=== stack_sequencer_flat ===
$ cat src/rtl/stack_seq_pkg.sv
// stack_seq_pkg: command/state encodings and command classification helpers for the stack sequencer.
package stack_seq_pkg;
   typedef enum logic [2:0] {NOP, PUSH, POP, DUP, DROP, OVER, BINOP, RSVD} cmd_t;
   typedef enum logic [2:0] {IDLE, XH, XL, YH, YL, ZH, ZL} state_t;
   function automatic logic cmd_legal(cmd_t c, int unsigned d, int unsigned max_d);
      return c == NOP ? 1'b1 :
             c == PUSH ? d < max_d :
             (c == POP || c == DROP) ? d >= 1 :
             c == DUP ? (d >= 1 && d < max_d) :
             c == OVER ? (d >= 2 && d < max_d) :
             c == BINOP ? d >= 2 : 1'b0;
   endfunction
   function automatic logic cmd_grows(cmd_t c);
      return c == PUSH || c == DUP || c == OVER;
   endfunction
   function automatic logic cmd_shrinks(cmd_t c);
      return c == POP || c == DROP || c == BINOP;
   endfunction
   function automatic logic cmd_writes(cmd_t c);
      return cmd_grows(c) || c == BINOP;
   endfunction
endpackage

$ cat src/rtl/stack_sequencer_if.sv
// stack_sequencer_if: command handshake plus Memory-side bus of the stack sequencer.
interface stack_sequencer_if #(parameter int P_W = 16, parameter int DW = 7);
   logic [2:0]     i_CMD;
   logic [P_W-1:0] i_DATA;
   logic           f_VALID;
   logic           o_READY;
   logic           o_DONE;
   logic           o_ERROR;
   logic [P_W-1:0] o_RESULT;
   logic [DW-1:0]  o_DEPTH;
   logic           o_XCLOCK;
   logic           o_YCLOCK;
   logic           o_ZCLOCK;
   logic [15:0]    o_RADDR;
   logic [15:0]    o_WADDR;
   logic [P_W-1:0] o_DATA;
   logic           o_WRITE;
   logic [P_W-1:0] i_OP1;
   logic [P_W-1:0] i_OP2;
   modport master (
      output i_CMD, i_DATA, f_VALID, i_OP1, i_OP2,
      input  o_READY, o_DONE, o_ERROR, o_RESULT, o_DEPTH, o_XCLOCK, o_YCLOCK, o_ZCLOCK,
             o_RADDR, o_WADDR, o_DATA, o_WRITE
   );
   modport slave (
      input  i_CMD, i_DATA, f_VALID, i_OP1, i_OP2,
      output o_READY, o_DONE, o_ERROR, o_RESULT, o_DEPTH, o_XCLOCK, o_YCLOCK, o_ZCLOCK,
             o_RADDR, o_WADDR, o_DATA, o_WRITE
   );
endinterface

$ cat src/rtl/stack_phase_gen.sv
// stack_phase_gen: 7-state phase ring producing registered X/Y/Z phase clocks, ready and done.
module stack_phase_gen
   import stack_seq_pkg::*;
(
   input  logic   clk,
   input  logic   rst,
   input  logic   valid,
   output state_t state,
   output logic   ready,
   output logic   done,
   output logic   xclk,
   output logic   yclk,
   output logic   zclk
);
   state_t state_q, state_d;
   logic   xclk_q, xclk_d, yclk_q, yclk_d, zclk_q, zclk_d;
   always_comb begin
      state_d = state_q == IDLE ? (valid ? XH : IDLE) :
                state_q == XH ? XL :
                state_q == XL ? YH :
                state_q == YH ? YL :
                state_q == YL ? ZH :
                state_q == ZH ? ZL : IDLE;
      xclk_d = state_d == XH;
      yclk_d = state_d == YH;
      zclk_d = state_d == ZH;
   end
   always_ff @(posedge clk) begin
      if (rst) begin
         state_q <= IDLE;
         xclk_q  <= 1'b0;
         yclk_q  <= 1'b0;
         zclk_q  <= 1'b0;
      end else begin
         state_q <= state_d;
         xclk_q  <= xclk_d;
         yclk_q  <= yclk_d;
         zclk_q  <= zclk_d;
      end
   end
   assign state = state_q;
   assign ready = state_q == IDLE;
   assign done  = state_q == ZL;
   assign xclk  = xclk_q;
   assign yclk  = yclk_q;
   assign zclk  = zclk_q;
endmodule

$ cat src/rtl/stack_sequencer.sv
// stack_sequencer: one-command-at-a-time stack controller driving the data-stack Memory.
module stack_sequencer
   import stack_seq_pkg::*;
#(
   parameter int          P_W     = 16,
   parameter logic [15:0] P_BASE  = 16'd0,
   parameter int          P_DEPTH = 64
) (
   input logic              c_CLOCK,
   input logic              f_RESET,
   stack_sequencer_if.slave bus
);
   localparam int DW = $clog2(P_DEPTH + 1);
   state_t         state;
   logic           accept;
   cmd_t           cmd_q, cmd_d;
   logic [P_W-1:0] data_q, data_d, op1_q, op1_d, op2_q, op2_d;
   logic [P_W-1:0] result_q, result_d, wdata_q, wdata_d;
   logic           err_q, err_d, write_q, write_d;
   logic [DW-1:0]  depth_q, depth_d;
   logic [15:0]    raddr_q, raddr_d, waddr_q, waddr_d, tos_up;
   stack_phase_gen u_phase (
      .clk   (c_CLOCK),
      .rst   (f_RESET),
      .valid (bus.f_VALID),
      .state (state),
      .ready (bus.o_READY),
      .done  (bus.o_DONE),
      .xclk  (bus.o_XCLOCK),
      .yclk  (bus.o_YCLOCK),
      .zclk  (bus.o_ZCLOCK)
   );
   assign accept = bus.f_VALID && bus.o_READY;
   assign tos_up = P_BASE + 16'(depth_q);
   // Legality is frozen at acceptance; an illegal command still runs its phases but has no effect.
   always_comb begin
      cmd_d    = cmd_q;
      data_d   = data_q;
      err_d    = err_q;
      raddr_d  = raddr_q;
      op1_d    = op1_q;
      op2_d    = op2_q;
      result_d = result_q;
      waddr_d  = waddr_q;
      wdata_d  = wdata_q;
      write_d  = write_q;
      depth_d  = depth_q;
      if (accept) begin
         cmd_d   = cmd_t'(bus.i_CMD);
         data_d  = bus.i_DATA;
         err_d   = !cmd_legal(cmd_t'(bus.i_CMD), int'(depth_q), P_DEPTH);
         raddr_d = depth_q != '0 ? tos_up - 16'd1 : P_BASE;
      end
      if (state == XL) begin
         op1_d    = bus.i_OP1;
         op2_d    = bus.i_OP2;
         result_d = (cmd_q == POP && !err_q) ? bus.i_OP1 : result_q;
      end
      if (state == YL) begin
         write_d = !err_q && cmd_writes(cmd_q);
         if (write_d) begin
            waddr_d = cmd_q == BINOP ? tos_up - 16'd2 : tos_up;
            wdata_d = (cmd_q == PUSH || cmd_q == BINOP) ? data_q : cmd_q == DUP ? op1_q : op2_q;
         end
      end
      if (state == ZL) begin
         write_d = 1'b0;
         depth_d = err_q ? depth_q :
                   cmd_grows(cmd_q) ? depth_q + 1'b1 :
                   cmd_shrinks(cmd_q) ? depth_q - 1'b1 : depth_q;
      end
   end
   always_ff @(posedge c_CLOCK) begin
      if (f_RESET) begin
         cmd_q    <= NOP;
         data_q   <= '0;
         err_q    <= 1'b0;
         raddr_q  <= P_BASE;
         op1_q    <= '0;
         op2_q    <= '0;
         result_q <= '0;
         waddr_q  <= '0;
         wdata_q  <= '0;
         write_q  <= 1'b0;
         depth_q  <= '0;
      end else begin
         cmd_q    <= cmd_d;
         data_q   <= data_d;
         err_q    <= err_d;
         raddr_q  <= raddr_d;
         op1_q    <= op1_d;
         op2_q    <= op2_d;
         result_q <= result_d;
         waddr_q  <= waddr_d;
         wdata_q  <= wdata_d;
         write_q  <= write_d;
         depth_q  <= depth_d;
      end
   end
   assign bus.o_ERROR  = state == ZL && err_q;
   assign bus.o_RESULT = result_q;
   assign bus.o_DEPTH  = depth_q;
   assign bus.o_RADDR  = raddr_q;
   assign bus.o_WADDR  = waddr_q;
   assign bus.o_DATA   = wdata_q;
   assign bus.o_WRITE  = write_q;
endmodule

$ cat src/flat_wrapper.sv
// flat-port wrapper written by rule: the top's interface ports become plain ports
module stack_sequencer_flat import stack_seq_pkg::*;
#(
   parameter int          P_W     = 16,
   parameter logic [15:0] P_BASE  = 16'd0,
   parameter int          P_DEPTH = 64
)
  (c_CLOCK, f_RESET, bus_i_CMD, bus_i_DATA, bus_f_VALID, bus_i_OP1, bus_i_OP2, bus_o_READY, bus_o_DONE, bus_o_ERROR, bus_o_RESULT, bus_o_DEPTH, bus_o_XCLOCK, bus_o_YCLOCK, bus_o_ZCLOCK, bus_o_RADDR, bus_o_WADDR, bus_o_DATA, bus_o_WRITE);
  stack_sequencer_if #(.P_W(P_W), .DW(7)) bus_i ();
  input logic c_CLOCK;
  input logic f_RESET;
  input wire logic [$bits(bus_i.i_CMD)-1:0] bus_i_CMD;
  input wire logic [$bits(bus_i.i_DATA)-1:0] bus_i_DATA;
  input wire logic [$bits(bus_i.f_VALID)-1:0] bus_f_VALID;
  input wire logic [$bits(bus_i.i_OP1)-1:0] bus_i_OP1;
  input wire logic [$bits(bus_i.i_OP2)-1:0] bus_i_OP2;
  output wire logic [$bits(bus_i.o_READY)-1:0] bus_o_READY;
  output wire logic [$bits(bus_i.o_DONE)-1:0] bus_o_DONE;
  output wire logic [$bits(bus_i.o_ERROR)-1:0] bus_o_ERROR;
  output wire logic [$bits(bus_i.o_RESULT)-1:0] bus_o_RESULT;
  output wire logic [$bits(bus_i.o_DEPTH)-1:0] bus_o_DEPTH;
  output wire logic [$bits(bus_i.o_XCLOCK)-1:0] bus_o_XCLOCK;
  output wire logic [$bits(bus_i.o_YCLOCK)-1:0] bus_o_YCLOCK;
  output wire logic [$bits(bus_i.o_ZCLOCK)-1:0] bus_o_ZCLOCK;
  output wire logic [$bits(bus_i.o_RADDR)-1:0] bus_o_RADDR;
  output wire logic [$bits(bus_i.o_WADDR)-1:0] bus_o_WADDR;
  output wire logic [$bits(bus_i.o_DATA)-1:0] bus_o_DATA;
  output wire logic [$bits(bus_i.o_WRITE)-1:0] bus_o_WRITE;
  assign bus_i.i_CMD = bus_i_CMD;
  assign bus_i.i_DATA = bus_i_DATA;
  assign bus_i.f_VALID = bus_f_VALID;
  assign bus_i.i_OP1 = bus_i_OP1;
  assign bus_i.i_OP2 = bus_i_OP2;
  assign bus_o_READY = bus_i.o_READY;
  assign bus_o_DONE = bus_i.o_DONE;
  assign bus_o_ERROR = bus_i.o_ERROR;
  assign bus_o_RESULT = bus_i.o_RESULT;
  assign bus_o_DEPTH = bus_i.o_DEPTH;
  assign bus_o_XCLOCK = bus_i.o_XCLOCK;
  assign bus_o_YCLOCK = bus_i.o_YCLOCK;
  assign bus_o_ZCLOCK = bus_i.o_ZCLOCK;
  assign bus_o_RADDR = bus_i.o_RADDR;
  assign bus_o_WADDR = bus_i.o_WADDR;
  assign bus_o_DATA = bus_i.o_DATA;
  assign bus_o_WRITE = bus_i.o_WRITE;
  stack_sequencer #(.P_W(P_W), .P_BASE(P_BASE), .P_DEPTH(P_DEPTH)) u_core (.c_CLOCK(c_CLOCK), .f_RESET(f_RESET), .bus(bus_i));
endmodule
$ cat config.mk
export PLATFORM = sky130hd
export DESIGN_NAME = stack_sequencer_flat
export DESIGN_NICKNAME = d
export VERILOG_FILES = /design/src/rtl/stack_seq_pkg.sv /design/src/rtl/stack_sequencer_if.sv /design/src/rtl/stack_phase_gen.sv /design/src/rtl/stack_sequencer.sv /design/src/flat_wrapper.sv
export SDC_FILE = /design/constraint.sdc
export NUM_CORES = 1
export LEC_CHECK = 0
export CORE_MARGIN = 2
export CORE_UTILIZATION = 35
export CTS_BUF_LIST = sky130_fd_sc_hd__clkbuf_8
export CTS_CLUSTER_SIZE = 16
export DETAILED_ROUTE_END_ITERATION = 10
export PLACE_DENSITY = 0.75
export SYNTH_ARGS = -nofsm -noshare
export SYNTH_HDL_FRONTEND = slang
export SYNTH_SLANG_ARGS = --single-unit
$ cat constraint.sdc
create_clock -name c_CLOCK -period 2.1 [get_ports c_CLOCK]
set_input_delay 0.63 -clock c_CLOCK [delete_from_list [all_inputs] [get_ports c_CLOCK]]
set_output_delay 0.63 -clock c_CLOCK [all_outputs]
set_load 0.05 [all_outputs]
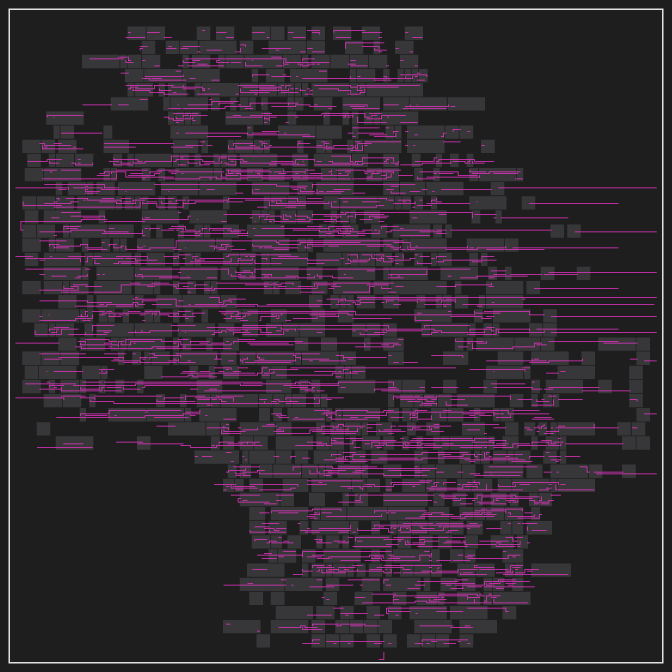
**Above:** stack_sequencer_flat (M1 wires).
longest straight run: 57.5 um
share of all routed wire: 47%
main direction: horizontal

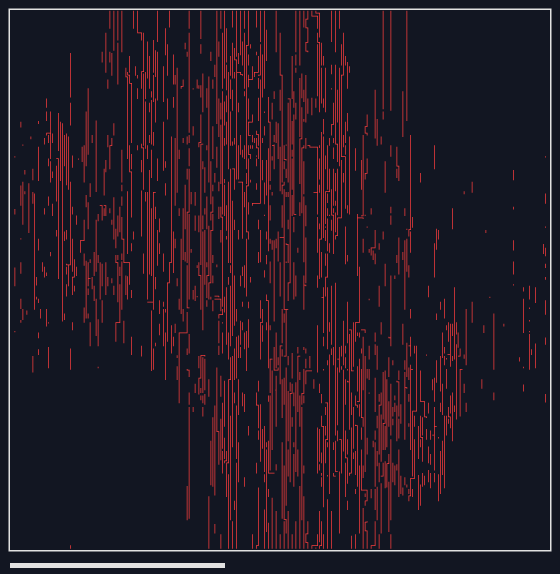
**Above:** stack_sequencer_flat (met2 routing).
The bar under the picture is 50 um long.
wire length on this layer: 6420 um
share of all routed wire: 46%
nets with wire on the layer: 620
main direction: vertical
Vias: 4699
drt total wl: 14.1 mm
M2 GR Usage: 0.273

==> ci_impl_report.md <==
## Synthesis and layout report

| Metric | Value |
|---|---|
| Status | `finished, final reports clean` |
| Register cell area after layout | `between 0.002 and 0.0025 mm2` |
| Least-Margin Pin Slew | `between 1 and 1.5 ns` |
| Total grt overflow | `0` |
| Cells after DPL | `roughly 890` |
| Ys cells | `approximately 610` |
| Yosys aoi share | `0.197` |
| Crit path from | `u_core.u_phase.state[0]` |
| Logic pwr share | `0.118` |
| Largest net degree at the start of global routing | `48` |
| Max-cap violation count | `0` |
| Pre-CTS WS | `-0.235 ns` |
| Tool warnings | `33` |
| Synth area leader | `dfxtp_1` |
| First-pass DRT Iterations | `5` |
| Final core occ | `0.481` |
| Syn_area_per_cell | `roughly 8.5 um2` |
| Netlist Area Pre-Place | `0.00517 mm2` |
| Clk root buf | `clkbuf_8` |
| Setup WS post-layout | `a little under 0.04 ns` |
| Share of post-route cells with drive strength above 1 | `0.235` |
| CTS tree | `done` |
| Int Pwr | `about 3700 uW` |
| Clk sinks | `between 100 and 150` |
| #FFs+latches synth | `approximately 110` |
| Normalized max-slew margin | `0.252` |
| Gate Area | `~0.0025 mm2` |
| CTS clk-pin slew, worst paths | `0.07 ns` |
| Dominant combinational family | `simple AND/OR/NAND/NOR gates` |
| Io pins | `roughly 130` |
| Final Hold Violating Endpoints | `0` |
| Max-area cell share | `0.442` |
| Worst-skew pair later-pin latency | `0.44 ns` |
| Hold buffer count at CTS | `0` |
| Floorplan row count | `44` |
| Max-slew violations | `0` |
| Number of vias per cell | `between 5 and 6` |
| Routed wl met2 | `~6.4 mm` |
| Most Used Layer, Global Route | `met2` |
| Crit-path cells | `and3b_2, and2_2, buf_12` |
| CTS HTree Levels | `4` |
| Final #Nets | `about 790` |
| Number of gates resized after CTS | `6` |
| PortBufs | `approximately 130` |
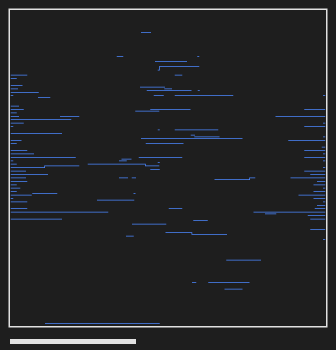
**Above:** stack_sequencer_flat (the metal 3 layer).
The bar under the picture is 50 um long.
longest straight run: 45.3 um
nets with wire on the layer: 90
share of all routed wire: 6.5%
wire length on this layer: 921 um
main direction: horizontal
grt met3 use: 0.0539

[area by class of cell]
class,count,share of cell area
Multi-Input combinational cell,418,0.356
Sequential cell,114,0.330
Timing Repair Buffer,170,0.218
Clock buffer,18,0.0355
Tap cell,184,0.0330
Clock inverter,14,0.0233
Inverter,8,0.00431
[path summary, 6_finish.rpt]
kind | endpoint | cells past startpoint
worst max-delay path | bus_o_ERROR | 3
worst min register to register | u_core.op2_q[4] | 2
worst max register to register | u_core.bus.o_DATA[11] | 6
worst min-delay path | u_core.op2_q[4] | 2

=== block_cipher_stream ===
**Block_cipher_stream: M1 wires**

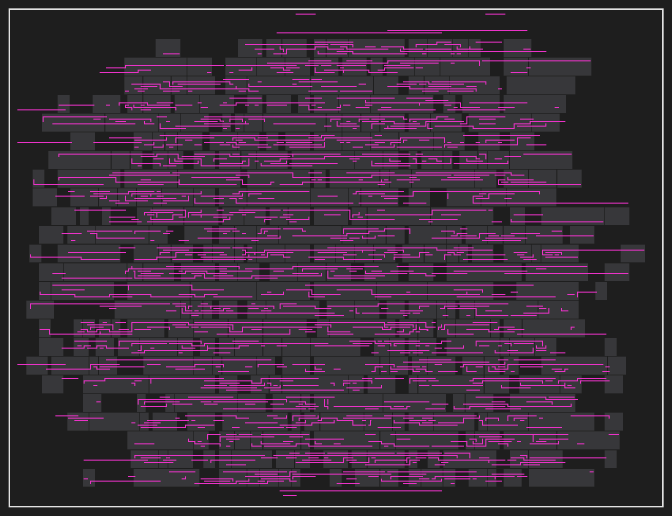
**Block_cipher_stream: met2 routing**

The bar under the picture is 20 um long.
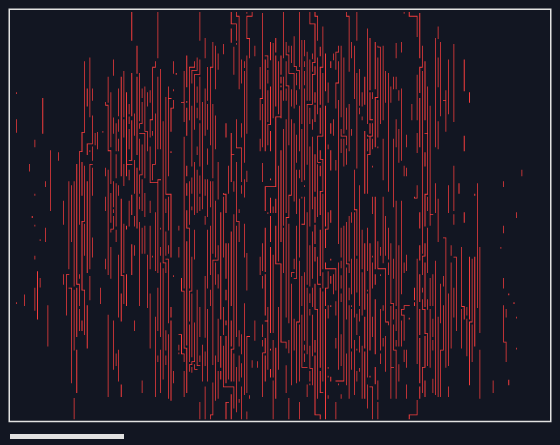
## config.mk

```make
export PLATFORM = sky130hd
export DESIGN_NAME = block_cipher_stream
export DESIGN_NICKNAME = d
export VERILOG_FILES = /design/src/rtl/block_cipher_stream.sv
export SDC_FILE = /design/constraint.sdc
export NUM_CORES = 1
export LEC_CHECK = 0
export CAP_MARGIN = 0
export CORE_ASPECT_RATIO = 0.75
export CORE_MARGIN = 2
export CORE_UTILIZATION = 46
export CTS_BUF_LIST = sky130_fd_sc_hd__clkbuf_8 sky130_fd_sc_hd__clkbuf_16
export DETAILED_ROUTE_END_ITERATION = 8
export GPL_TIMING_DRIVEN = 0
export PLACE_DENSITY = 0.76
export SYNTH_ARGS = -nofsm -noshare
export SYNTH_HDL_FRONTEND = slang
export SYNTH_SLANG_ARGS = --single-unit
```

## constraint.sdc

```tcl
create_clock -name clk -period 1.5 [get_ports clk]
set_input_delay 0.45 -clock clk [delete_from_list [all_inputs] [get_ports clk]]
set_output_delay 0.45 -clock clk [all_outputs]
set_load 0.05 [all_outputs]
```

## src/rtl/block_cipher_stream.sv

```systemverilog
// Toy stream block cipher: key/chain XOR plus adjacent-bit swap.
// ECB or CBC, valid/ready block streams in and out.
module block_cipher_stream #(
  parameter int W     = 8,
  parameter int CNT_W = 16
) (
  input  logic             clk,
  input  logic             rst_n,
  input  logic             start,
  input  logic             mode_dec,
  input  logic             cbc_en,
  input  logic [W-1:0]     key,
  input  logic [W-1:0]     iv,
  input  logic             in_valid,
  output logic             in_ready,
  input  logic [W-1:0]     in_data,
  input  logic             in_last,
  output logic             out_valid,
  input  logic             out_ready,
  output logic [W-1:0]     out_data,
  output logic             out_last,
  output logic             busy,
  output logic [CNT_W-1:0] blk_cnt
);

  typedef enum logic [1:0] {
    IDLE,
    RUN,
    DRAIN
  } state_t;

  state_t     state;
  logic [W-1:0] key_q;
  logic [W-1:0] chain_q;
  logic         mode_q;
  logic         cbc_q;

  logic         acc_in;
  logic         acc_out;
  logic [W-1:0] chain_use;
  logic [W-1:0] res;
  logic [W-1:0] chain_nxt;

  function automatic logic [W-1:0] swap(input logic [W-1:0] x);
    logic [W-1:0] r;
    r = '0;
    for (int i = 0; i < W / 2; i++) begin
      r[2*i]   = x[2*i+1];
      r[2*i+1] = x[2*i];
    end
    return r;
  endfunction

  assign in_ready = (state == RUN) && (!out_valid || out_ready);
  assign acc_in   = in_valid && in_ready;
  assign acc_out  = out_valid && out_ready;
  assign busy     = (state != IDLE);

  always_comb begin
    chain_use = cbc_q ? chain_q : '0;
    res       = '0;
    chain_nxt = '0;
    unique case (1'b1)
      mode_q: begin
        res       = swap(in_data) ^ key_q ^ chain_use;
        chain_nxt = in_data;
      end
      default: begin
        res       = swap(in_data ^ key_q ^ chain_use);
        chain_nxt = res;
      end
    endcase
  end

  always_ff @(posedge clk or negedge rst_n) begin
    if (!rst_n) begin
      state     <= IDLE;
      key_q     <= '0;
      chain_q   <= '0;
      mode_q    <= 1'b0;
      cbc_q     <= 1'b0;
      out_valid <= 1'b0;
      out_data  <= '0;
      out_last  <= 1'b0;
      blk_cnt   <= '0;
    end else begin
      unique case (state)
        IDLE: begin
          if (start) begin
            state   <= RUN;
            key_q   <= key;
            chain_q <= iv;
            mode_q  <= mode_dec;
            cbc_q   <= cbc_en;
            blk_cnt <= '0;
          end
        end
        RUN: begin
          if (acc_in && in_last) state <= DRAIN;
        end
        DRAIN: begin
          if (acc_out && out_last) state <= IDLE;
        end
        default: state <= IDLE;
      endcase

      // acc_in only happens in RUN, so it never races the start load above
      if (acc_in) begin
        out_valid <= 1'b1;
        out_data  <= res;
        out_last  <= in_last;
        blk_cnt   <= blk_cnt + CNT_W'(1);
        if (cbc_q) chain_q <= chain_nxt;
      end else if (acc_out) begin
        out_valid <= 1'b0;
        out_last  <= 1'b0;
      end
    end
  end

endmodule

```

==> ci_impl_report.md <==
## Synthesis and layout report

| Metric | Value |
|---|---|
| Synth area leader | `dfrtp_1` |
| Crit-path most repeated cell | `buf_6` |
| Hold buffer count at CTS | `0` |
| Crit end category | `flip-flop` |
| # setup viols final | `between 40 and 50` |
| Total grt overflow | `0` |
| Top fanout value on the critical path | `7` |
| Failing checks | `setup timing` |
| Status | `complete, but fails checks` |
| Syn nets | `roughly 320` |
| Area of the core | `0.00589 mm2` |
| Clk sinks | `46` |
| Total CTS buffers | `5` |
| Floorplan row count | `24` |
| Setup WS post-layout | `-0.173 ns` |
Notes on 'M1 wires' of block_cipher_stream above:
longest straight run: 33.1 um
nets with wire on the layer: 373
main direction: horizontal
Vias: 2885
M1 GR Usage: 0.382
drt total wl: 9.95 mm

Notes on 'met2 routing' of block_cipher_stream above:
nets with wire on the layer: 380
wire length on this layer: 4700 um

state kept, by name, indices dropped and copies added (netlist names):
signal / count
state: 2
blk_cnt: 16
key_q: 8
mode_q: 1
out_valid: 1
out_last: 1
chain_q: 8
cbc_q: 1
out_data: 8
what timing repair did:
action,in CTS,in global routing
buffers inserted,16,11
setup endpoints to repair,74,48
gates cloned,4,4
pin swaps,27,21
resized,209,75
where the power goes:
| part | switching (uW) | internal [uW] |
|---|---|---|
| clock | 456 | 486 |
| combinational | 3450 | 2960 |
| sequential | 617 | 1720 |

=== regfile_write_arbiter ===
**regfile_write_arbiter: M1 wires**

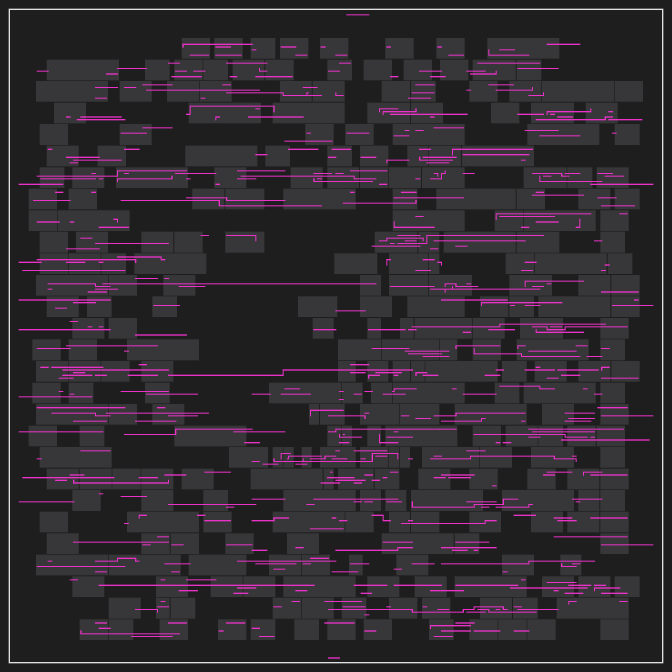
**regfile_write_arbiter: met2 routing**

The bar under the picture is 20 um long.
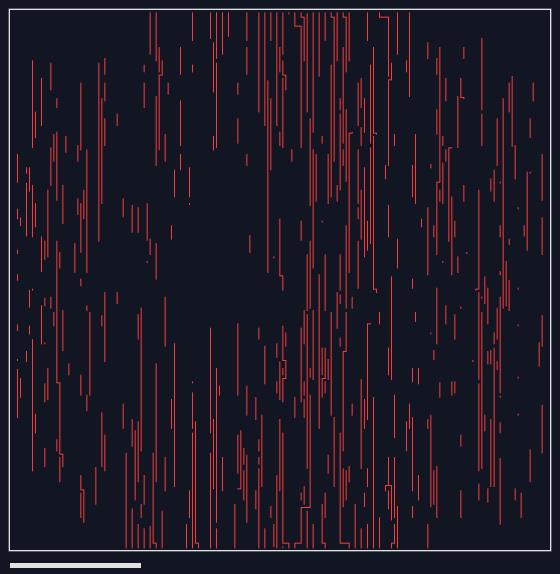
`src/rtl/regfile_write_arbiter.sv`:
```
// Register-file write-port arbiter: shares one write port between the
// pipeline write-back stage (P, priority) and the multiply/divide unit (M).
// An age counter forces an M grant after MAX_WAIT consecutive denials.
// The winning write is registered and presented one cycle later.
module regfile_write_arbiter #(
    parameter int DATA_W   = 32,
    parameter int ADDR_W   = 5,
    parameter int MAX_WAIT = 4
) (
    input  logic              clk,
    input  logic              rst_n,
    input  logic              p_valid,
    output logic              p_ready,
    input  logic [ADDR_W-1:0] p_addr,
    input  logic [DATA_W-1:0] p_data,
    input  logic              m_valid,
    output logic              m_ready,
    input  logic [ADDR_W-1:0] m_addr,
    input  logic [DATA_W-1:0] m_data,
    output logic              wr_en,
    output logic [ADDR_W-1:0] wr_addr,
    output logic [DATA_W-1:0] wr_data,
    output logic              m_forced
);

    // Four bits cover the full legal MAX_WAIT range of 1..15.
    localparam logic [3:0] MAX_CNT = 4'(MAX_WAIT);

    logic [3:0] wait_cnt;
    logic       force_m;
    logic       p_xfer;
    logic       m_xfer;

    // Grant decode: P wins unless M has aged out.
    always_comb begin
        force_m = m_valid && (wait_cnt == MAX_CNT);
        p_ready = !force_m;
        m_ready = !p_valid || force_m;
        p_xfer  = p_valid && p_ready;
        m_xfer  = m_valid && m_ready;
    end

    // Age counter: counts consecutive cycles M is held off, saturating.
    always_ff @(posedge clk or negedge rst_n) begin
        if (!rst_n) begin
            wait_cnt <= '0;
        end else if (!m_valid || m_xfer) begin
            wait_cnt <= '0;
        end else if (wait_cnt != MAX_CNT) begin
            wait_cnt <= wait_cnt + 4'd1;
        end
    end

    // Write-port register: load the winner, suppress the enable for r0.
    always_ff @(posedge clk or negedge rst_n) begin
        if (!rst_n) begin
            wr_en   <= 1'b0;
            wr_addr <= '0;
            wr_data <= '0;
        end else if (p_xfer) begin
            wr_en   <= (p_addr != '0);
            wr_addr <= p_addr;
            wr_data <= p_data;
        end else if (m_xfer) begin
            wr_en   <= (m_addr != '0);
            wr_addr <= m_addr;
            wr_data <= m_data;
        end else begin
            wr_en   <= 1'b0;
        end
    end

    // Flags the write slot that came from an aged-out M grant.
    always_ff @(posedge clk or negedge rst_n) begin
        if (!rst_n) begin
            m_forced <= 1'b0;
        end else begin
            m_forced <= m_xfer && force_m;
        end
    end

endmodule

```
`config.mk`:
```
export PLATFORM = sky130hd
export DESIGN_NAME = regfile_write_arbiter
export DESIGN_NICKNAME = d
export VERILOG_FILES = /design/src/rtl/regfile_write_arbiter.sv
export SDC_FILE = /design/constraint.sdc
export NUM_CORES = 1
export LEC_CHECK = 0
export CAP_MARGIN = 15
export CORE_MARGIN = 2
export CORE_UTILIZATION = 35
export DETAILED_ROUTE_END_ITERATION = 10
export GPL_TIMING_DRIVEN = 0
export MAX_ROUTING_LAYER = met4
export PLACE_DENSITY = 0.77
export SETUP_SLACK_MARGIN = 0.4
export SLEW_MARGIN = 15
export SYNTH_ARGS = -nofsm -noshare
export SYNTH_HDL_FRONTEND = slang
export SYNTH_SLANG_ARGS = --single-unit
```
`constraint.sdc`:
```
create_clock -name clk -period 1.8 [get_ports clk]
set_clock_uncertainty 0.05 [all_clocks]
set_input_delay 0.27 -clock clk [delete_from_list [all_inputs] [get_ports clk]]
set_output_delay 0.27 -clock clk [all_outputs]
set_load 0.01 [all_outputs]
```
==> ci_impl_report.md <==
## Synthesis and layout report

| Metric | Value |
|---|---|
| Status | `finished, final reports clean` |
| Switching Share | `0.236` |
| Delay-heaviest family, CP | `buffers and inverters` |
| Worst path bufs/invs | `5` |
| Final ANT Viol Nets | `0` |
| Clock share of power | `0.275` |
| Initial Util | `0.363` |
| Pwr Total | `between 2000 and 2500 uW` |
| Critical Path AT | `between 1.5 and 2 ns` |
| Final #Nets | `365` |
| End of the critical path | `wr_data[18]` |
| Final TNS setup | `0 ns` |
| Synth Area in Adders | `0.0116` |
| CTS HTree Levels | `2` |
| Achievable Freq | `between 0.5 and 0.6 GHz` |
| Worst hold margin | `~0.41 ns` |
| Netlist Area Pre-Place | `approximately 0.0021 mm2` |
| Total grt overflow | `0` |
| Max-area cell share | `0.501` |
| Total CTS buffers | `5` |
| Placed Area | `around 0.0034 mm2` |
| Normalized max-slew margin | `0.687` |
| Highest routed layer | `met4` |
| DR WL/cell | `13.9 um` |
| Hold buffer count at CTS | `1` |
| Synth area leader | `dfrtp_1` |
| Metal1 wirelength | `approximately 1.9 mm` |
| Max incr delay on CP | `0.38 ns` |
| Worst vdd ir | `0.299 mV` |
| Yosys aoi share | `0.00524` |
| Initial antenna violation count | `0` |
| Crit path time final | `roughly 1.8 ns` |
| Setup WS post-layout | `approximately 0.021 ns` |
| Crit-path cells | `inv_1, ha_1, and4b_4, inv_4, nand2_4, buf_8, buf_12, buf_4, mux2_2` |
| Die Height | `between 80 and 90 um` |
| Routed wl met3 | `roughly 470 um` |
| MUX area fraction | `0.405` |
| Final Hold Violating Endpoints | `0` |
| Max Root-Sink Buffers | `2` |
| Logic pwr share | `0.274` |
| Share of post-route cells with drive strength above 1 | `0.374` |
| Number of global-route vias before repair | `between 1500 and 2000` |
| Fillers | `between 500 and 600` |
## Picture notes: 'M1 wires' of regfile_write_arbiter
main direction: horizontal
nets with wire on the layer: 298
share of all routed wire: 38%
longest straight run: 34.5 um
drt total wl: 5.03 mm
Vias: 1670
M1 GR Usage: 0.178

## Picture notes: 'met2 routing' of regfile_write_arbiter
share of all routed wire: 51%
wire length on this layer: 2550 um
main direction: vertical
nets with wire on the layer: 328
longest straight run: 32.0 um
M2 GR Usage: 0.286

layout make-up:
type / count / area (um2) / area share
Timing Repair Buffer: 131 / 1290 / 0.353
Sequential cell: 43 / 1080 / 0.293
Multi-Input combinational cell: 92 / 1000 / 0.274
Clock buffer: 8 / 100 / 0.0273
Tap cell: 75 / 93.8 / 0.0256
Buffer: 8 / 82.6 / 0.0225
Inverter: 4 / 17.5 / 0.00478
cell usage after synthesis (all sizes together):
library cell,count
or4,2
xnor2,1
o21ai,1
nand2,1
clkbuf,1
ha,2
nor2b,1
xor2,1
dfrtp,43
inv,4
buf,7
o22ai,1
mux2,74
and4b,1
nand3,2
nor2,5

=== multi_cycle_ctrl ===
**multi_cycle_ctrl: M1 wires**

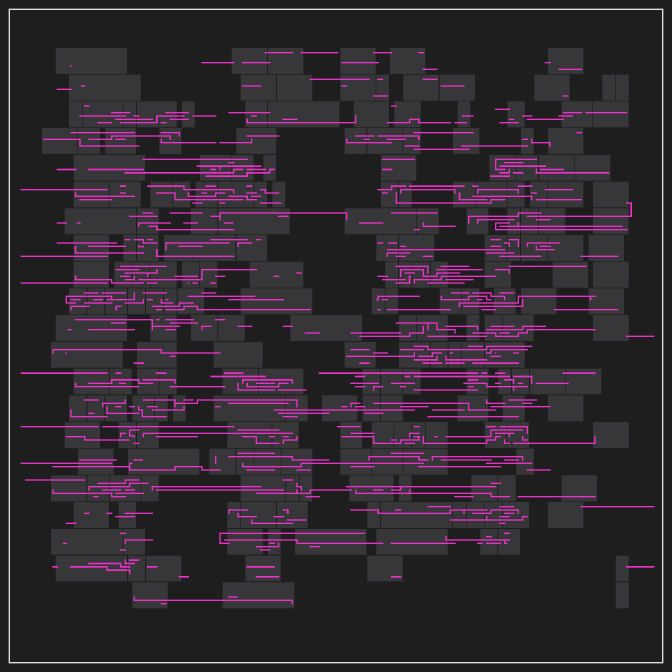
**multi_cycle_ctrl: met2 routing**

The bar under the picture is 20 um long.
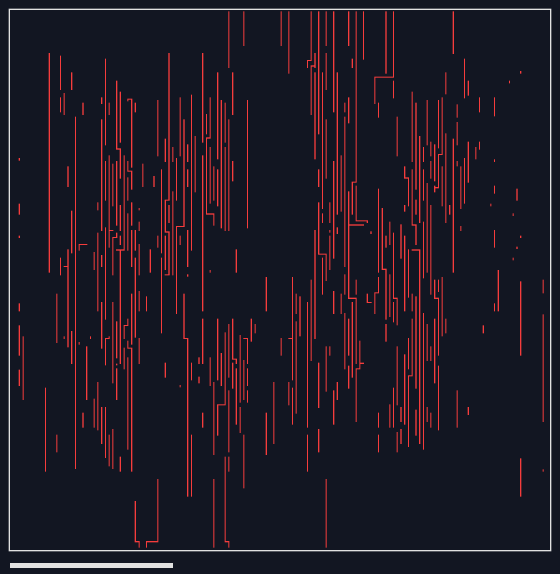
**multi_cycle_ctrl: the metal 3 layer**

The bar under the picture is 20 um long.
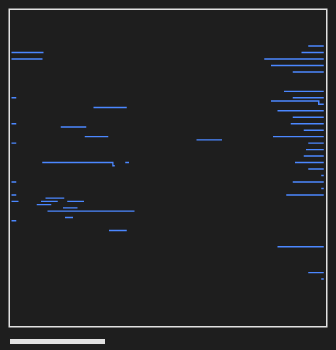
[config.mk]
export PLATFORM = sky130hd
export DESIGN_NAME = multi_cycle_ctrl
export DESIGN_NICKNAME = d
export VERILOG_FILES = /design/src/rtl/multi_cycle_ctrl.sv
export SDC_FILE = /design/constraint.sdc
export NUM_CORES = 1
export LEC_CHECK = 0
export CAP_MARGIN = 0
export CORE_MARGIN = 3
export CORE_UTILIZATION = 40
export DETAILED_ROUTE_END_ITERATION = 8
export PLACE_DENSITY_LB_ADDON = 0.08
export SETUP_SLACK_MARGIN = 0.05
export SYNTH_ARGS = -nofsm -noshare
export SYNTH_HDL_FRONTEND = slang
export SYNTH_SLANG_ARGS = --single-unit
[constraint.sdc]
create_clock -name clk -period 5.3 [get_ports clk]
set_clock_uncertainty 0.1 [all_clocks]
set_input_delay 1.06 -clock clk [delete_from_list [all_inputs] [get_ports clk]]
set_output_delay 1.06 -clock clk [all_outputs]
set_load 0.005 [all_outputs]
[src/rtl/multi_cycle_ctrl.sv]
// multi_cycle_ctrl
//   Multi-cycle MIPS control FSM. Each instruction is sequenced through
//   fetch, decode, execute, memory and write-back states. The FSM waits for
//   the memory ready handshake on every memory access. It drives the
//   datapath strobes and the ALU control code, flags undecodable
//   instructions and counts retired instructions.
//
//   Optional feature macro: CTRL_JUMP_EN
//     defined   : J/JAL are decoded and executed through the JMP state
//     undefined : J/JAL are reported as illegal; no JMP state exists
//
// Ports
//   clk          clock, all state updates on the rising edge
//   reset        synchronous, active-high; aborts any instruction in flight
//   op, funct    instruction fields IR[31:26] / IR[5:0]
//   mem_ready    memory completes the current mem_rd / mem_wr this cycle
//   pc_wr        unconditional PC write
//   pc_wr_cond   PC write when the ALU zero flag is set
//   npc_sel      next PC source: 00 ALU result, 01 branch target, 10 jump target
//   i_or_d       memory address: 0 PC, 1 ALU out register
//   mem_rd       memory read request
//   mem_wr       memory write request
//   ir_wr        instruction register load
//   reg_wr       register file write
//   reg_dst      destination register: 00 rt, 01 rd, 10 r31
//   mem_to_reg   write-back data: 00 ALU out, 01 MDR, 10 PC
//   alu_src_a    ALU A operand: 0 PC, 1 rs
//   alu_src_b    ALU B operand: 00 rt, 01 const 4, 10 ext imm, 11 ext imm<<2
//   ext_op       immediate extension: 1 sign, 0 zero
//   alu_ctr      ALU operation code
//   illegal      one-cycle pulse on an undecodable instruction
//   retire       one-cycle pulse on the last cycle of each legal instruction
//   retired_cnt  retired-instruction counter, wraps
module multi_cycle_ctrl #(
    parameter int               ALU_W   = 3,
    parameter logic [ALU_W-1:0] ALU_ADD = 3'b000,
    parameter logic [ALU_W-1:0] ALU_SUB = 3'b001,
    parameter logic [ALU_W-1:0] ALU_ORI = 3'b010,
    parameter logic [ALU_W-1:0] ALU_LUI = 3'b011,
    parameter int               CNT_W   = 16
) (
    input  logic             clk,
    input  logic             reset,
    input  logic [5:0]       op,
    input  logic [5:0]       funct,
    input  logic             mem_ready,
    output logic             pc_wr,
    output logic             pc_wr_cond,
    output logic [1:0]       npc_sel,
    output logic             i_or_d,
    output logic             mem_rd,
    output logic             mem_wr,
    output logic             ir_wr,
    output logic             reg_wr,
    output logic [1:0]       reg_dst,
    output logic [1:0]       mem_to_reg,
    output logic             alu_src_a,
    output logic [1:0]       alu_src_b,
    output logic             ext_op,
    output logic [ALU_W-1:0] alu_ctr,
    output logic             illegal,
    output logic             retire,
    output logic [CNT_W-1:0] retired_cnt
);

    localparam logic [5:0] OP_R    = 6'b000000;
    localparam logic [5:0] OP_LW   = 6'b100011;
    localparam logic [5:0] OP_SW   = 6'b101011;
    localparam logic [5:0] OP_ORI  = 6'b001101;
    localparam logic [5:0] OP_LUI  = 6'b001111;
    localparam logic [5:0] OP_BEQ  = 6'b000100;
`ifdef CTRL_JUMP_EN
    localparam logic [5:0] OP_J    = 6'b000010;
    localparam logic [5:0] OP_JAL  = 6'b000011;
`endif
    localparam logic [5:0] FN_ADDU = 6'b100001;
    localparam logic [5:0] FN_SUBU = 6'b100011;

    localparam logic [CNT_W-1:0] CNT_ONE = {{(CNT_W-1){1'b0}}, 1'b1};

    typedef enum logic [3:0] {
        FETCH, DECODE, MADDR, MRD, LWB, MWR, EXR, RWB, EXI, IWB, BR
`ifdef CTRL_JUMP_EN
        , JMP
`endif
    } ctrlState_t;

    ctrlState_t state;
    ctrlState_t dispatchState;
    logic       decodeIllegal;

    // Instruction dispatch out of DECODE; anything unmatched is illegal.
    always_comb begin
        dispatchState = FETCH;
        decodeIllegal = 1'b1;
        case (op)
            OP_LW, OP_SW: begin
                dispatchState = MADDR;
                decodeIllegal = 1'b0;
            end
            OP_R: begin
                if (funct == FN_ADDU || funct == FN_SUBU) begin
                    dispatchState = EXR;
                    decodeIllegal = 1'b0;
                end
            end
            OP_ORI, OP_LUI: begin
                dispatchState = EXI;
                decodeIllegal = 1'b0;
            end
            OP_BEQ: begin
                dispatchState = BR;
                decodeIllegal = 1'b0;
            end
`ifdef CTRL_JUMP_EN
            OP_J, OP_JAL: begin
                dispatchState = JMP;
                decodeIllegal = 1'b0;
            end
`endif
            default: ;
        endcase
    end

    // Moore strobes decoded from state. The FETCH handshake strobes and
    // the MWR retire also follow mem_ready. Everything is forced low while
    // reset is asserted so an aborted instruction cannot write anything.
    always_comb begin
        pc_wr      = 1'b0;
        pc_wr_cond = 1'b0;
        npc_sel    = 2'b00;
        i_or_d     = 1'b0;
        mem_rd     = 1'b0;
        mem_wr     = 1'b0;
        ir_wr      = 1'b0;
        reg_wr     = 1'b0;
        reg_dst    = 2'b00;
        mem_to_reg = 2'b00;
        alu_src_a  = 1'b0;
        alu_src_b  = 2'b00;
        ext_op     = 1'b0;
        alu_ctr    = ALU_ADD;
        illegal    = 1'b0;
        retire     = 1'b0;
        if (!reset) begin
            case (state)
                FETCH: begin
                    mem_rd    = 1'b1;
                    alu_src_b = 2'b01;
                    ir_wr     = mem_ready;
                    pc_wr     = mem_ready;
                end
                DECODE: begin
                    alu_src_b = 2'b11;
                    ext_op    = 1'b1;
                    illegal   = decodeIllegal;
                end
                MADDR: begin
                    alu_src_a = 1'b1;
                    alu_src_b = 2'b10;
                    ext_op    = 1'b1;
                end
                MRD: begin
                    mem_rd = 1'b1;
                    i_or_d = 1'b1;
                end
                LWB: begin
                    reg_wr     = 1'b1;
                    mem_to_reg = 2'b01;
                    retire     = 1'b1;
                end
                MWR: begin
                    mem_wr = 1'b1;
                    i_or_d = 1'b1;
                    retire = mem_ready;
                end
                EXR: begin
                    alu_src_a = 1'b1;
                    alu_ctr   = (funct == FN_SUBU) ? ALU_SUB : ALU_ADD;
                end
                RWB: begin
                    reg_wr  = 1'b1;
                    reg_dst = 2'b01;
                    retire  = 1'b1;
                end
                EXI: begin
                    alu_src_a = 1'b1;
                    alu_src_b = 2'b10;
                    alu_ctr   = (op == OP_LUI) ? ALU_LUI : ALU_ORI;
                end
                IWB: begin
                    reg_wr = 1'b1;
                    retire = 1'b1;
                end
                BR: begin
                    alu_src_a  = 1'b1;
                    alu_ctr    = ALU_SUB;
                    pc_wr_cond = 1'b1;
                    npc_sel    = 2'b01;
                    retire     = 1'b1;
                end
`ifdef CTRL_JUMP_EN
                JMP: begin
                    pc_wr   = 1'b1;
                    npc_sel = 2'b10;
                    retire  = 1'b1;
                    if (op == OP_JAL) begin
                        reg_wr     = 1'b1;
                        reg_dst    = 2'b10;
                        mem_to_reg = 2'b10;
                    end
                end
`endif
                default: ;
            endcase
        end
    end

    // State register and retired-instruction counter.
    always_ff @(posedge clk) begin
        if (reset) begin
            state       <= FETCH;
            retired_cnt <= '0;
        end else begin
            if (retire) begin
                retired_cnt <= retired_cnt + CNT_ONE;
            end
            case (state)
                FETCH:  if (mem_ready) state <= DECODE;
                DECODE: state <= dispatchState;
                MADDR:  state <= (op == OP_SW) ? MWR : MRD;
                MRD:    if (mem_ready) state <= LWB;
                MWR:    if (mem_ready) state <= FETCH;
                EXR:    state <= RWB;
                EXI:    state <= IWB;
                default: state <= FETCH;
            endcase
        end
    end

endmodule

==> ci_impl_report.md <==
## Synthesis and layout report

| Metric | Value |
|---|---|
| Final TNS setup | `0 ns` |
| Gate Area | `~960 um2` |
| Number of vias per cell | `approximately 5.6` |
| FF-to-FF path depth | `5` |
| Normalized max-slew margin | `0.542` |
| Int Pwr | `between 200 and 250 uW` |
| #FFs+latches synth | `20` |
| Clk sinks | `20` |
| Synth area leader | `dfxtp_1` |
| Metal1 wirelength | `around 1.7 mm` |
| Status | `finished, final reports clean` |
| Crit-path cells | `clkdlybuf4s50_1, nor3_1, and2_1, or2_2, clkdlybuf4s50_1` |
| Initial DRC Count | `around 120` |
| Initial Util | `0.427` |
| Setup bufs post-CTS | `0` |
| Register cell area after layout | `roughly 400 um2` |
| Flop count | `20` |
| CP Depth | `5` |
| Register area share after synthesis | `0.274` |
| Floorplan row count | `21` |
| Routed wl met3 | `238 um` |
| Synth Instances | `around 190` |
| Most Used Layer, Global Route | `met2` |
| Placed Area | `0.00193 mm2` |
| Final #Nets | `around 250` |
| Sequential share of power | `0.534` |
| Max incr delay on CP | `a little over 0.9 ns` |
| Yosys warnings | `0` |
| Ys cells | `190` |
| First-pass DRT Iterations | `4` |
| Crit path time final | `roughly 4.2 ns` |
| Die W | `66.4 um` |
| Layout Cells excl Fill | `between 200 and 300` |
| Final HPWL from detailed placement | `roughly 2.8 mm` |
| Worst hold margin | `between 0.4 and 0.5 ns` |
| # setup viols final | `0` |
| Io pins | `roughly 53` |
| Crit-path most repeated cell | `clkdlybuf4s50_1` |
| DRC Markers | `0` |
Notes on 'M1 wires' of multi_cycle_ctrl above:
longest straight run: 16.1 um
main direction: horizontal
share of all routed wire: 44%
wire length on this layer: 1680 um

Notes on 'met2 routing' of multi_cycle_ctrl above:
wire length on this layer: 1840 um
share of all routed wire: 48%
nets with wire on the layer: 220
longest straight run: 43.2 um
M2 GR Usage: 0.322
drt total wl: 3.81 mm
Vias: 1544

Notes on 'the metal 3 layer' of multi_cycle_ctrl above:
wire length on this layer: 239 um
share of all routed wire: 6.3%

tightest hold or removal path, delay by kind of cell (launching register included):
family	cells	cell delay, ns
flip-flops	1	0.35
AND-OR/OR-AND	2	0.14
cells by family after synthesis:
logic type,count (synthesis),synth area share
muxes,5,0.0403
other,1,0.00257
DFF,20,0.274
adders and majority gates,1,0.00857
xor gates and xnor gates,5,0.0300
and+or+nand+nor,89,0.346
AOI/OAI and AO/OA,47,0.224
buffers and inverters,22,0.0746
state kept, by name (all words and copies together), names as in the netlist:
name / cells
retired_cnt: 16
state: 4

=== ex_hazard_sequencer_flat ===
**ex_hazard_sequencer_flat: M1 wires**

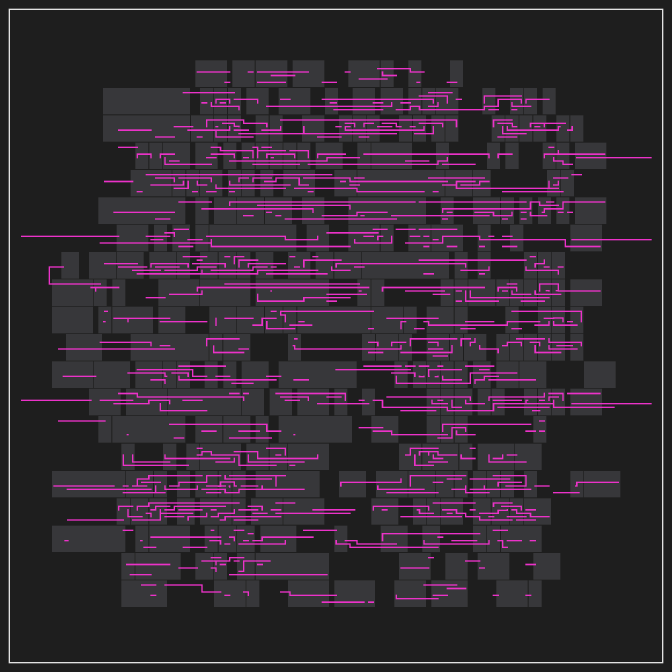
**ex_hazard_sequencer_flat: met2 routing**

The bar under the picture is 20 um long.
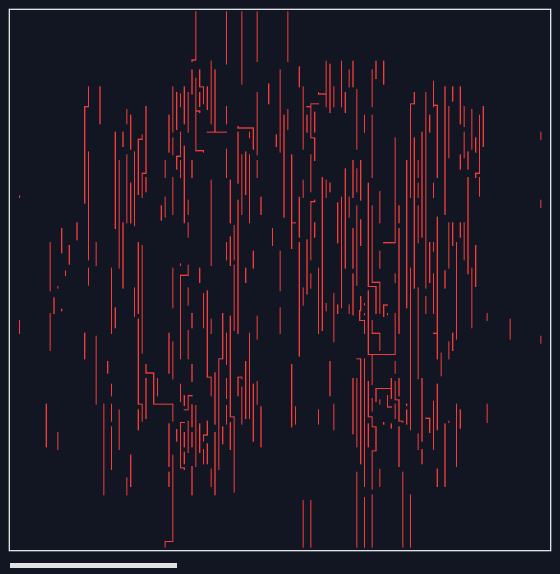
[config.mk]
export PLATFORM = sky130hd
export DESIGN_NAME = ex_hazard_sequencer_flat
export DESIGN_NICKNAME = d
export VERILOG_FILES = /design/src/rtl/ex_hazard_sequencer_if.sv /design/src/rtl/ex_hazard_sequencer.sv /design/src/flat_wrapper.sv
export SDC_FILE = /design/constraint.sdc
export NUM_CORES = 1
export LEC_CHECK = 0
export ABC_AREA = 1
export CAP_MARGIN = 20
export CORE_MARGIN = 4
export CORE_UTILIZATION = 41
export DETAILED_ROUTE_END_ITERATION = 7
export HOLD_SLACK_MARGIN = 0.05
export PLACE_DENSITY_LB_ADDON = 0.08
export SYNTH_ARGS = -nofsm -noshare
export SYNTH_HDL_FRONTEND = slang
export SYNTH_SLANG_ARGS = --single-unit
[constraint.sdc]
create_clock -name clk -period 1.8 [get_ports clk]
set_clock_uncertainty 0.2 [all_clocks]
set_input_delay 0.27 -clock clk [delete_from_list [all_inputs] [get_ports clk]]
set_output_delay 0.27 -clock clk [all_outputs]
set_load 0.02 [all_outputs]
[src/rtl/ex_hazard_sequencer_if.sv]
`default_nettype none
// ============================================================================
//  Module      : ex_hazard_sequencer_if
//  Description : Pipeline-side bundle for the EX hazard sequencer: the OF
//                instruction, its valid flag, the EX branch outcome, and the
//                latch control outputs returned to the pipeline.
//  Revision    : 1.0 - initial release
// ============================================================================
interface ex_hazard_sequencer_if;
    logic [31:0] of_instruction;
    logic        of_valid;
    logic        isBranchTaken;
    logic        stall_if;
    logic        stall_of;
    logic        bubble_ex;
    logic        flush_of;
    logic        hold_ex;
    logic        bubble_ma;
    logic        muldiv_busy;

    // Pipeline datapath side: presents the OF instruction, consumes controls
    modport master (
        output of_instruction,
        output of_valid,
        output isBranchTaken,
        input  stall_if,
        input  stall_of,
        input  bubble_ex,
        input  flush_of,
        input  hold_ex,
        input  bubble_ma,
        input  muldiv_busy
    );

    // Sequencer side: observes the OF instruction, drives the controls
    modport slave (
        input  of_instruction,
        input  of_valid,
        input  isBranchTaken,
        output stall_if,
        output stall_of,
        output bubble_ex,
        output flush_of,
        output hold_ex,
        output bubble_ma,
        output muldiv_busy
    );
endinterface
`default_nettype wire

[src/rtl/ex_hazard_sequencer.sv]
`default_nettype none
// ============================================================================
//  Module      : ex_hazard_sequencer
//  Description : Interlock / sequencing controller for the 5-stage SimpleRisc
//                pipeline. Decodes the OF instruction, tracks the EX and MA
//                destinations in a two-entry scoreboard, and generates the
//                stall, bubble, flush and EX-hold controls, including the
//                multi-cycle mul/div/mod hold and the taken-branch flush.
//                Optional macro EX_FORWARDING_EN: with the EX/MA->OF bypass
//                present, only load-use against EX stalls (1 cycle).
//  Revision    : 1.0 - initial release
// ============================================================================
module ex_hazard_sequencer #(
    parameter int          MULDIV_CYCLES = 4,     // EX occupancy of mul/div/mod, 1..15
    parameter logic [3:0]  RA_REG        = 4'd15  // return-address register
) (
    input  wire logic            clk,
    input  wire logic            rst,
    ex_hazard_sequencer_if.slave bus
);

    // ------------------------------------------------------------------
    // Constants
    // ------------------------------------------------------------------
    localparam logic [4:0] OP_CMP  = 5'b00101;
    localparam logic [4:0] OP_NOT  = 5'b01000;
    localparam logic [4:0] OP_MOV  = 5'b01001;
    localparam logic [4:0] OP_ASR  = 5'b01100;
    localparam logic [4:0] OP_NOP  = 5'b01101;
    localparam logic [4:0] OP_LD   = 5'b01110;
    localparam logic [4:0] OP_ST   = 5'b01111;
    localparam logic [4:0] OP_BEQ  = 5'b10000;
    localparam logic [4:0] OP_CALL = 5'b10011;
    localparam logic [4:0] OP_RET  = 5'b10100;
    localparam logic [4:0] OP_MUL  = 5'b00010;
    localparam logic [4:0] OP_MOD  = 5'b00100;

    localparam logic       MD_MULTI = (MULDIV_CYCLES > 1);
    localparam logic [3:0] MD_LOAD  = 4'(MULDIV_CYCLES - 1);

    typedef enum logic [0:0] {
        ST_IDLE = 1'b0,
        ST_BUSY = 1'b1
    } state_t;

    // ------------------------------------------------------------------
    // Decode of the OF instruction
    // ------------------------------------------------------------------
    logic [4:0] w_op;
    logic       w_imm;
    logic [3:0] w_rd;
    logic [3:0] w_rs1;
    logic [3:0] w_rs2;

    assign w_op  = bus.of_instruction[31:27];
    assign w_imm = bus.of_instruction[26];
    assign w_rd  = bus.of_instruction[25:22];
    assign w_rs1 = bus.of_instruction[21:18];
    assign w_rs2 = bus.of_instruction[17:14];

    logic       w_rs1_en;     // rs1 field is a source
    logic       w_rs2_en;     // rs2 field is a source
    logic       w_rdsrc_en;   // rd field is a source (store data)
    logic       w_ra_en;      // RA_REG is a source (ret)
    logic       w_dest_en;    // instruction writes a register
    logic [3:0] w_dest;
    logic       w_is_ld;
    logic       w_muldiv;

    // Source/destination classification of the OF opcode
    always_comb begin
        w_rs1_en   = !((w_op == OP_NOT) || (w_op == OP_MOV) || (w_op == OP_NOP) ||
                       ((w_op >= OP_BEQ) && (w_op <= OP_CALL)));
        w_rs2_en   = !w_imm && (w_op <= OP_ASR);
        w_rdsrc_en = (w_op == OP_ST);
        w_ra_en    = (w_op == OP_RET);
        w_dest_en  = ((w_op <= OP_ASR) && (w_op != OP_CMP)) ||
                     (w_op == OP_LD) || (w_op == OP_CALL);
        w_dest     = (w_op == OP_CALL) ? RA_REG : w_rd;
        w_is_ld    = (w_op == OP_LD);
        w_muldiv   = (w_op >= OP_MUL) && (w_op <= OP_MOD);
    end

    // ------------------------------------------------------------------
    // Scoreboard (EX and MA entries) and multi-cycle FSM state
    // ------------------------------------------------------------------
    logic       ex_valid_q, ex_valid_d;
    logic [3:0] ex_dest_q,  ex_dest_d;
    logic       ex_is_ld_q, ex_is_ld_d;
    logic       ma_valid_q, ma_valid_d;
    logic [3:0] ma_dest_q,  ma_dest_d;
    logic       ma_is_ld_q, ma_is_ld_d;

    state_t     state_q;
    logic [3:0] md_cnt_q;
    logic       busy_q;

    // Does any live OF source name a given destination register?
    function automatic logic src_hit(input logic [3:0] d,
                                     input logic rs1_en, input logic [3:0] rs1,
                                     input logic rs2_en, input logic [3:0] rs2,
                                     input logic rd_en,  input logic [3:0] rd,
                                     input logic ra_en);
        return (rs1_en && (rs1 == d)) || (rs2_en && (rs2 == d)) ||
               (rd_en  && (rd  == d)) || (ra_en  && (RA_REG == d));
    endfunction

    logic w_hit_ex;
    logic w_hit_ma;
    logic w_hazard;

    // Match OF sources against the scoreboard and form the data hazard
    always_comb begin
        w_hit_ex = ex_valid_q && src_hit(ex_dest_q, w_rs1_en, w_rs1, w_rs2_en, w_rs2,
                                         w_rdsrc_en, w_rd, w_ra_en);
        w_hit_ma = ma_valid_q && src_hit(ma_dest_q, w_rs1_en, w_rs1, w_rs2_en, w_rs2,
                                         w_rdsrc_en, w_rd, w_ra_en);
`ifdef EX_FORWARDING_EN
        // Bypass covers everything except a load still in EX
        w_hazard = bus.of_valid && w_hit_ex && ex_is_ld_q;
`else
        w_hazard = bus.of_valid && (w_hit_ex || w_hit_ma);
`endif
    end

    // MA.is_ld is carried for visibility only; the MA match is unused
    // when the bypass handles everything past EX.
    logic w_unused;
`ifdef EX_FORWARDING_EN
    assign w_unused = ^{ma_is_ld_q, w_hit_ma};
`else
    assign w_unused = ^{ma_is_ld_q, ex_is_ld_q};
`endif

    // ------------------------------------------------------------------
    // Control outputs (all forced low while reset is asserted)
    // ------------------------------------------------------------------
    logic w_busy;
    logic w_flush;
    logic w_stall;
    logic w_bubble_ex;

    // Flush wins over a data stall; BUSY holds everything and bubbles MA
    always_comb begin
        w_busy      = busy_q && !rst;
        w_flush     = bus.isBranchTaken && !w_busy && !rst;
        w_stall     = w_busy || (w_hazard && !w_flush && !rst);
        w_bubble_ex = !w_busy && !rst && (w_flush || w_hazard);
    end

    assign bus.stall_if    = w_stall;
    assign bus.stall_of    = w_stall;
    assign bus.bubble_ex   = w_bubble_ex;
    assign bus.flush_of    = w_flush;
    assign bus.hold_ex     = w_busy;
    assign bus.bubble_ma   = w_busy;
    assign bus.muldiv_busy = w_busy;

    // An instruction actually moves from OF into EX this cycle
    logic w_issue;
    assign w_issue = !w_busy && bus.of_valid && !w_bubble_ex;

    // Scoreboard next state: advance when EX is free, else drain MA
    always_comb begin
        ex_valid_d = ex_valid_q;
        ex_dest_d  = ex_dest_q;
        ex_is_ld_d = ex_is_ld_q;
        ma_valid_d = 1'b0;
        ma_dest_d  = 4'd0;
        ma_is_ld_d = 1'b0;
        if (!w_busy) begin
            ma_valid_d = ex_valid_q;
            ma_dest_d  = ex_dest_q;
            ma_is_ld_d = ex_is_ld_q;
            if (w_issue) begin
                ex_valid_d = w_dest_en;
                ex_dest_d  = w_dest_en ? w_dest : 4'd0;
                ex_is_ld_d = w_dest_en && w_is_ld;
            end else begin
                ex_valid_d = 1'b0;
                ex_dest_d  = 4'd0;
                ex_is_ld_d = 1'b0;
            end
        end
    end

    // Scoreboard registers
    always_ff @(posedge clk) begin
        if (rst) begin
            ex_valid_q <= 1'b0;
            ex_dest_q  <= 4'd0;
            ex_is_ld_q <= 1'b0;
            ma_valid_q <= 1'b0;
            ma_dest_q  <= 4'd0;
            ma_is_ld_q <= 1'b0;
        end else begin
            ex_valid_q <= ex_valid_d;
            ex_dest_q  <= ex_dest_d;
            ex_is_ld_q <= ex_is_ld_d;
            ma_valid_q <= ma_valid_d;
            ma_dest_q  <= ma_dest_d;
            ma_is_ld_q <= ma_is_ld_d;
        end
    end

    // Multi-cycle FSM: BUSY covers the extra EX cycles of mul/div/mod
    always_ff @(posedge clk) begin
        if (rst) begin
            state_q  <= ST_IDLE;
            md_cnt_q <= 4'd0;
            busy_q   <= 1'b0;
        end else begin
            case (state_q)
                ST_IDLE: begin
                    if (w_issue && w_muldiv && MD_MULTI) begin
                        state_q  <= ST_BUSY;
                        md_cnt_q <= MD_LOAD;
                        busy_q   <= 1'b1;
                    end
                end
                ST_BUSY: begin
                    if (md_cnt_q <= 4'd1) begin
                        state_q  <= ST_IDLE;
                        md_cnt_q <= 4'd0;
                        busy_q   <= 1'b0;
                    end else begin
                        md_cnt_q <= md_cnt_q - 4'd1;
                    end
                end
                default: begin
                    state_q  <= ST_IDLE;
                    md_cnt_q <= 4'd0;
                    busy_q   <= 1'b0;
                end
            endcase
        end
    end

endmodule
`default_nettype wire

[src/flat_wrapper.sv]
// flat-port wrapper written by rule: the top's interface ports become plain ports
module ex_hazard_sequencer_flat 
#(
    parameter int          MULDIV_CYCLES = 4,                                          
    parameter logic [3:0]  RA_REG        = 4'd15                            
)
  (clk, rst, bus_of_instruction, bus_of_valid, bus_isBranchTaken, bus_stall_if, bus_stall_of, bus_bubble_ex, bus_flush_of, bus_hold_ex, bus_bubble_ma, bus_muldiv_busy);
  ex_hazard_sequencer_if bus_i ();
  input  wire logic clk;
  input  wire logic rst;
  input wire logic [$bits(bus_i.of_instruction)-1:0] bus_of_instruction;
  input wire logic [$bits(bus_i.of_valid)-1:0] bus_of_valid;
  input wire logic [$bits(bus_i.isBranchTaken)-1:0] bus_isBranchTaken;
  output wire logic [$bits(bus_i.stall_if)-1:0] bus_stall_if;
  output wire logic [$bits(bus_i.stall_of)-1:0] bus_stall_of;
  output wire logic [$bits(bus_i.bubble_ex)-1:0] bus_bubble_ex;
  output wire logic [$bits(bus_i.flush_of)-1:0] bus_flush_of;
  output wire logic [$bits(bus_i.hold_ex)-1:0] bus_hold_ex;
  output wire logic [$bits(bus_i.bubble_ma)-1:0] bus_bubble_ma;
  output wire logic [$bits(bus_i.muldiv_busy)-1:0] bus_muldiv_busy;
  assign bus_i.of_instruction = bus_of_instruction;
  assign bus_i.of_valid = bus_of_valid;
  assign bus_i.isBranchTaken = bus_isBranchTaken;
  assign bus_stall_if = bus_i.stall_if;
  assign bus_stall_of = bus_i.stall_of;
  assign bus_bubble_ex = bus_i.bubble_ex;
  assign bus_flush_of = bus_i.flush_of;
  assign bus_hold_ex = bus_i.hold_ex;
  assign bus_bubble_ma = bus_i.bubble_ma;
  assign bus_muldiv_busy = bus_i.muldiv_busy;
  ex_hazard_sequencer #(.MULDIV_CYCLES(MULDIV_CYCLES), .RA_REG(RA_REG)) u_core (.clk(clk), .rst(rst), .bus(bus_i));
endmodule
==> ci_impl_report.md <==
## Synthesis and layout report

| Metric | Value |
|---|---|
| Final #Nets | `around 340` |
| Failing checks | `setup timing` |
| Syn_area_per_cell | `roughly 5.5 um2` |
| Worst Path Required | `around 1.3 ns` |
| Cell with the most instances after synthesis | `nand2_1` |
| First-pass DRT Iterations | `4` |
| Crit end category | `output port` |
| Floorplan row count | `20` |
| Most frequent cells after synthesis | `nand2_1, nor2_1, inv_1` |
| Status | `complete, but fails checks` |
| Hold Path Sink | `u_core.ma_valid_q` |
| Delay-heaviest family, CP | `simple AND/OR/NAND/NOR gates` |
| Total CTS buffers | `3` |
| Netlist Area Pre-Place | `0.00132 mm2` |
| LEAKAGE | `0.00100 uW` |
| Final ANT Viol Nets | `0` |
| Hold WC Path Type | `flip-flop to flip-flop` |
| # setup viols final | `14` |
| Largest registers | `u_core.ex_dest_q x4, u_core.ma_dest_q x4, u_core.md_cnt_q x4` |
| Most numerous logic cells after layout | `nand2_1, nor2_1, inv_1` |
| Area of the core | `slightly above 0.003 mm2` |
| Register area share after synthesis | `0.242` |
| P_seq | `366 uW` |
| DRC Markers | `0` |
| Setup WS post-layout | `-0.564 ns` |
| Largest Pwr Group | `registers` |
| Worst path slowest cell | `dfxtp_4` |
About 'M1 wires' of ex_hazard_sequencer_flat:
nets with wire on the layer: 302
wire length on this layer: 1780 um
share of all routed wire: 50%
longest straight run: 18.4 um
Vias: 1546
M1 GR Usage: 0.243

About 'met2 routing' of ex_hazard_sequencer_flat:
nets with wire on the layer: 236
wire length on this layer: 1590 um
longest straight run: 23.5 um
main direction: vertical
share of all routed wire: 45%

routing by layer:
| layer | part of all wire | wire length (um) |
|---|---|---|
| met5 | 0 | 0 |
| met4 | 0.0060 | 21 |
| met3 | 0.040 | 142 |
| met2 | 0.45 | 1590 |
| met1 | 0.50 | 1780 |
cell type report:
cell class | count | area share
Clock buffer | 4 | 0.0181
Inverter | 39 | 0.0766
Multi-Input combinational cell | 182 | 0.462
Sequential cell | 16 | 0.172
Tap cell | 44 | 0.0274
Timing Repair Buffer | 57 | 0.244

=== character_renderer_flat ===
**character_renderer_flat: M1 wires**

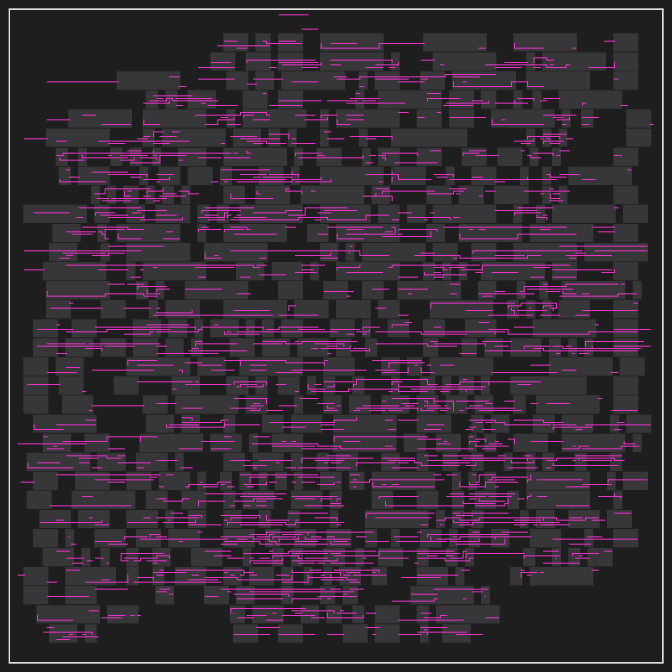
**character_renderer_flat: met2 routing**

The bar under the picture is 20 um long.
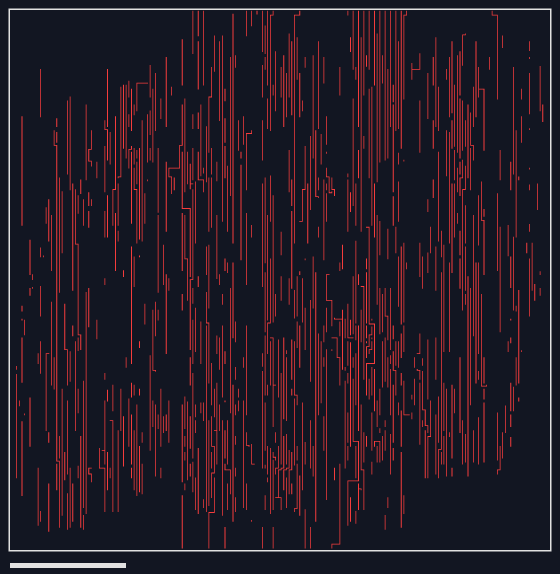
===== src/rtl/character_renderer_if.sv =====
// Pixel stream, character state and composited output of the character renderer.
interface character_renderer_if #(
    parameter int unsigned PHY_WIDTH   = 10,
    parameter int unsigned PIXEL_WIDTH = 12
);
    logic                          frame_start;
    logic                          pixel_valid;
    logic [9:0]                    pixel_x;
    logic [9:0]                    pixel_y;
    logic [PIXEL_WIDTH-1:0]        bg_rgb;
    logic signed [PHY_WIDTH:0]     char_pos_x;
    logic signed [PHY_WIDTH:0]     char_pos_y;
    logic signed [1:0]             char_face;
    logic [3:0]                    char_state;
    logic [PIXEL_WIDTH-1:0]        rgb_out;
    logic                          rgb_valid;
    logic                          in_sprite;

    // Video timing / physics side.
    modport master (
        output frame_start, pixel_valid, pixel_x, pixel_y, bg_rgb,
               char_pos_x, char_pos_y, char_face, char_state,
        input  rgb_out, rgb_valid, in_sprite
    );

    // Renderer side.
    modport slave (
        input  frame_start, pixel_valid, pixel_x, pixel_y, bg_rgb,
               char_pos_x, char_pos_y, char_face, char_state,
        output rgb_out, rgb_valid, in_sprite
    );
endinterface


===== src/rtl/character_renderer.sv =====
// Two-stage sprite compositor: overlays a 4-frame animated character on the background.
module character_renderer #(
    parameter int unsigned PHY_WIDTH    = 10,
    parameter int unsigned PIXEL_WIDTH  = 12,
    parameter int unsigned CHAR_WIDTH_X = 32,
    parameter int unsigned CHAR_WIDTH_Y = 32,
    parameter int unsigned Y_ORIGIN     = 479,
    parameter int unsigned ANIM_DIV     = 8
) (
    input  logic                 sys_clk,
    input  logic                 sys_rst_n,
    character_renderer_if.slave  bus
);
    localparam int unsigned SW        = PHY_WIDTH + 3;
    localparam int unsigned COL_W     = (CHAR_WIDTH_X > 1) ? $clog2(CHAR_WIDTH_X) : 1;
    localparam int unsigned ROW_W     = (CHAR_WIDTH_Y > 1) ? $clog2(CHAR_WIDTH_Y) : 1;
    localparam int unsigned TEXELS    = CHAR_WIDTH_X * CHAR_WIDTH_Y;
    localparam int unsigned ROM_DEPTH = 4 * TEXELS;
    localparam int unsigned ADDR_W    = $clog2(ROM_DEPTH);
    localparam int unsigned CNT_W     = $clog2(ANIM_DIV + 1);

    // Built-in sprite sheet: column 0 transparent, rest of frame n uses index (n mod 3)+1.
    function automatic logic [2*ROM_DEPTH-1:0] rom_init();
        logic [2*ROM_DEPTH-1:0] img;
        img = '0;
        for (int unsigned f = 0; f < 4; f++)
            for (int unsigned r = 0; r < CHAR_WIDTH_Y; r++)
                for (int unsigned c = 0; c < CHAR_WIDTH_X; c++)
                    img[2*(f*TEXELS + r*CHAR_WIDTH_X + c) +: 2] = (c == 0) ? 2'd0 : 2'(f % 3 + 1);
        return img;
    endfunction

    localparam logic [2*ROM_DEPTH-1:0] SPRITE_ROM = rom_init();

    // Palette index to colour; index 0 is transparent and never looked up.
    function automatic logic [PIXEL_WIDTH-1:0] palette(input logic [1:0] idx);
        case (idx)
            2'd1:    return PIXEL_WIDTH'(12'hF00);
            2'd2:    return PIXEL_WIDTH'(12'h0F0);
            2'd3:    return PIXEL_WIDTH'(12'h00F);
            default: return '0;
        endcase
    endfunction

    logic signed [PHY_WIDTH:0] sh_x;
    logic signed [PHY_WIDTH:0] sh_y;
    logic signed [1:0]         sh_face;
    logic [3:0]                sh_state;
    logic                      sh_valid;
    logic [CNT_W-1:0]          anim_cnt;
    logic                      walk_phase;

    logic signed [SW-1:0]      left_s;
    logic signed [SW-1:0]      top_s;
    logic signed [SW-1:0]      dx;
    logic signed [SW-1:0]      dy;
    logic                      hit_c;
    logic [COL_W-1:0]          col_c;
    logic [1:0]                frame_c;

    logic                      s1_valid;
    logic                      s1_hit;
    logic [ROW_W-1:0]          s1_row;
    logic [COL_W-1:0]          s1_col;
    logic [1:0]                s1_frame;
    logic [PIXEL_WIDTH-1:0]    s1_bg;

    logic [ADDR_W-1:0]         rom_addr;
    logic [1:0]                texel_idx;

    // Latch character state once per frame; the state being latched drives the walk animation.
    always_ff @(posedge sys_clk or negedge sys_rst_n) begin
        if (!sys_rst_n) begin
            sh_x       <= '0;
            sh_y       <= '0;
            sh_face    <= '0;
            sh_state   <= '0;
            sh_valid   <= 1'b0;
            anim_cnt   <= '0;
            walk_phase <= 1'b0;
        end else if (bus.frame_start) begin
            sh_x     <= bus.char_pos_x;
            sh_y     <= bus.char_pos_y;
            sh_face  <= bus.char_face;
            sh_state <= bus.char_state;
            sh_valid <= 1'b1;
            if (bus.char_state == 4'd1 || bus.char_state == 4'd2) begin
                if (anim_cnt == CNT_W'(ANIM_DIV - 1)) begin
                    anim_cnt   <= '0;
                    walk_phase <= ~walk_phase;
                end else begin
                    anim_cnt <= anim_cnt + 1'b1;
                end
            end else begin
                anim_cnt   <= '0;
                walk_phase <= 1'b0;
            end
        end
    end

    // Sprite-relative coordinates, widened so off-screen positions never wrap.
    assign left_s = SW'(sh_x);
    assign top_s  = $signed(SW'(Y_ORIGIN)) - SW'(sh_y) - $signed(SW'(CHAR_WIDTH_Y - 1));
    assign dx     = $signed(SW'(bus.pixel_x)) - left_s;
    assign dy     = $signed(SW'(bus.pixel_y)) - top_s;

    // Hit test, mirroring and animation frame selection.
    always_comb begin
        hit_c = sh_valid
              && (dx >= 0) && (dx < $signed(SW'(CHAR_WIDTH_X)))
              && (dy >= 0) && (dy < $signed(SW'(CHAR_WIDTH_Y)));
        col_c = (sh_face == 2'sb11) ? COL_W'(CHAR_WIDTH_X - 1) - COL_W'(dx) : COL_W'(dx);
        case (sh_state)
            4'd1, 4'd2: frame_c = 2'd1 + {1'b0, walk_phase};
            4'd3, 4'd4: frame_c = 2'd3;
            default:    frame_c = 2'd0;
        endcase
    end

    // Stage 1: register hit test results alongside the background pixel.
    always_ff @(posedge sys_clk or negedge sys_rst_n) begin
        if (!sys_rst_n) begin
            s1_valid <= 1'b0;
            s1_hit   <= 1'b0;
            s1_row   <= '0;
            s1_col   <= '0;
            s1_frame <= '0;
            s1_bg    <= '0;
        end else begin
            s1_valid <= bus.pixel_valid;
            s1_hit   <= hit_c;
            s1_row   <= ROW_W'(dy);
            s1_col   <= col_c;
            s1_frame <= frame_c;
            s1_bg    <= bus.bg_rgb;
        end
    end

    assign rom_addr  = ADDR_W'(s1_frame) * ADDR_W'(TEXELS)
                     + ADDR_W'(s1_row) * ADDR_W'(CHAR_WIDTH_X)
                     + ADDR_W'(s1_col);
    assign texel_idx = SPRITE_ROM[{rom_addr, 1'b0} +: 2];

    // Stage 2: composite the texel over the background.
    always_ff @(posedge sys_clk or negedge sys_rst_n) begin
        if (!sys_rst_n) begin
            bus.rgb_out   <= '0;
            bus.rgb_valid <= 1'b0;
            bus.in_sprite <= 1'b0;
        end else begin
            bus.rgb_valid <= s1_valid;
            if (s1_valid && s1_hit && texel_idx != 2'd0) begin
                bus.rgb_out   <= palette(texel_idx);
                bus.in_sprite <= 1'b1;
            end else if (s1_valid) begin
                bus.rgb_out   <= s1_bg;
                bus.in_sprite <= 1'b0;
            end else begin
                bus.rgb_out   <= '0;
                bus.in_sprite <= 1'b0;
            end
        end
    end
endmodule

===== src/flat_wrapper.sv =====
// flat-port wrapper written by rule: the top's interface ports become plain ports
module character_renderer_flat 
#(
    parameter int unsigned PHY_WIDTH    = 10,
    parameter int unsigned PIXEL_WIDTH  = 12,
    parameter int unsigned CHAR_WIDTH_X = 32,
    parameter int unsigned CHAR_WIDTH_Y = 32,
    parameter int unsigned Y_ORIGIN     = 479,
    parameter int unsigned ANIM_DIV     = 8
)
  (sys_clk, sys_rst_n, bus_frame_start, bus_pixel_valid, bus_pixel_x, bus_pixel_y, bus_bg_rgb, bus_char_pos_x, bus_char_pos_y, bus_char_face, bus_char_state, bus_rgb_out, bus_rgb_valid, bus_in_sprite);
  character_renderer_if #(.PHY_WIDTH(PHY_WIDTH), .PIXEL_WIDTH(PIXEL_WIDTH)) bus_i ();
  input  logic sys_clk;
  input  logic sys_rst_n;
  input wire logic [$bits(bus_i.frame_start)-1:0] bus_frame_start;
  input wire logic [$bits(bus_i.pixel_valid)-1:0] bus_pixel_valid;
  input wire logic [$bits(bus_i.pixel_x)-1:0] bus_pixel_x;
  input wire logic [$bits(bus_i.pixel_y)-1:0] bus_pixel_y;
  input wire logic [$bits(bus_i.bg_rgb)-1:0] bus_bg_rgb;
  input wire logic [$bits(bus_i.char_pos_x)-1:0] bus_char_pos_x;
  input wire logic [$bits(bus_i.char_pos_y)-1:0] bus_char_pos_y;
  input wire logic [$bits(bus_i.char_face)-1:0] bus_char_face;
  input wire logic [$bits(bus_i.char_state)-1:0] bus_char_state;
  output wire logic [$bits(bus_i.rgb_out)-1:0] bus_rgb_out;
  output wire logic [$bits(bus_i.rgb_valid)-1:0] bus_rgb_valid;
  output wire logic [$bits(bus_i.in_sprite)-1:0] bus_in_sprite;
  assign bus_i.frame_start = bus_frame_start;
  assign bus_i.pixel_valid = bus_pixel_valid;
  assign bus_i.pixel_x = bus_pixel_x;
  assign bus_i.pixel_y = bus_pixel_y;
  assign bus_i.bg_rgb = bus_bg_rgb;
  assign bus_i.char_pos_x = bus_char_pos_x;
  assign bus_i.char_pos_y = bus_char_pos_y;
  assign bus_i.char_face = bus_char_face;
  assign bus_i.char_state = bus_char_state;
  assign bus_rgb_out = bus_i.rgb_out;
  assign bus_rgb_valid = bus_i.rgb_valid;
  assign bus_in_sprite = bus_i.in_sprite;
  character_renderer #(.PHY_WIDTH(PHY_WIDTH), .PIXEL_WIDTH(PIXEL_WIDTH), .CHAR_WIDTH_X(CHAR_WIDTH_X), .CHAR_WIDTH_Y(CHAR_WIDTH_Y), .Y_ORIGIN(Y_ORIGIN), .ANIM_DIV(ANIM_DIV)) u_core (.sys_clk(sys_clk), .sys_rst_n(sys_rst_n), .bus(bus_i));
endmodule

===== config.mk =====
export PLATFORM = sky130hd
export DESIGN_NAME = character_renderer_flat
export DESIGN_NICKNAME = d
export VERILOG_FILES = /design/src/rtl/character_renderer_if.sv /design/src/rtl/character_renderer.sv /design/src/flat_wrapper.sv
export SDC_FILE = /design/constraint.sdc
export NUM_CORES = 1
export LEC_CHECK = 0
export ABC_CLOCK_PERIOD_IN_PS = 4100
export CAP_MARGIN = 20
export CELL_PAD_IN_SITES_DETAIL_PLACEMENT = 1
export CELL_PAD_IN_SITES_GLOBAL_PLACEMENT = 1
export CORE_UTILIZATION = 44
export CTS_BUF_LIST = sky130_fd_sc_hd__clkbuf_8
export CTS_CLUSTER_DIAMETER = 100
export DETAILED_ROUTE_END_ITERATION = 7
export PLACE_DENSITY = 0.86
export SYNTH_ARGS = -nofsm -noshare
export SYNTH_HDL_FRONTEND = slang
export SYNTH_SLANG_ARGS = --single-unit

===== constraint.sdc =====
create_clock -name sys_clk -period 4.1 [get_ports sys_clk]
set_input_delay 0.82 -clock sys_clk [delete_from_list [all_inputs] [get_ports sys_clk]]
set_output_delay 0.82 -clock sys_clk [all_outputs]
set_load 0.02 [all_outputs]

==> ci_impl_report.md <==
## Synthesis and layout report

| Metric | Value |
|---|---|
| DR WL/cell | `between 15 and 20 um` |
| RR Startpoint | `u_core.sh_y[5]` |
| Setup WS post-layout | `0.922 ns` |
| Cells after DPL | `between 500 and 600` |
| Final core occ | `0.602` |
| Max-area cell share | `0.474` |
| DRC Markers | `0` |
| Worst path bufs/invs | `1` |
| N_taps | `approximately 100` |
| Hold buffer count at CTS | `0` |
| First-pass GRT wire length | `16.2 mm` |
| CP Launch Type | `primary input` |
| Status | `finished, final reports clean` |
| Clk sinks | `about 69` |
| Most numerous logic cells after layout | `clkdlybuf4s50_1, dfrtp_1, nand2_1` |
| Worst path slowest cell | `ha_1` |
| Sequential share of power | `0.403` |
| CTS HTree Levels | `3` |
| Pre-CTS WS | `about 0.58 ns` |
| Hold WC Path Type | `flip-flop to flip-flop` |
| Number of gates resized after CTS | `0` |
| Clock share of power | `0.326` |
| CTS clk-pin slew, worst paths | `approximately 0.080 ns` |
| Synth Instances | `between 300 and 400` |
| Least-Margin Pin Slew | `just under 0.8 ns` |
| Async S/R FF share, synth | `1.00` |
| Pwr Density | `roughly 400 mW/mm2` |
| Synth area leader | `dfrtp_1` |
| Critical Path AT | `3.46 ns` |
| Largest registers | `u_core.bus.rgb_out x12, u_core.s1_bg x12` |
| Total CTS buffers | `9` |
| Top cells by area | `dfrtp_1, ha_1, mux2_2` |
| Switching Share | `0.306` |
| Die W | `between 90 and 100 um` |
| Flop count | `between 60 and 70` |
| Logic pwr share | `0.270` |
| Crit-path cells | `clkdlybuf4s50_1, ha_1, ha_1, a21oi_1, nor2_1, a21oi_1, nor4b_1, o2111ai_1, nor4_1, and4_1` |
| Final TNS setup | `0 ns` |
| Achievable Freq | `between 0.3 and 0.4 GHz` |
| Drt total wl | `between 9 and 10 mm` |
| Int Pwr | `1330 uW` |
| Inverter count | `27` |
| GRT Overall Usage | `0.246` |
| Total grt overflow | `0` |
About 'M1 wires' of character_renderer_flat:
nets with wire on the layer: 479
longest straight run: 26.7 um
share of all routed wire: 39%
Vias: 2937
M1 GR Usage: 0.271

About 'met2 routing' of character_renderer_flat:
wire length on this layer: 5100 um
share of all routed wire: 53%
nets with wire on the layer: 484
longest straight run: 54.4 um

-- routing by layer --
layer	part of all wire	GRT usage	routed length, um
met2	0.53	0.456	5100
met1	0.39	0.271	3810
met5	0	0	0
met4	0.022	0.0744	214
met3	0.055	0.0675	531
-- cell families after synthesis --
family	share of synthesized area
AND/OR/NAND/NOR	0.133
flip-flops	0.474
adder cells (fa/ha/maj)	0.121
XOR/XNOR	0.0360
buffers and inverters	0.0367
multiplexers	0.0669
AND-OR/OR-AND	0.133

=== sq_iter ===
**sq_iter: M1 wires**

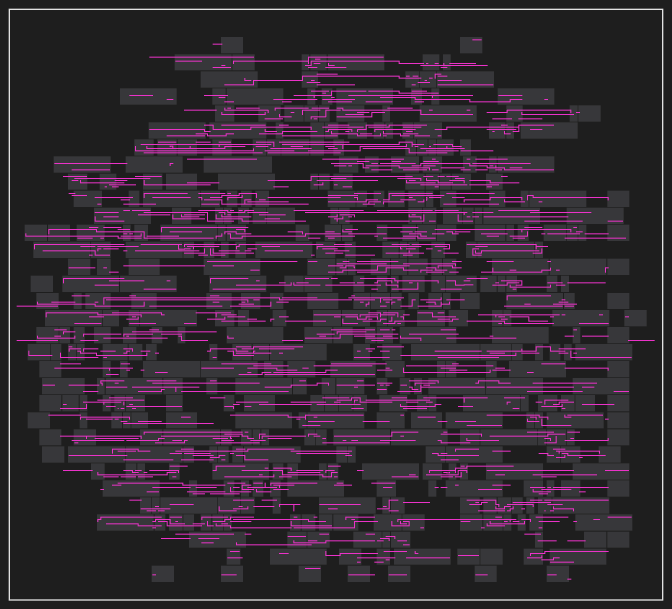
**config.mk**
```make
export PLATFORM = sky130hd
export DESIGN_NAME = sq_iter
export DESIGN_NICKNAME = d
export VERILOG_FILES = /design/src/rtl/sq_iter.sv
export SDC_FILE = /design/constraint.sdc
export NUM_CORES = 1
export LEC_CHECK = 0
export CAP_MARGIN = 20
export CORE_ASPECT_RATIO = 0.9
export CORE_MARGIN = 2
export CORE_UTILIZATION = 45
export CTS_CLUSTER_SIZE = 16
export DETAILED_ROUTE_END_ITERATION = 12
export HOLD_SLACK_MARGIN = 0.15
export PLACE_DENSITY = 0.66
export SLEW_MARGIN = 20
export SYNTH_ARGS = -nofsm -noshare
export SYNTH_HDL_FRONTEND = slang
export SYNTH_SLANG_ARGS = --single-unit
```
**constraint.sdc**
```tcl
create_clock -name clk -period 3.15 [get_ports clk]
set_input_delay 0.63 -clock clk [delete_from_list [all_inputs] [get_ports clk]]
set_output_delay 0.63 -clock clk [all_outputs]
set_load 0.02 [all_outputs]
```
**src/rtl/sq_iter.sv**
```systemverilog
// Iterative shift-add squarer: one partial product per clock.
// The 2*IN_W-bit result is held until the downstream side accepts it.
module sq_iter #(
    parameter int IN_W  = 8,
    parameter int CNT_W = 16
) (
    input  logic                 clk,
    input  logic                 rst,
    input  logic [IN_W-1:0]      sq_i,
    input  logic                 val_i,
    output logic                 rdy_o,
    output logic [2*IN_W-1:0]    sq_o,
    output logic                 val_o,
    input  logic                 rdy_i,
    output logic [CNT_W-1:0]     done_cnt_o
);

    localparam int OUT_W = 2 * IN_W;
    localparam int IT_W  = $clog2(IN_W);
    localparam logic [IT_W-1:0] LAST_IT = IT_W'(IN_W - 1);

    typedef enum logic [1:0] {
        IDLE,
        CALC,
        DONE
    } state_t;

    state_t             r_state;
    logic [OUT_W-1:0]   r_mcand;
    logic [IN_W-1:0]    r_mplier;
    logic [OUT_W-1:0]   r_acc;
    logic [IT_W-1:0]    r_iter;
    logic [OUT_W-1:0]   r_sq;
    logic               r_val;
    logic [CNT_W-1:0]   r_cnt;

    logic [OUT_W-1:0]   w_addend;
    logic [OUT_W-1:0]   w_sum;
    logic               w_last;

    assign w_addend = r_mplier[0] ? r_mcand : '0;
    assign w_sum    = r_acc + w_addend;
    assign w_last   = (r_iter == LAST_IT);

    // Ready is a pure state decode, held low while reset is asserted.
    assign rdy_o      = (r_state == IDLE) & ~rst;
    assign sq_o       = r_sq;
    assign val_o      = r_val;
    assign done_cnt_o = r_cnt;

    always_ff @(posedge clk or posedge rst) begin
        if (rst) begin
            r_state  <= IDLE;
            r_mcand  <= '0;
            r_mplier <= '0;
            r_acc    <= '0;
            r_iter   <= '0;
            r_sq     <= '0;
            r_val    <= 1'b0;
            r_cnt    <= '0;
        end else begin
            unique case (r_state)
                IDLE: begin
                    if (val_i) begin
                        r_mcand  <= {{IN_W{1'b0}}, sq_i};
                        r_mplier <= sq_i;
                        r_acc    <= '0;
                        r_iter   <= '0;
                        r_state  <= CALC;
                    end
                end
                CALC: begin
                    r_acc    <= w_sum;
                    r_mcand  <= r_mcand << 1;
                    r_mplier <= r_mplier >> 1;
                    if (w_last) begin
                        r_iter  <= '0;
                        r_sq    <= w_sum;
                        r_val   <= 1'b1;
                        r_state <= DONE;
                    end else begin
                        r_iter <= r_iter + 1'b1;
                    end
                end
                DONE: begin
                    if (rdy_i) begin
                        r_val   <= 1'b0;
                        r_cnt   <= r_cnt + 1'b1;
                        r_state <= IDLE;
                    end
                end
                default: begin
                    r_state <= IDLE;
                    r_val   <= 1'b0;
                end
            endcase
        end
    end

endmodule

```
==> ci_impl_report.md <==
## Synthesis and layout report

| Metric | Value |
|---|---|
| Number of global-route vias before repair | `3043` |
| R2r setup slk | `just over 0.6 ns` |
| CTS tree | `done` |
| Plain + repair buffers | `49` |
| Clk root buf | `clkbuf_8` |
| Gate Area | `0.00195 mm2` |
| FF-to-FF path depth | `8` |
| Int Pwr | `2510 uW` |
| Register cell area after layout | `0.00195 mm2` |
| Final TNS setup | `0 ns` |
| M1 GR Usage | `0.270` |
| LEAKAGE | `0.00209 uW` |
| #FFs+latches synth | `about 80` |
| RR Startpoint | `r_mplier[0]` |
| Cycle use final | `0.804` |
| Switching Share | `0.391` |
| Comb pwr | `around 1700 uW` |
| Synth area leader | `dfrtp_1` |
| Crit path time final | `between 2 and 3 ns` |
| Pwr Density | `~860 mW/mm2` |
| Floorplan row count | `32` |
| Worst path bufs/invs | `0` |
| Top cells by area | `dfrtp_1, ha_1, nand2_1` |
| Final clock-cell share | `0.0462` |
| Status | `finished, final reports clean` |
| First-pass DRT Iterations | `4` |
| Drt total wl | `between 8 and 9 mm` |
| Crit-path cells | `and2_1, ha_1, fa_1, a211oi_1, o21ai_0, a31oi_1, xor2_1, o21ai_0` |
| Async S/R FF share, synth | `1.00` |
| Worst r2r dst | `r_acc[10]` |
| Worst path slowest cell | `dfrtp_1` |
| DR WL/cell | `15.2 um` |
## Picture notes: 'M1 wires' of sq_iter
wire length on this layer: 4350 um
main direction: horizontal
nets with wire on the layer: 427
share of all routed wire: 50%

==> kinds of logic (layout without fill, tap and decap cells) <==
kind of cell    count (synthesis)  in the layout  share of synthesized area
simple gates                  135            135                      0.167
fa+ha+maj                      19             19                     0.0605
compound gates                117            117                      0.182
xor+xnor                       24             24                     0.0519
flops                          78             78                      0.482
mux                             6              6                     0.0164
buf+inv                        26             70                     0.0411
==> sequential cells by signal, summed over array words and instances (netlist names) <==
name and flops:
r_iter 3, r_acc 16, r_state 2, r_mcand 16
r_mplier 8, sq_o 16, done_cnt_o 16, val_o 1

=== pb_debounce ===
**pb_debounce: M1 wires**

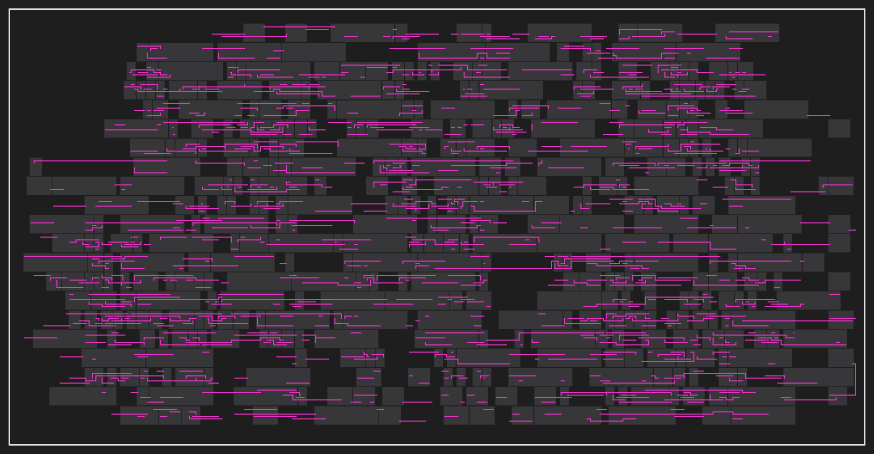
--- config.mk ---
export PLATFORM = sky130hd
export DESIGN_NAME = pb_debounce
export DESIGN_NICKNAME = d
export VERILOG_FILES = /design/src/rtl/pb_debounce.sv
export SDC_FILE = /design/constraint.sdc
export NUM_CORES = 1
export LEC_CHECK = 0
export ABC_AREA = 1
export CAP_MARGIN = 25
export CORE_ASPECT_RATIO = 0.5
export CORE_UTILIZATION = 51
export CTS_CLUSTER_SIZE = 8
export DETAILED_ROUTE_END_ITERATION = 7
export GPL_TIMING_DRIVEN = 0
export HOLD_SLACK_MARGIN = 0.15
export PLACE_DENSITY_LB_ADDON = 0.12
export SYNTH_ARGS = -nofsm -noshare
export SYNTH_HDL_FRONTEND = slang
export SYNTH_SLANG_ARGS = --single-unit
--- constraint.sdc ---
create_clock -name clk -period 1.3 [get_ports clk]
set_input_delay 0.195 -clock clk [delete_from_list [all_inputs] [get_ports clk]]
set_output_delay 0.195 -clock clk [all_outputs]
set_load 0.02 [all_outputs]
--- src/rtl/pb_debounce.sv ---
// Push-button conditioner: per-bit two-flop synchroniser, stable-time debounce,
// press/release pulses, sticky press events with mask clear, and a level interrupt.
module pb_debounce #(
    parameter int unsigned DB_CYCLES = 1000,
    parameter int unsigned CNT_W     = 10,
    parameter int unsigned N_PB      = 5
) (
    input  logic            clk,
    input  logic            rst_n,
    input  logic [N_PB-1:0] pb,
    input  logic [N_PB-1:0] ev_clr,
    output logic [N_PB-1:0] pb_level,
    output logic [N_PB-1:0] pb_press,
    output logic [N_PB-1:0] pb_release,
    output logic [N_PB-1:0] pb_event,
    output logic            irq
);

    // Counter value on which a persistent mismatch is accepted as the new level.
    localparam logic [CNT_W-1:0] CntMax = CNT_W'(DB_CYCLES - 1);

    logic [N_PB-1:0]  s1_q;
    logic [N_PB-1:0]  s2_q;
    logic [N_PB-1:0]  level_q,   level_d;
    logic [N_PB-1:0]  press_q,   press_d;
    logic [N_PB-1:0]  release_q, release_d;
    logic [N_PB-1:0]  event_q,   event_d;
    logic             irq_q,     irq_d;
    logic [CNT_W-1:0] cnt_q [N_PB];
    logic [CNT_W-1:0] cnt_d [N_PB];

    // Per-bit debounce: count consecutive mismatches, flip the level after DB_CYCLES of them.
    always_comb begin
        for (int unsigned i = 0; i < N_PB; i++) begin
            level_d[i]   = level_q[i];
            cnt_d[i]     = cnt_q[i];
            press_d[i]   = 1'b0;
            release_d[i] = 1'b0;
            if (s2_q[i] == level_q[i]) begin
                cnt_d[i] = '0;
            end else if (cnt_q[i] == CntMax) begin
                level_d[i]   = s2_q[i];
                cnt_d[i]     = '0;
                press_d[i]   = s2_q[i];
                release_d[i] = ~s2_q[i];
            end else begin
                cnt_d[i] = cnt_q[i] + CNT_W'(1);
            end
        end
        // A press landing on the same edge as a clear keeps the event set.
        event_d = press_d | (event_q & ~ev_clr);
        irq_d   = |event_d;
    end

    // All state, including the synchroniser, clears asynchronously on reset.
    always_ff @(posedge clk or negedge rst_n) begin
        if (!rst_n) begin
            s1_q      <= '0;
            s2_q      <= '0;
            level_q   <= '0;
            press_q   <= '0;
            release_q <= '0;
            event_q   <= '0;
            irq_q     <= 1'b0;
            for (int unsigned i = 0; i < N_PB; i++) begin
                cnt_q[i] <= '0;
            end
        end else begin
            s1_q      <= pb;
            s2_q      <= s1_q;
            level_q   <= level_d;
            press_q   <= press_d;
            release_q <= release_d;
            event_q   <= event_d;
            irq_q     <= irq_d;
            for (int unsigned i = 0; i < N_PB; i++) begin
                cnt_q[i] <= cnt_d[i];
            end
        end
    end

    assign pb_level   = level_q;
    assign pb_press   = press_q;
    assign pb_release = release_q;
    assign pb_event   = event_q;
    assign irq        = irq_q;

endmodule

==> ci_impl_report.md <==
## Synthesis and layout report

| Metric | Value |
|---|---|
| CTS clk-pin slew, worst paths | `around 0.05 ns` |
| PortBufs | `32` |
| Synth Area in XOR/XNOR | `0.0385` |
| Final TNS setup | `0 ns` |
| Int Pwr | `between 4000 and 5000 uW` |
| Worst r2r dst | `cnt_q[28]` |
| Worst Path Required | `~1.5 ns` |
| Status | `finished, final reports clean` |
| Largest Pwr Group | `registers` |
| Dominant Register Cell | `dfrtp_1` |
| Max incr delay on CP | `about 0.36 ns` |
| Hold Path Stages | `1` |
| Least-Margin Pin Slew | `~0.45 ns` |
| Worst-skew pair later-pin latency | `0.34 ns` |
| Yosys simple share | `0.297` |
| Crit path time final | `around 1.3 ns` |
| Io pins | `33` |
| Max-cap violation count | `0` |
| #FFs+latches synth | `roughly 81` |
| Grt met3 use | `0.0803` |
| Top cells by area | `dfrtp_1, nor2_1, nand2_1` |
| Hold Path Sink | `s1_q[4]` |
| # setup viols final | `0` |
Notes on 'M1 wires' of pb_debounce above:
nets with wire on the layer: 449
share of all routed wire: 46%
longest straight run: 23.5 um
wire length on this layer: 3100 um
main direction: horizontal
Vias: 2773
drt total wl: 6.80 mm
M1 GR Usage: 0.247

-- final cells by class --
class / count / area (um2) / share of cell area
Tap cell: 92 / 115 / 0.0245
Sequential cell: 81 / 2040 / 0.434
Clock buffer: 12 / 267 / 0.0568
Multi-Input combinational cell: 262 / 1610 / 0.343
Clock inverter: 3 / 15.0 / 0.00320
Timing Repair Buffer: 50 / 444 / 0.0946
Inverter: 55 / 206 / 0.0440
-- registers in the layout (all words and copies together) (netlist names) --
signal and cells:
s2_q 5, pb_release 5, cnt_q 50, pb_press 5, pb_level 5, s1_q 5, pb_event 5, irq 1

=== toy_fetch_mem_bridge ===
**toy_fetch_mem_bridge: M1 wires**

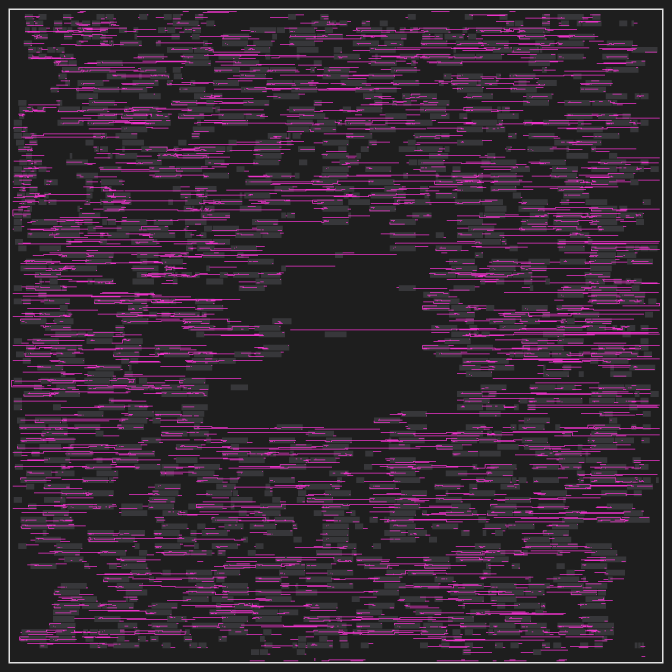
**toy_fetch_mem_bridge: met2 routing**

The bar under the picture is 100 um long.
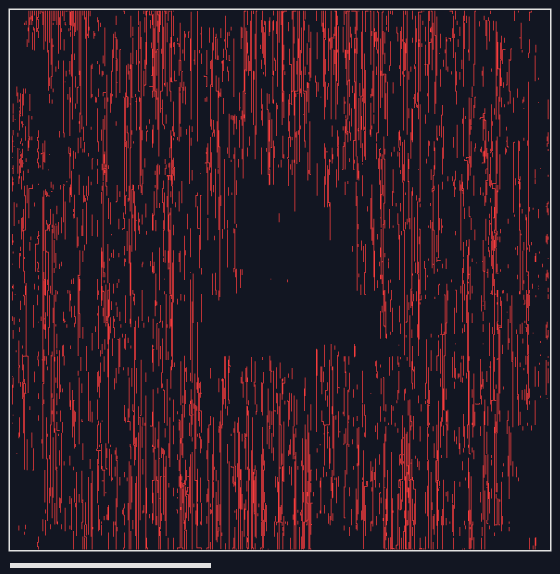
**toy_fetch_mem_bridge: the metal 3 layer**

The bar under the picture is 100 um long.
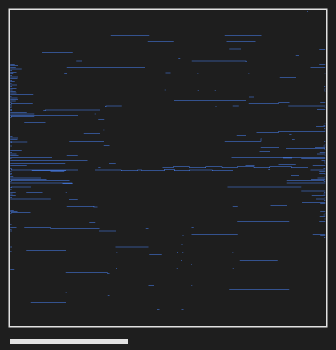
## config.mk

```make
export PLATFORM = sky130hd
export DESIGN_NAME = toy_fetch_mem_bridge
export DESIGN_NICKNAME = d
export VERILOG_FILES = /design/src/rtl/toy_fetch_mem_bridge.sv
export SDC_FILE = /design/constraint.sdc
export NUM_CORES = 1
export LEC_CHECK = 0
export ABC_CLOCK_PERIOD_IN_PS = 3900
export CAP_MARGIN = 20
export CORE_UTILIZATION = 30
export CTS_CLUSTER_SIZE = 14
export DETAILED_ROUTE_END_ITERATION = 10
export PLACE_DENSITY_LB_ADDON = 0.05
export RECOVER_POWER = 50
export SYNTH_ARGS = -nofsm -noshare
export SYNTH_HDL_FRONTEND = slang
export SYNTH_SLANG_ARGS = --single-unit
```

## constraint.sdc

```tcl
create_clock -name clk -period 3.9 [get_ports clk]
set_input_delay 0.39 -clock clk [delete_from_list [all_inputs] [get_ports clk]]
set_output_delay 0.39 -clock clk [all_outputs]
set_load 0.02 [all_outputs]
```

## src/rtl/toy_fetch_mem_bridge.sv

```systemverilog
// Instruction-fetch responder: accepts tagged fetch requests, reads a 1-cycle-latency ITCM SRAM
// and returns in-order acks. Define TOY_FETCH_RANGE_CHK_EN to enable the ITCM address range check.
module toy_fetch_mem_bridge #(
    parameter int                    ADDR_WIDTH = 32,
    parameter int                    DATA_WIDTH = 128,
    parameter int                    ID_WIDTH   = 6,
    parameter int                    DEPTH      = 4,
    parameter logic [ADDR_WIDTH-1:0] ITCM_BASE  = 32'h0000_0000,
    parameter logic [ADDR_WIDTH-1:0] ITCM_SIZE  = 32'h0001_0000
) (
    input  logic                  clk,
    input  logic                  rst_n,
    input  logic                  fetch_mem_req_vld,
    output logic                  fetch_mem_req_rdy,
    input  logic [ADDR_WIDTH-1:0] fetch_mem_req_addr,
    input  logic [ID_WIDTH-1:0]   fetch_mem_req_entry_id,
    output logic                  fetch_mem_ack_vld,
    input  logic                  fetch_mem_ack_rdy,
    output logic [DATA_WIDTH-1:0] fetch_mem_ack_data,
    output logic [ID_WIDTH-1:0]   fetch_mem_ack_entry_id,
    output logic                  fetch_mem_ack_err,
    output logic                  inst_mem_en,
    output logic [ADDR_WIDTH-1:0] inst_mem_addr,
    input  logic [DATA_WIDTH-1:0] inst_mem_rd_data
);

    localparam int PTR_W = $clog2(DEPTH);
    localparam int CNT_W = $clog2(DEPTH + 1);
    localparam logic [CNT_W-1:0] DEPTH_C = CNT_W'(DEPTH);
    localparam logic [CNT_W-1:0] CNT_ONE = CNT_W'(1);
    localparam logic [PTR_W-1:0] PTR_ONE = PTR_W'(1);
    localparam logic [ADDR_WIDTH-1:0] ALIGN_MASK =
        ~(ADDR_WIDTH'(DATA_WIDTH / 8) - ADDR_WIDTH'(1));

    typedef struct packed {
        logic [DATA_WIDTH-1:0] data;
        logic [ID_WIDTH-1:0]   id;
    } fifo_entry_t;

    if (DEPTH < 2 || (DEPTH & (DEPTH - 1)) != 0) begin : g_bad_depth
        $error("toy_fetch_mem_bridge: DEPTH must be a power of two >= 2");
    end
    if (DATA_WIDTH < 32 || (DATA_WIDTH & (DATA_WIDTH - 1)) != 0) begin : g_bad_width
        $error("toy_fetch_mem_bridge: DATA_WIDTH must be a power of two >= 32");
    end
    if (ITCM_SIZE == '0 || (ITCM_BASE & ~ALIGN_MASK) != '0) begin : g_bad_itcm
        $error("toy_fetch_mem_bridge: ITCM window must be non-empty and line-aligned");
    end

    logic                  rdy_q;
    logic [CNT_W-1:0]      occ_q;
    logic                  req_hs;
    logic                  ack_hs;
    logic                  mem_rd;
    logic                  s1_vld_q;
    logic [ID_WIDTH-1:0]   s1_id_q;
    logic [DATA_WIDTH-1:0] push_data;
    fifo_entry_t           fifo_mem [DEPTH];
    logic [PTR_W-1:0]      wr_ptr_q;
    logic [PTR_W-1:0]      rd_ptr_q;
    logic [CNT_W-1:0]      fifo_cnt_q;
    logic                  fifo_empty;

    // rdy_q keeps the request port closed during reset and opens it on the first edge after release.
    assign fetch_mem_req_rdy = rdy_q && (occ_q < DEPTH_C);
    assign req_hs            = fetch_mem_req_vld && fetch_mem_req_rdy;
    assign ack_hs            = fetch_mem_ack_vld && fetch_mem_ack_rdy;

`ifdef TOY_FETCH_RANGE_CHK_EN
    logic req_in_range;
    logic s1_err_q;
    logic err_mem [DEPTH];

    assign req_in_range = (fetch_mem_req_addr >= ITCM_BASE) &&
                          ((fetch_mem_req_addr - ITCM_BASE) < ITCM_SIZE);
    assign mem_rd       = req_hs && req_in_range;
    assign push_data    = s1_err_q ? '0 : inst_mem_rd_data;
`else
    assign mem_rd    = req_hs;
    assign push_data = inst_mem_rd_data;
`endif

    assign inst_mem_en   = mem_rd;
    assign inst_mem_addr = mem_rd ? (fetch_mem_req_addr & ALIGN_MASK) : '0;

    // NOTE: sequential state uses non-blocking assignments so every flop samples pre-edge values.
    always_ff @(posedge clk or negedge rst_n) begin
        if (!rst_n) begin
            rdy_q <= 1'b0;
            occ_q <= '0;
        end else begin
            rdy_q <= 1'b1;
            case ({req_hs, ack_hs})
                2'b10:   occ_q <= occ_q + CNT_ONE;
                2'b01:   occ_q <= occ_q - CNT_ONE;
                default: occ_q <= occ_q;
            endcase
        end
    end

    // Stage 1 tracks the request whose SRAM data appears on inst_mem_rd_data next cycle.
    always_ff @(posedge clk or negedge rst_n) begin
        if (!rst_n) begin
            s1_vld_q <= 1'b0;
            s1_id_q  <= '0;
        end else begin
            s1_vld_q <= req_hs;
            s1_id_q  <= req_hs ? fetch_mem_req_entry_id : '0;
        end
    end

`ifdef TOY_FETCH_RANGE_CHK_EN
    always_ff @(posedge clk or negedge rst_n) begin
        if (!rst_n) begin
            s1_err_q <= 1'b0;
        end else begin
            s1_err_q <= req_hs && !req_in_range;
        end
    end
`endif

    always_ff @(posedge clk or negedge rst_n) begin
        if (!rst_n) begin
            wr_ptr_q   <= '0;
            rd_ptr_q   <= '0;
            fifo_cnt_q <= '0;
        end else begin
            if (s1_vld_q) begin
                wr_ptr_q <= wr_ptr_q + PTR_ONE;
            end
            if (ack_hs) begin
                rd_ptr_q <= rd_ptr_q + PTR_ONE;
            end
            case ({s1_vld_q, ack_hs})
                2'b10:   fifo_cnt_q <= fifo_cnt_q + CNT_ONE;
                2'b01:   fifo_cnt_q <= fifo_cnt_q - CNT_ONE;
                default: fifo_cnt_q <= fifo_cnt_q;
            endcase
        end
    end

    // NOTE: FIFO storage is not reset; fifo_cnt_q decides validity and the outputs are masked when empty.
    always_ff @(posedge clk) begin
        if (s1_vld_q) begin
            fifo_mem[wr_ptr_q] <= '{data: push_data, id: s1_id_q};
`ifdef TOY_FETCH_RANGE_CHK_EN
            err_mem[wr_ptr_q]  <= s1_err_q;
`endif
        end
    end

    assign fifo_empty = (fifo_cnt_q == '0);

    // NOTE: every output of this block gets a default first, so no path can infer a latch.
    always_comb begin
        fetch_mem_ack_vld      = 1'b0;
        fetch_mem_ack_data     = '0;
        fetch_mem_ack_entry_id = '0;
        fetch_mem_ack_err      = 1'b0;
        if (!fifo_empty) begin
            fetch_mem_ack_vld      = 1'b1;
            fetch_mem_ack_data     = fifo_mem[rd_ptr_q].data;
            fetch_mem_ack_entry_id = fifo_mem[rd_ptr_q].id;
`ifdef TOY_FETCH_RANGE_CHK_EN
            fetch_mem_ack_err      = err_mem[rd_ptr_q];
`endif
        end
    end

endmodule

```

==> ci_impl_report.md <==
## Synthesis and layout report

| Metric | Value |
|---|---|
| Io pins | `approximately 340` |
| Max-cap violation count | `3` |
| Floorplan row count | `97` |
| Setup WS post-layout | `between 0.5 and 0.6 ns` |
| Routed wl met2 | `around 25 mm` |
| Clk root buf | `clkbuf_16` |
| Netlist Area Pre-Place | `0.0212 mm2` |
| Yosys simple share | `0.0526` |
| # setup viols final | `0` |
| Hold Path Stages | `2` |
| Gpl congestion | `between 0.6 and 0.7` |
| Status | `complete, but fails checks` |
| Max-slew violations | `147` |
| Max incr delay on CP | `~0.59 ns` |
| Largest Pwr Group | `combinational logic` |
| M2 GR Usage | `0.231` |
| RSZ-0062 raised after global routing | `false` |
| #FFs+latches synth | `~550` |
| Failing checks | `capacitance limit, slew limit` |
| Worst r2r dst | `fifo_mem[3][56]` |
| Worst Path Required | `~3.5 ns` |
| Fillers | `~6400` |
| Hold WC Path Type | `primary input to flip-flop` |
About 'M1 wires' of toy_fetch_mem_bridge:
share of all routed wire: 41%
nets with wire on the layer: 1340
longest straight run: 66.2 um
wire length on this layer: 20.2 mm
main direction: horizontal
M1 GR Usage: 0.171
Vias: 10300
drt total wl: 49.1 mm

About 'met2 routing' of toy_fetch_mem_bridge:
main direction: vertical
share of all routed wire: 51%
nets with wire on the layer: 1342

About 'the metal 3 layer' of toy_fetch_mem_bridge:
main direction: horizontal
wire length on this layer: 2760 um

-- sequential cells by signal (all words and copies together) (netlist names) --
| register | cells |
|---|---|
| fifo_cnt_q | 3 |
| fifo_mem | 536 |
| occ_q | 3 |
| rd_ptr_q | 2 |
| rdy_q | 1 |
| s1_id_q | 6 |
| s1_vld_q | 1 |
| wr_ptr_q | 2 |
-- cell type report --
class                           count  share of cell area
Tap cell                          940              0.0423
Antenna cell                        5            0.000450
Sequential cell                   554               0.596
Inverter                            7            0.000946
Multi-Input combinational cell    340               0.158
Clock inverter                     39              0.0129
Clock buffer                       73              0.0581
Timing Repair Buffer              358               0.132


==> gallery <==
Routed metal per tile.
image #1
The bar under the picture is 20 um long. The die is cut into 13 by 13 equal tiles; dark purple is low, yellow is high, scaled to the fullest tile. Values are wire area over tile area, all layers added.
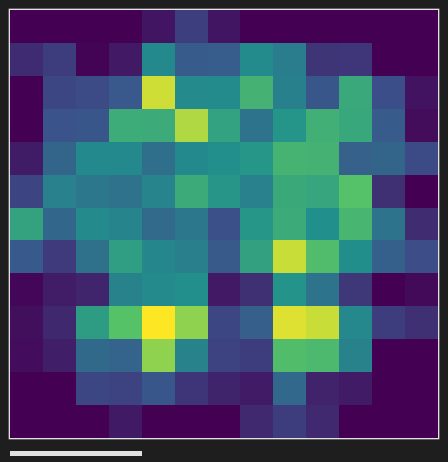
image #2
The bar under the picture is 20 um long. The die is cut into 21 by 19 equal tiles; dark purple is low, yellow is high, scaled to the fullest tile. Values are wire area over tile area, all layers added.
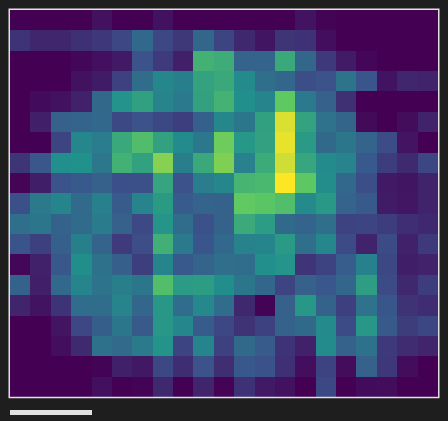
image #3
The bar under the picture is 20 um long. The die is cut into 16 by 16 equal tiles; dark purple is low, yellow is high, scaled to the fullest tile. Values are wire area over tile area, all layers added.
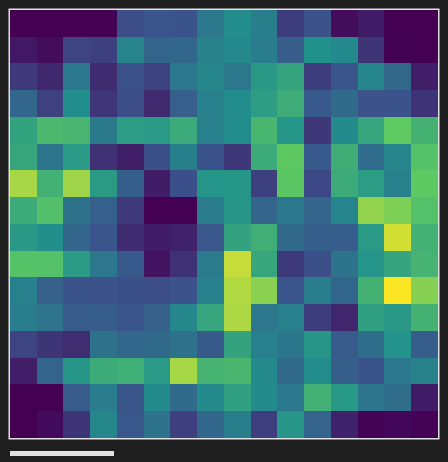
image #4
The bar under the picture is 20 um long. The die is cut into 13 by 13 equal tiles; dark purple is low, yellow is high, scaled to the fullest tile. Values are wire area over tile area, all layers added.
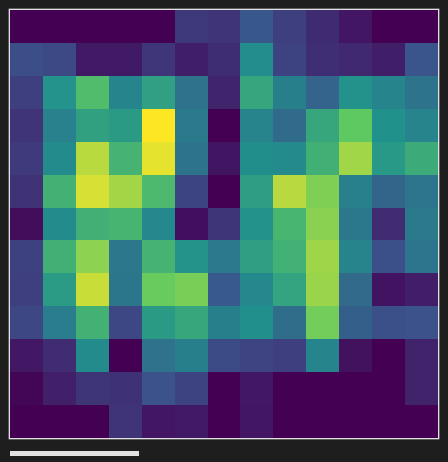
The one with the largest die is image #2.
multi_cycle_ctrl -> image #4
regfile_write_arbiter -> image #3
sq_iter -> image #2
ex_hazard_sequencer_flat -> image #1


==> gallery <==
Met4 routing.
picture 1
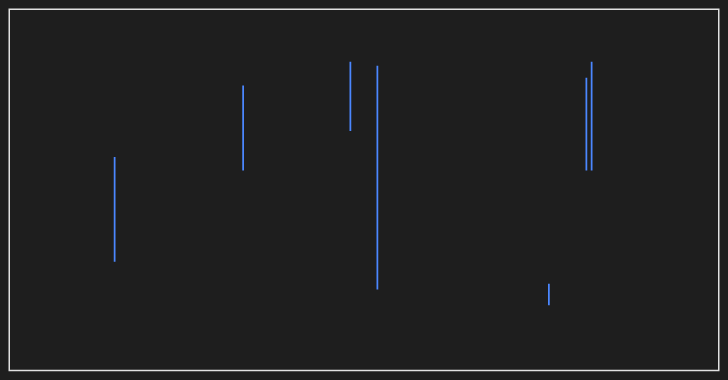
picture 2
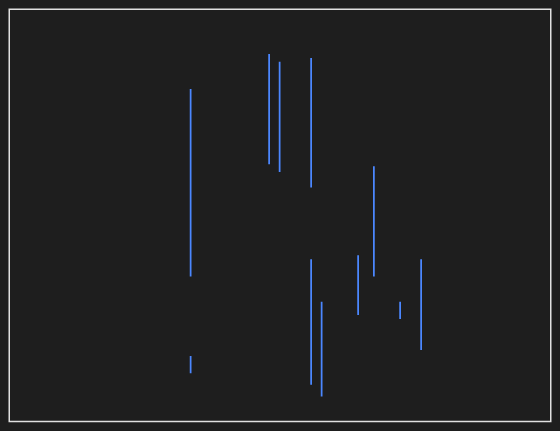
picture 3
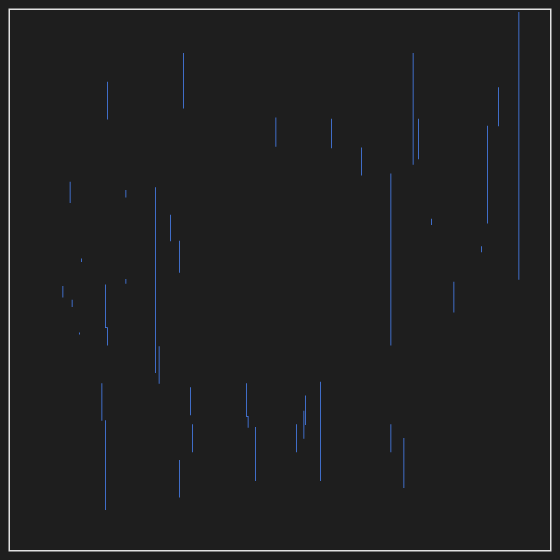
picture 4
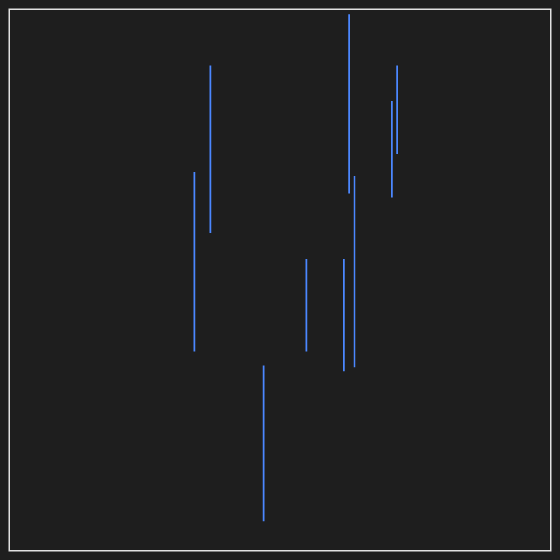
picture 4: character_renderer_flat
picture 3: toy_fetch_mem_bridge
picture 2: block_cipher_stream
picture 1: pb_debounce

Power is estimated from default activity; no workload was simulated.
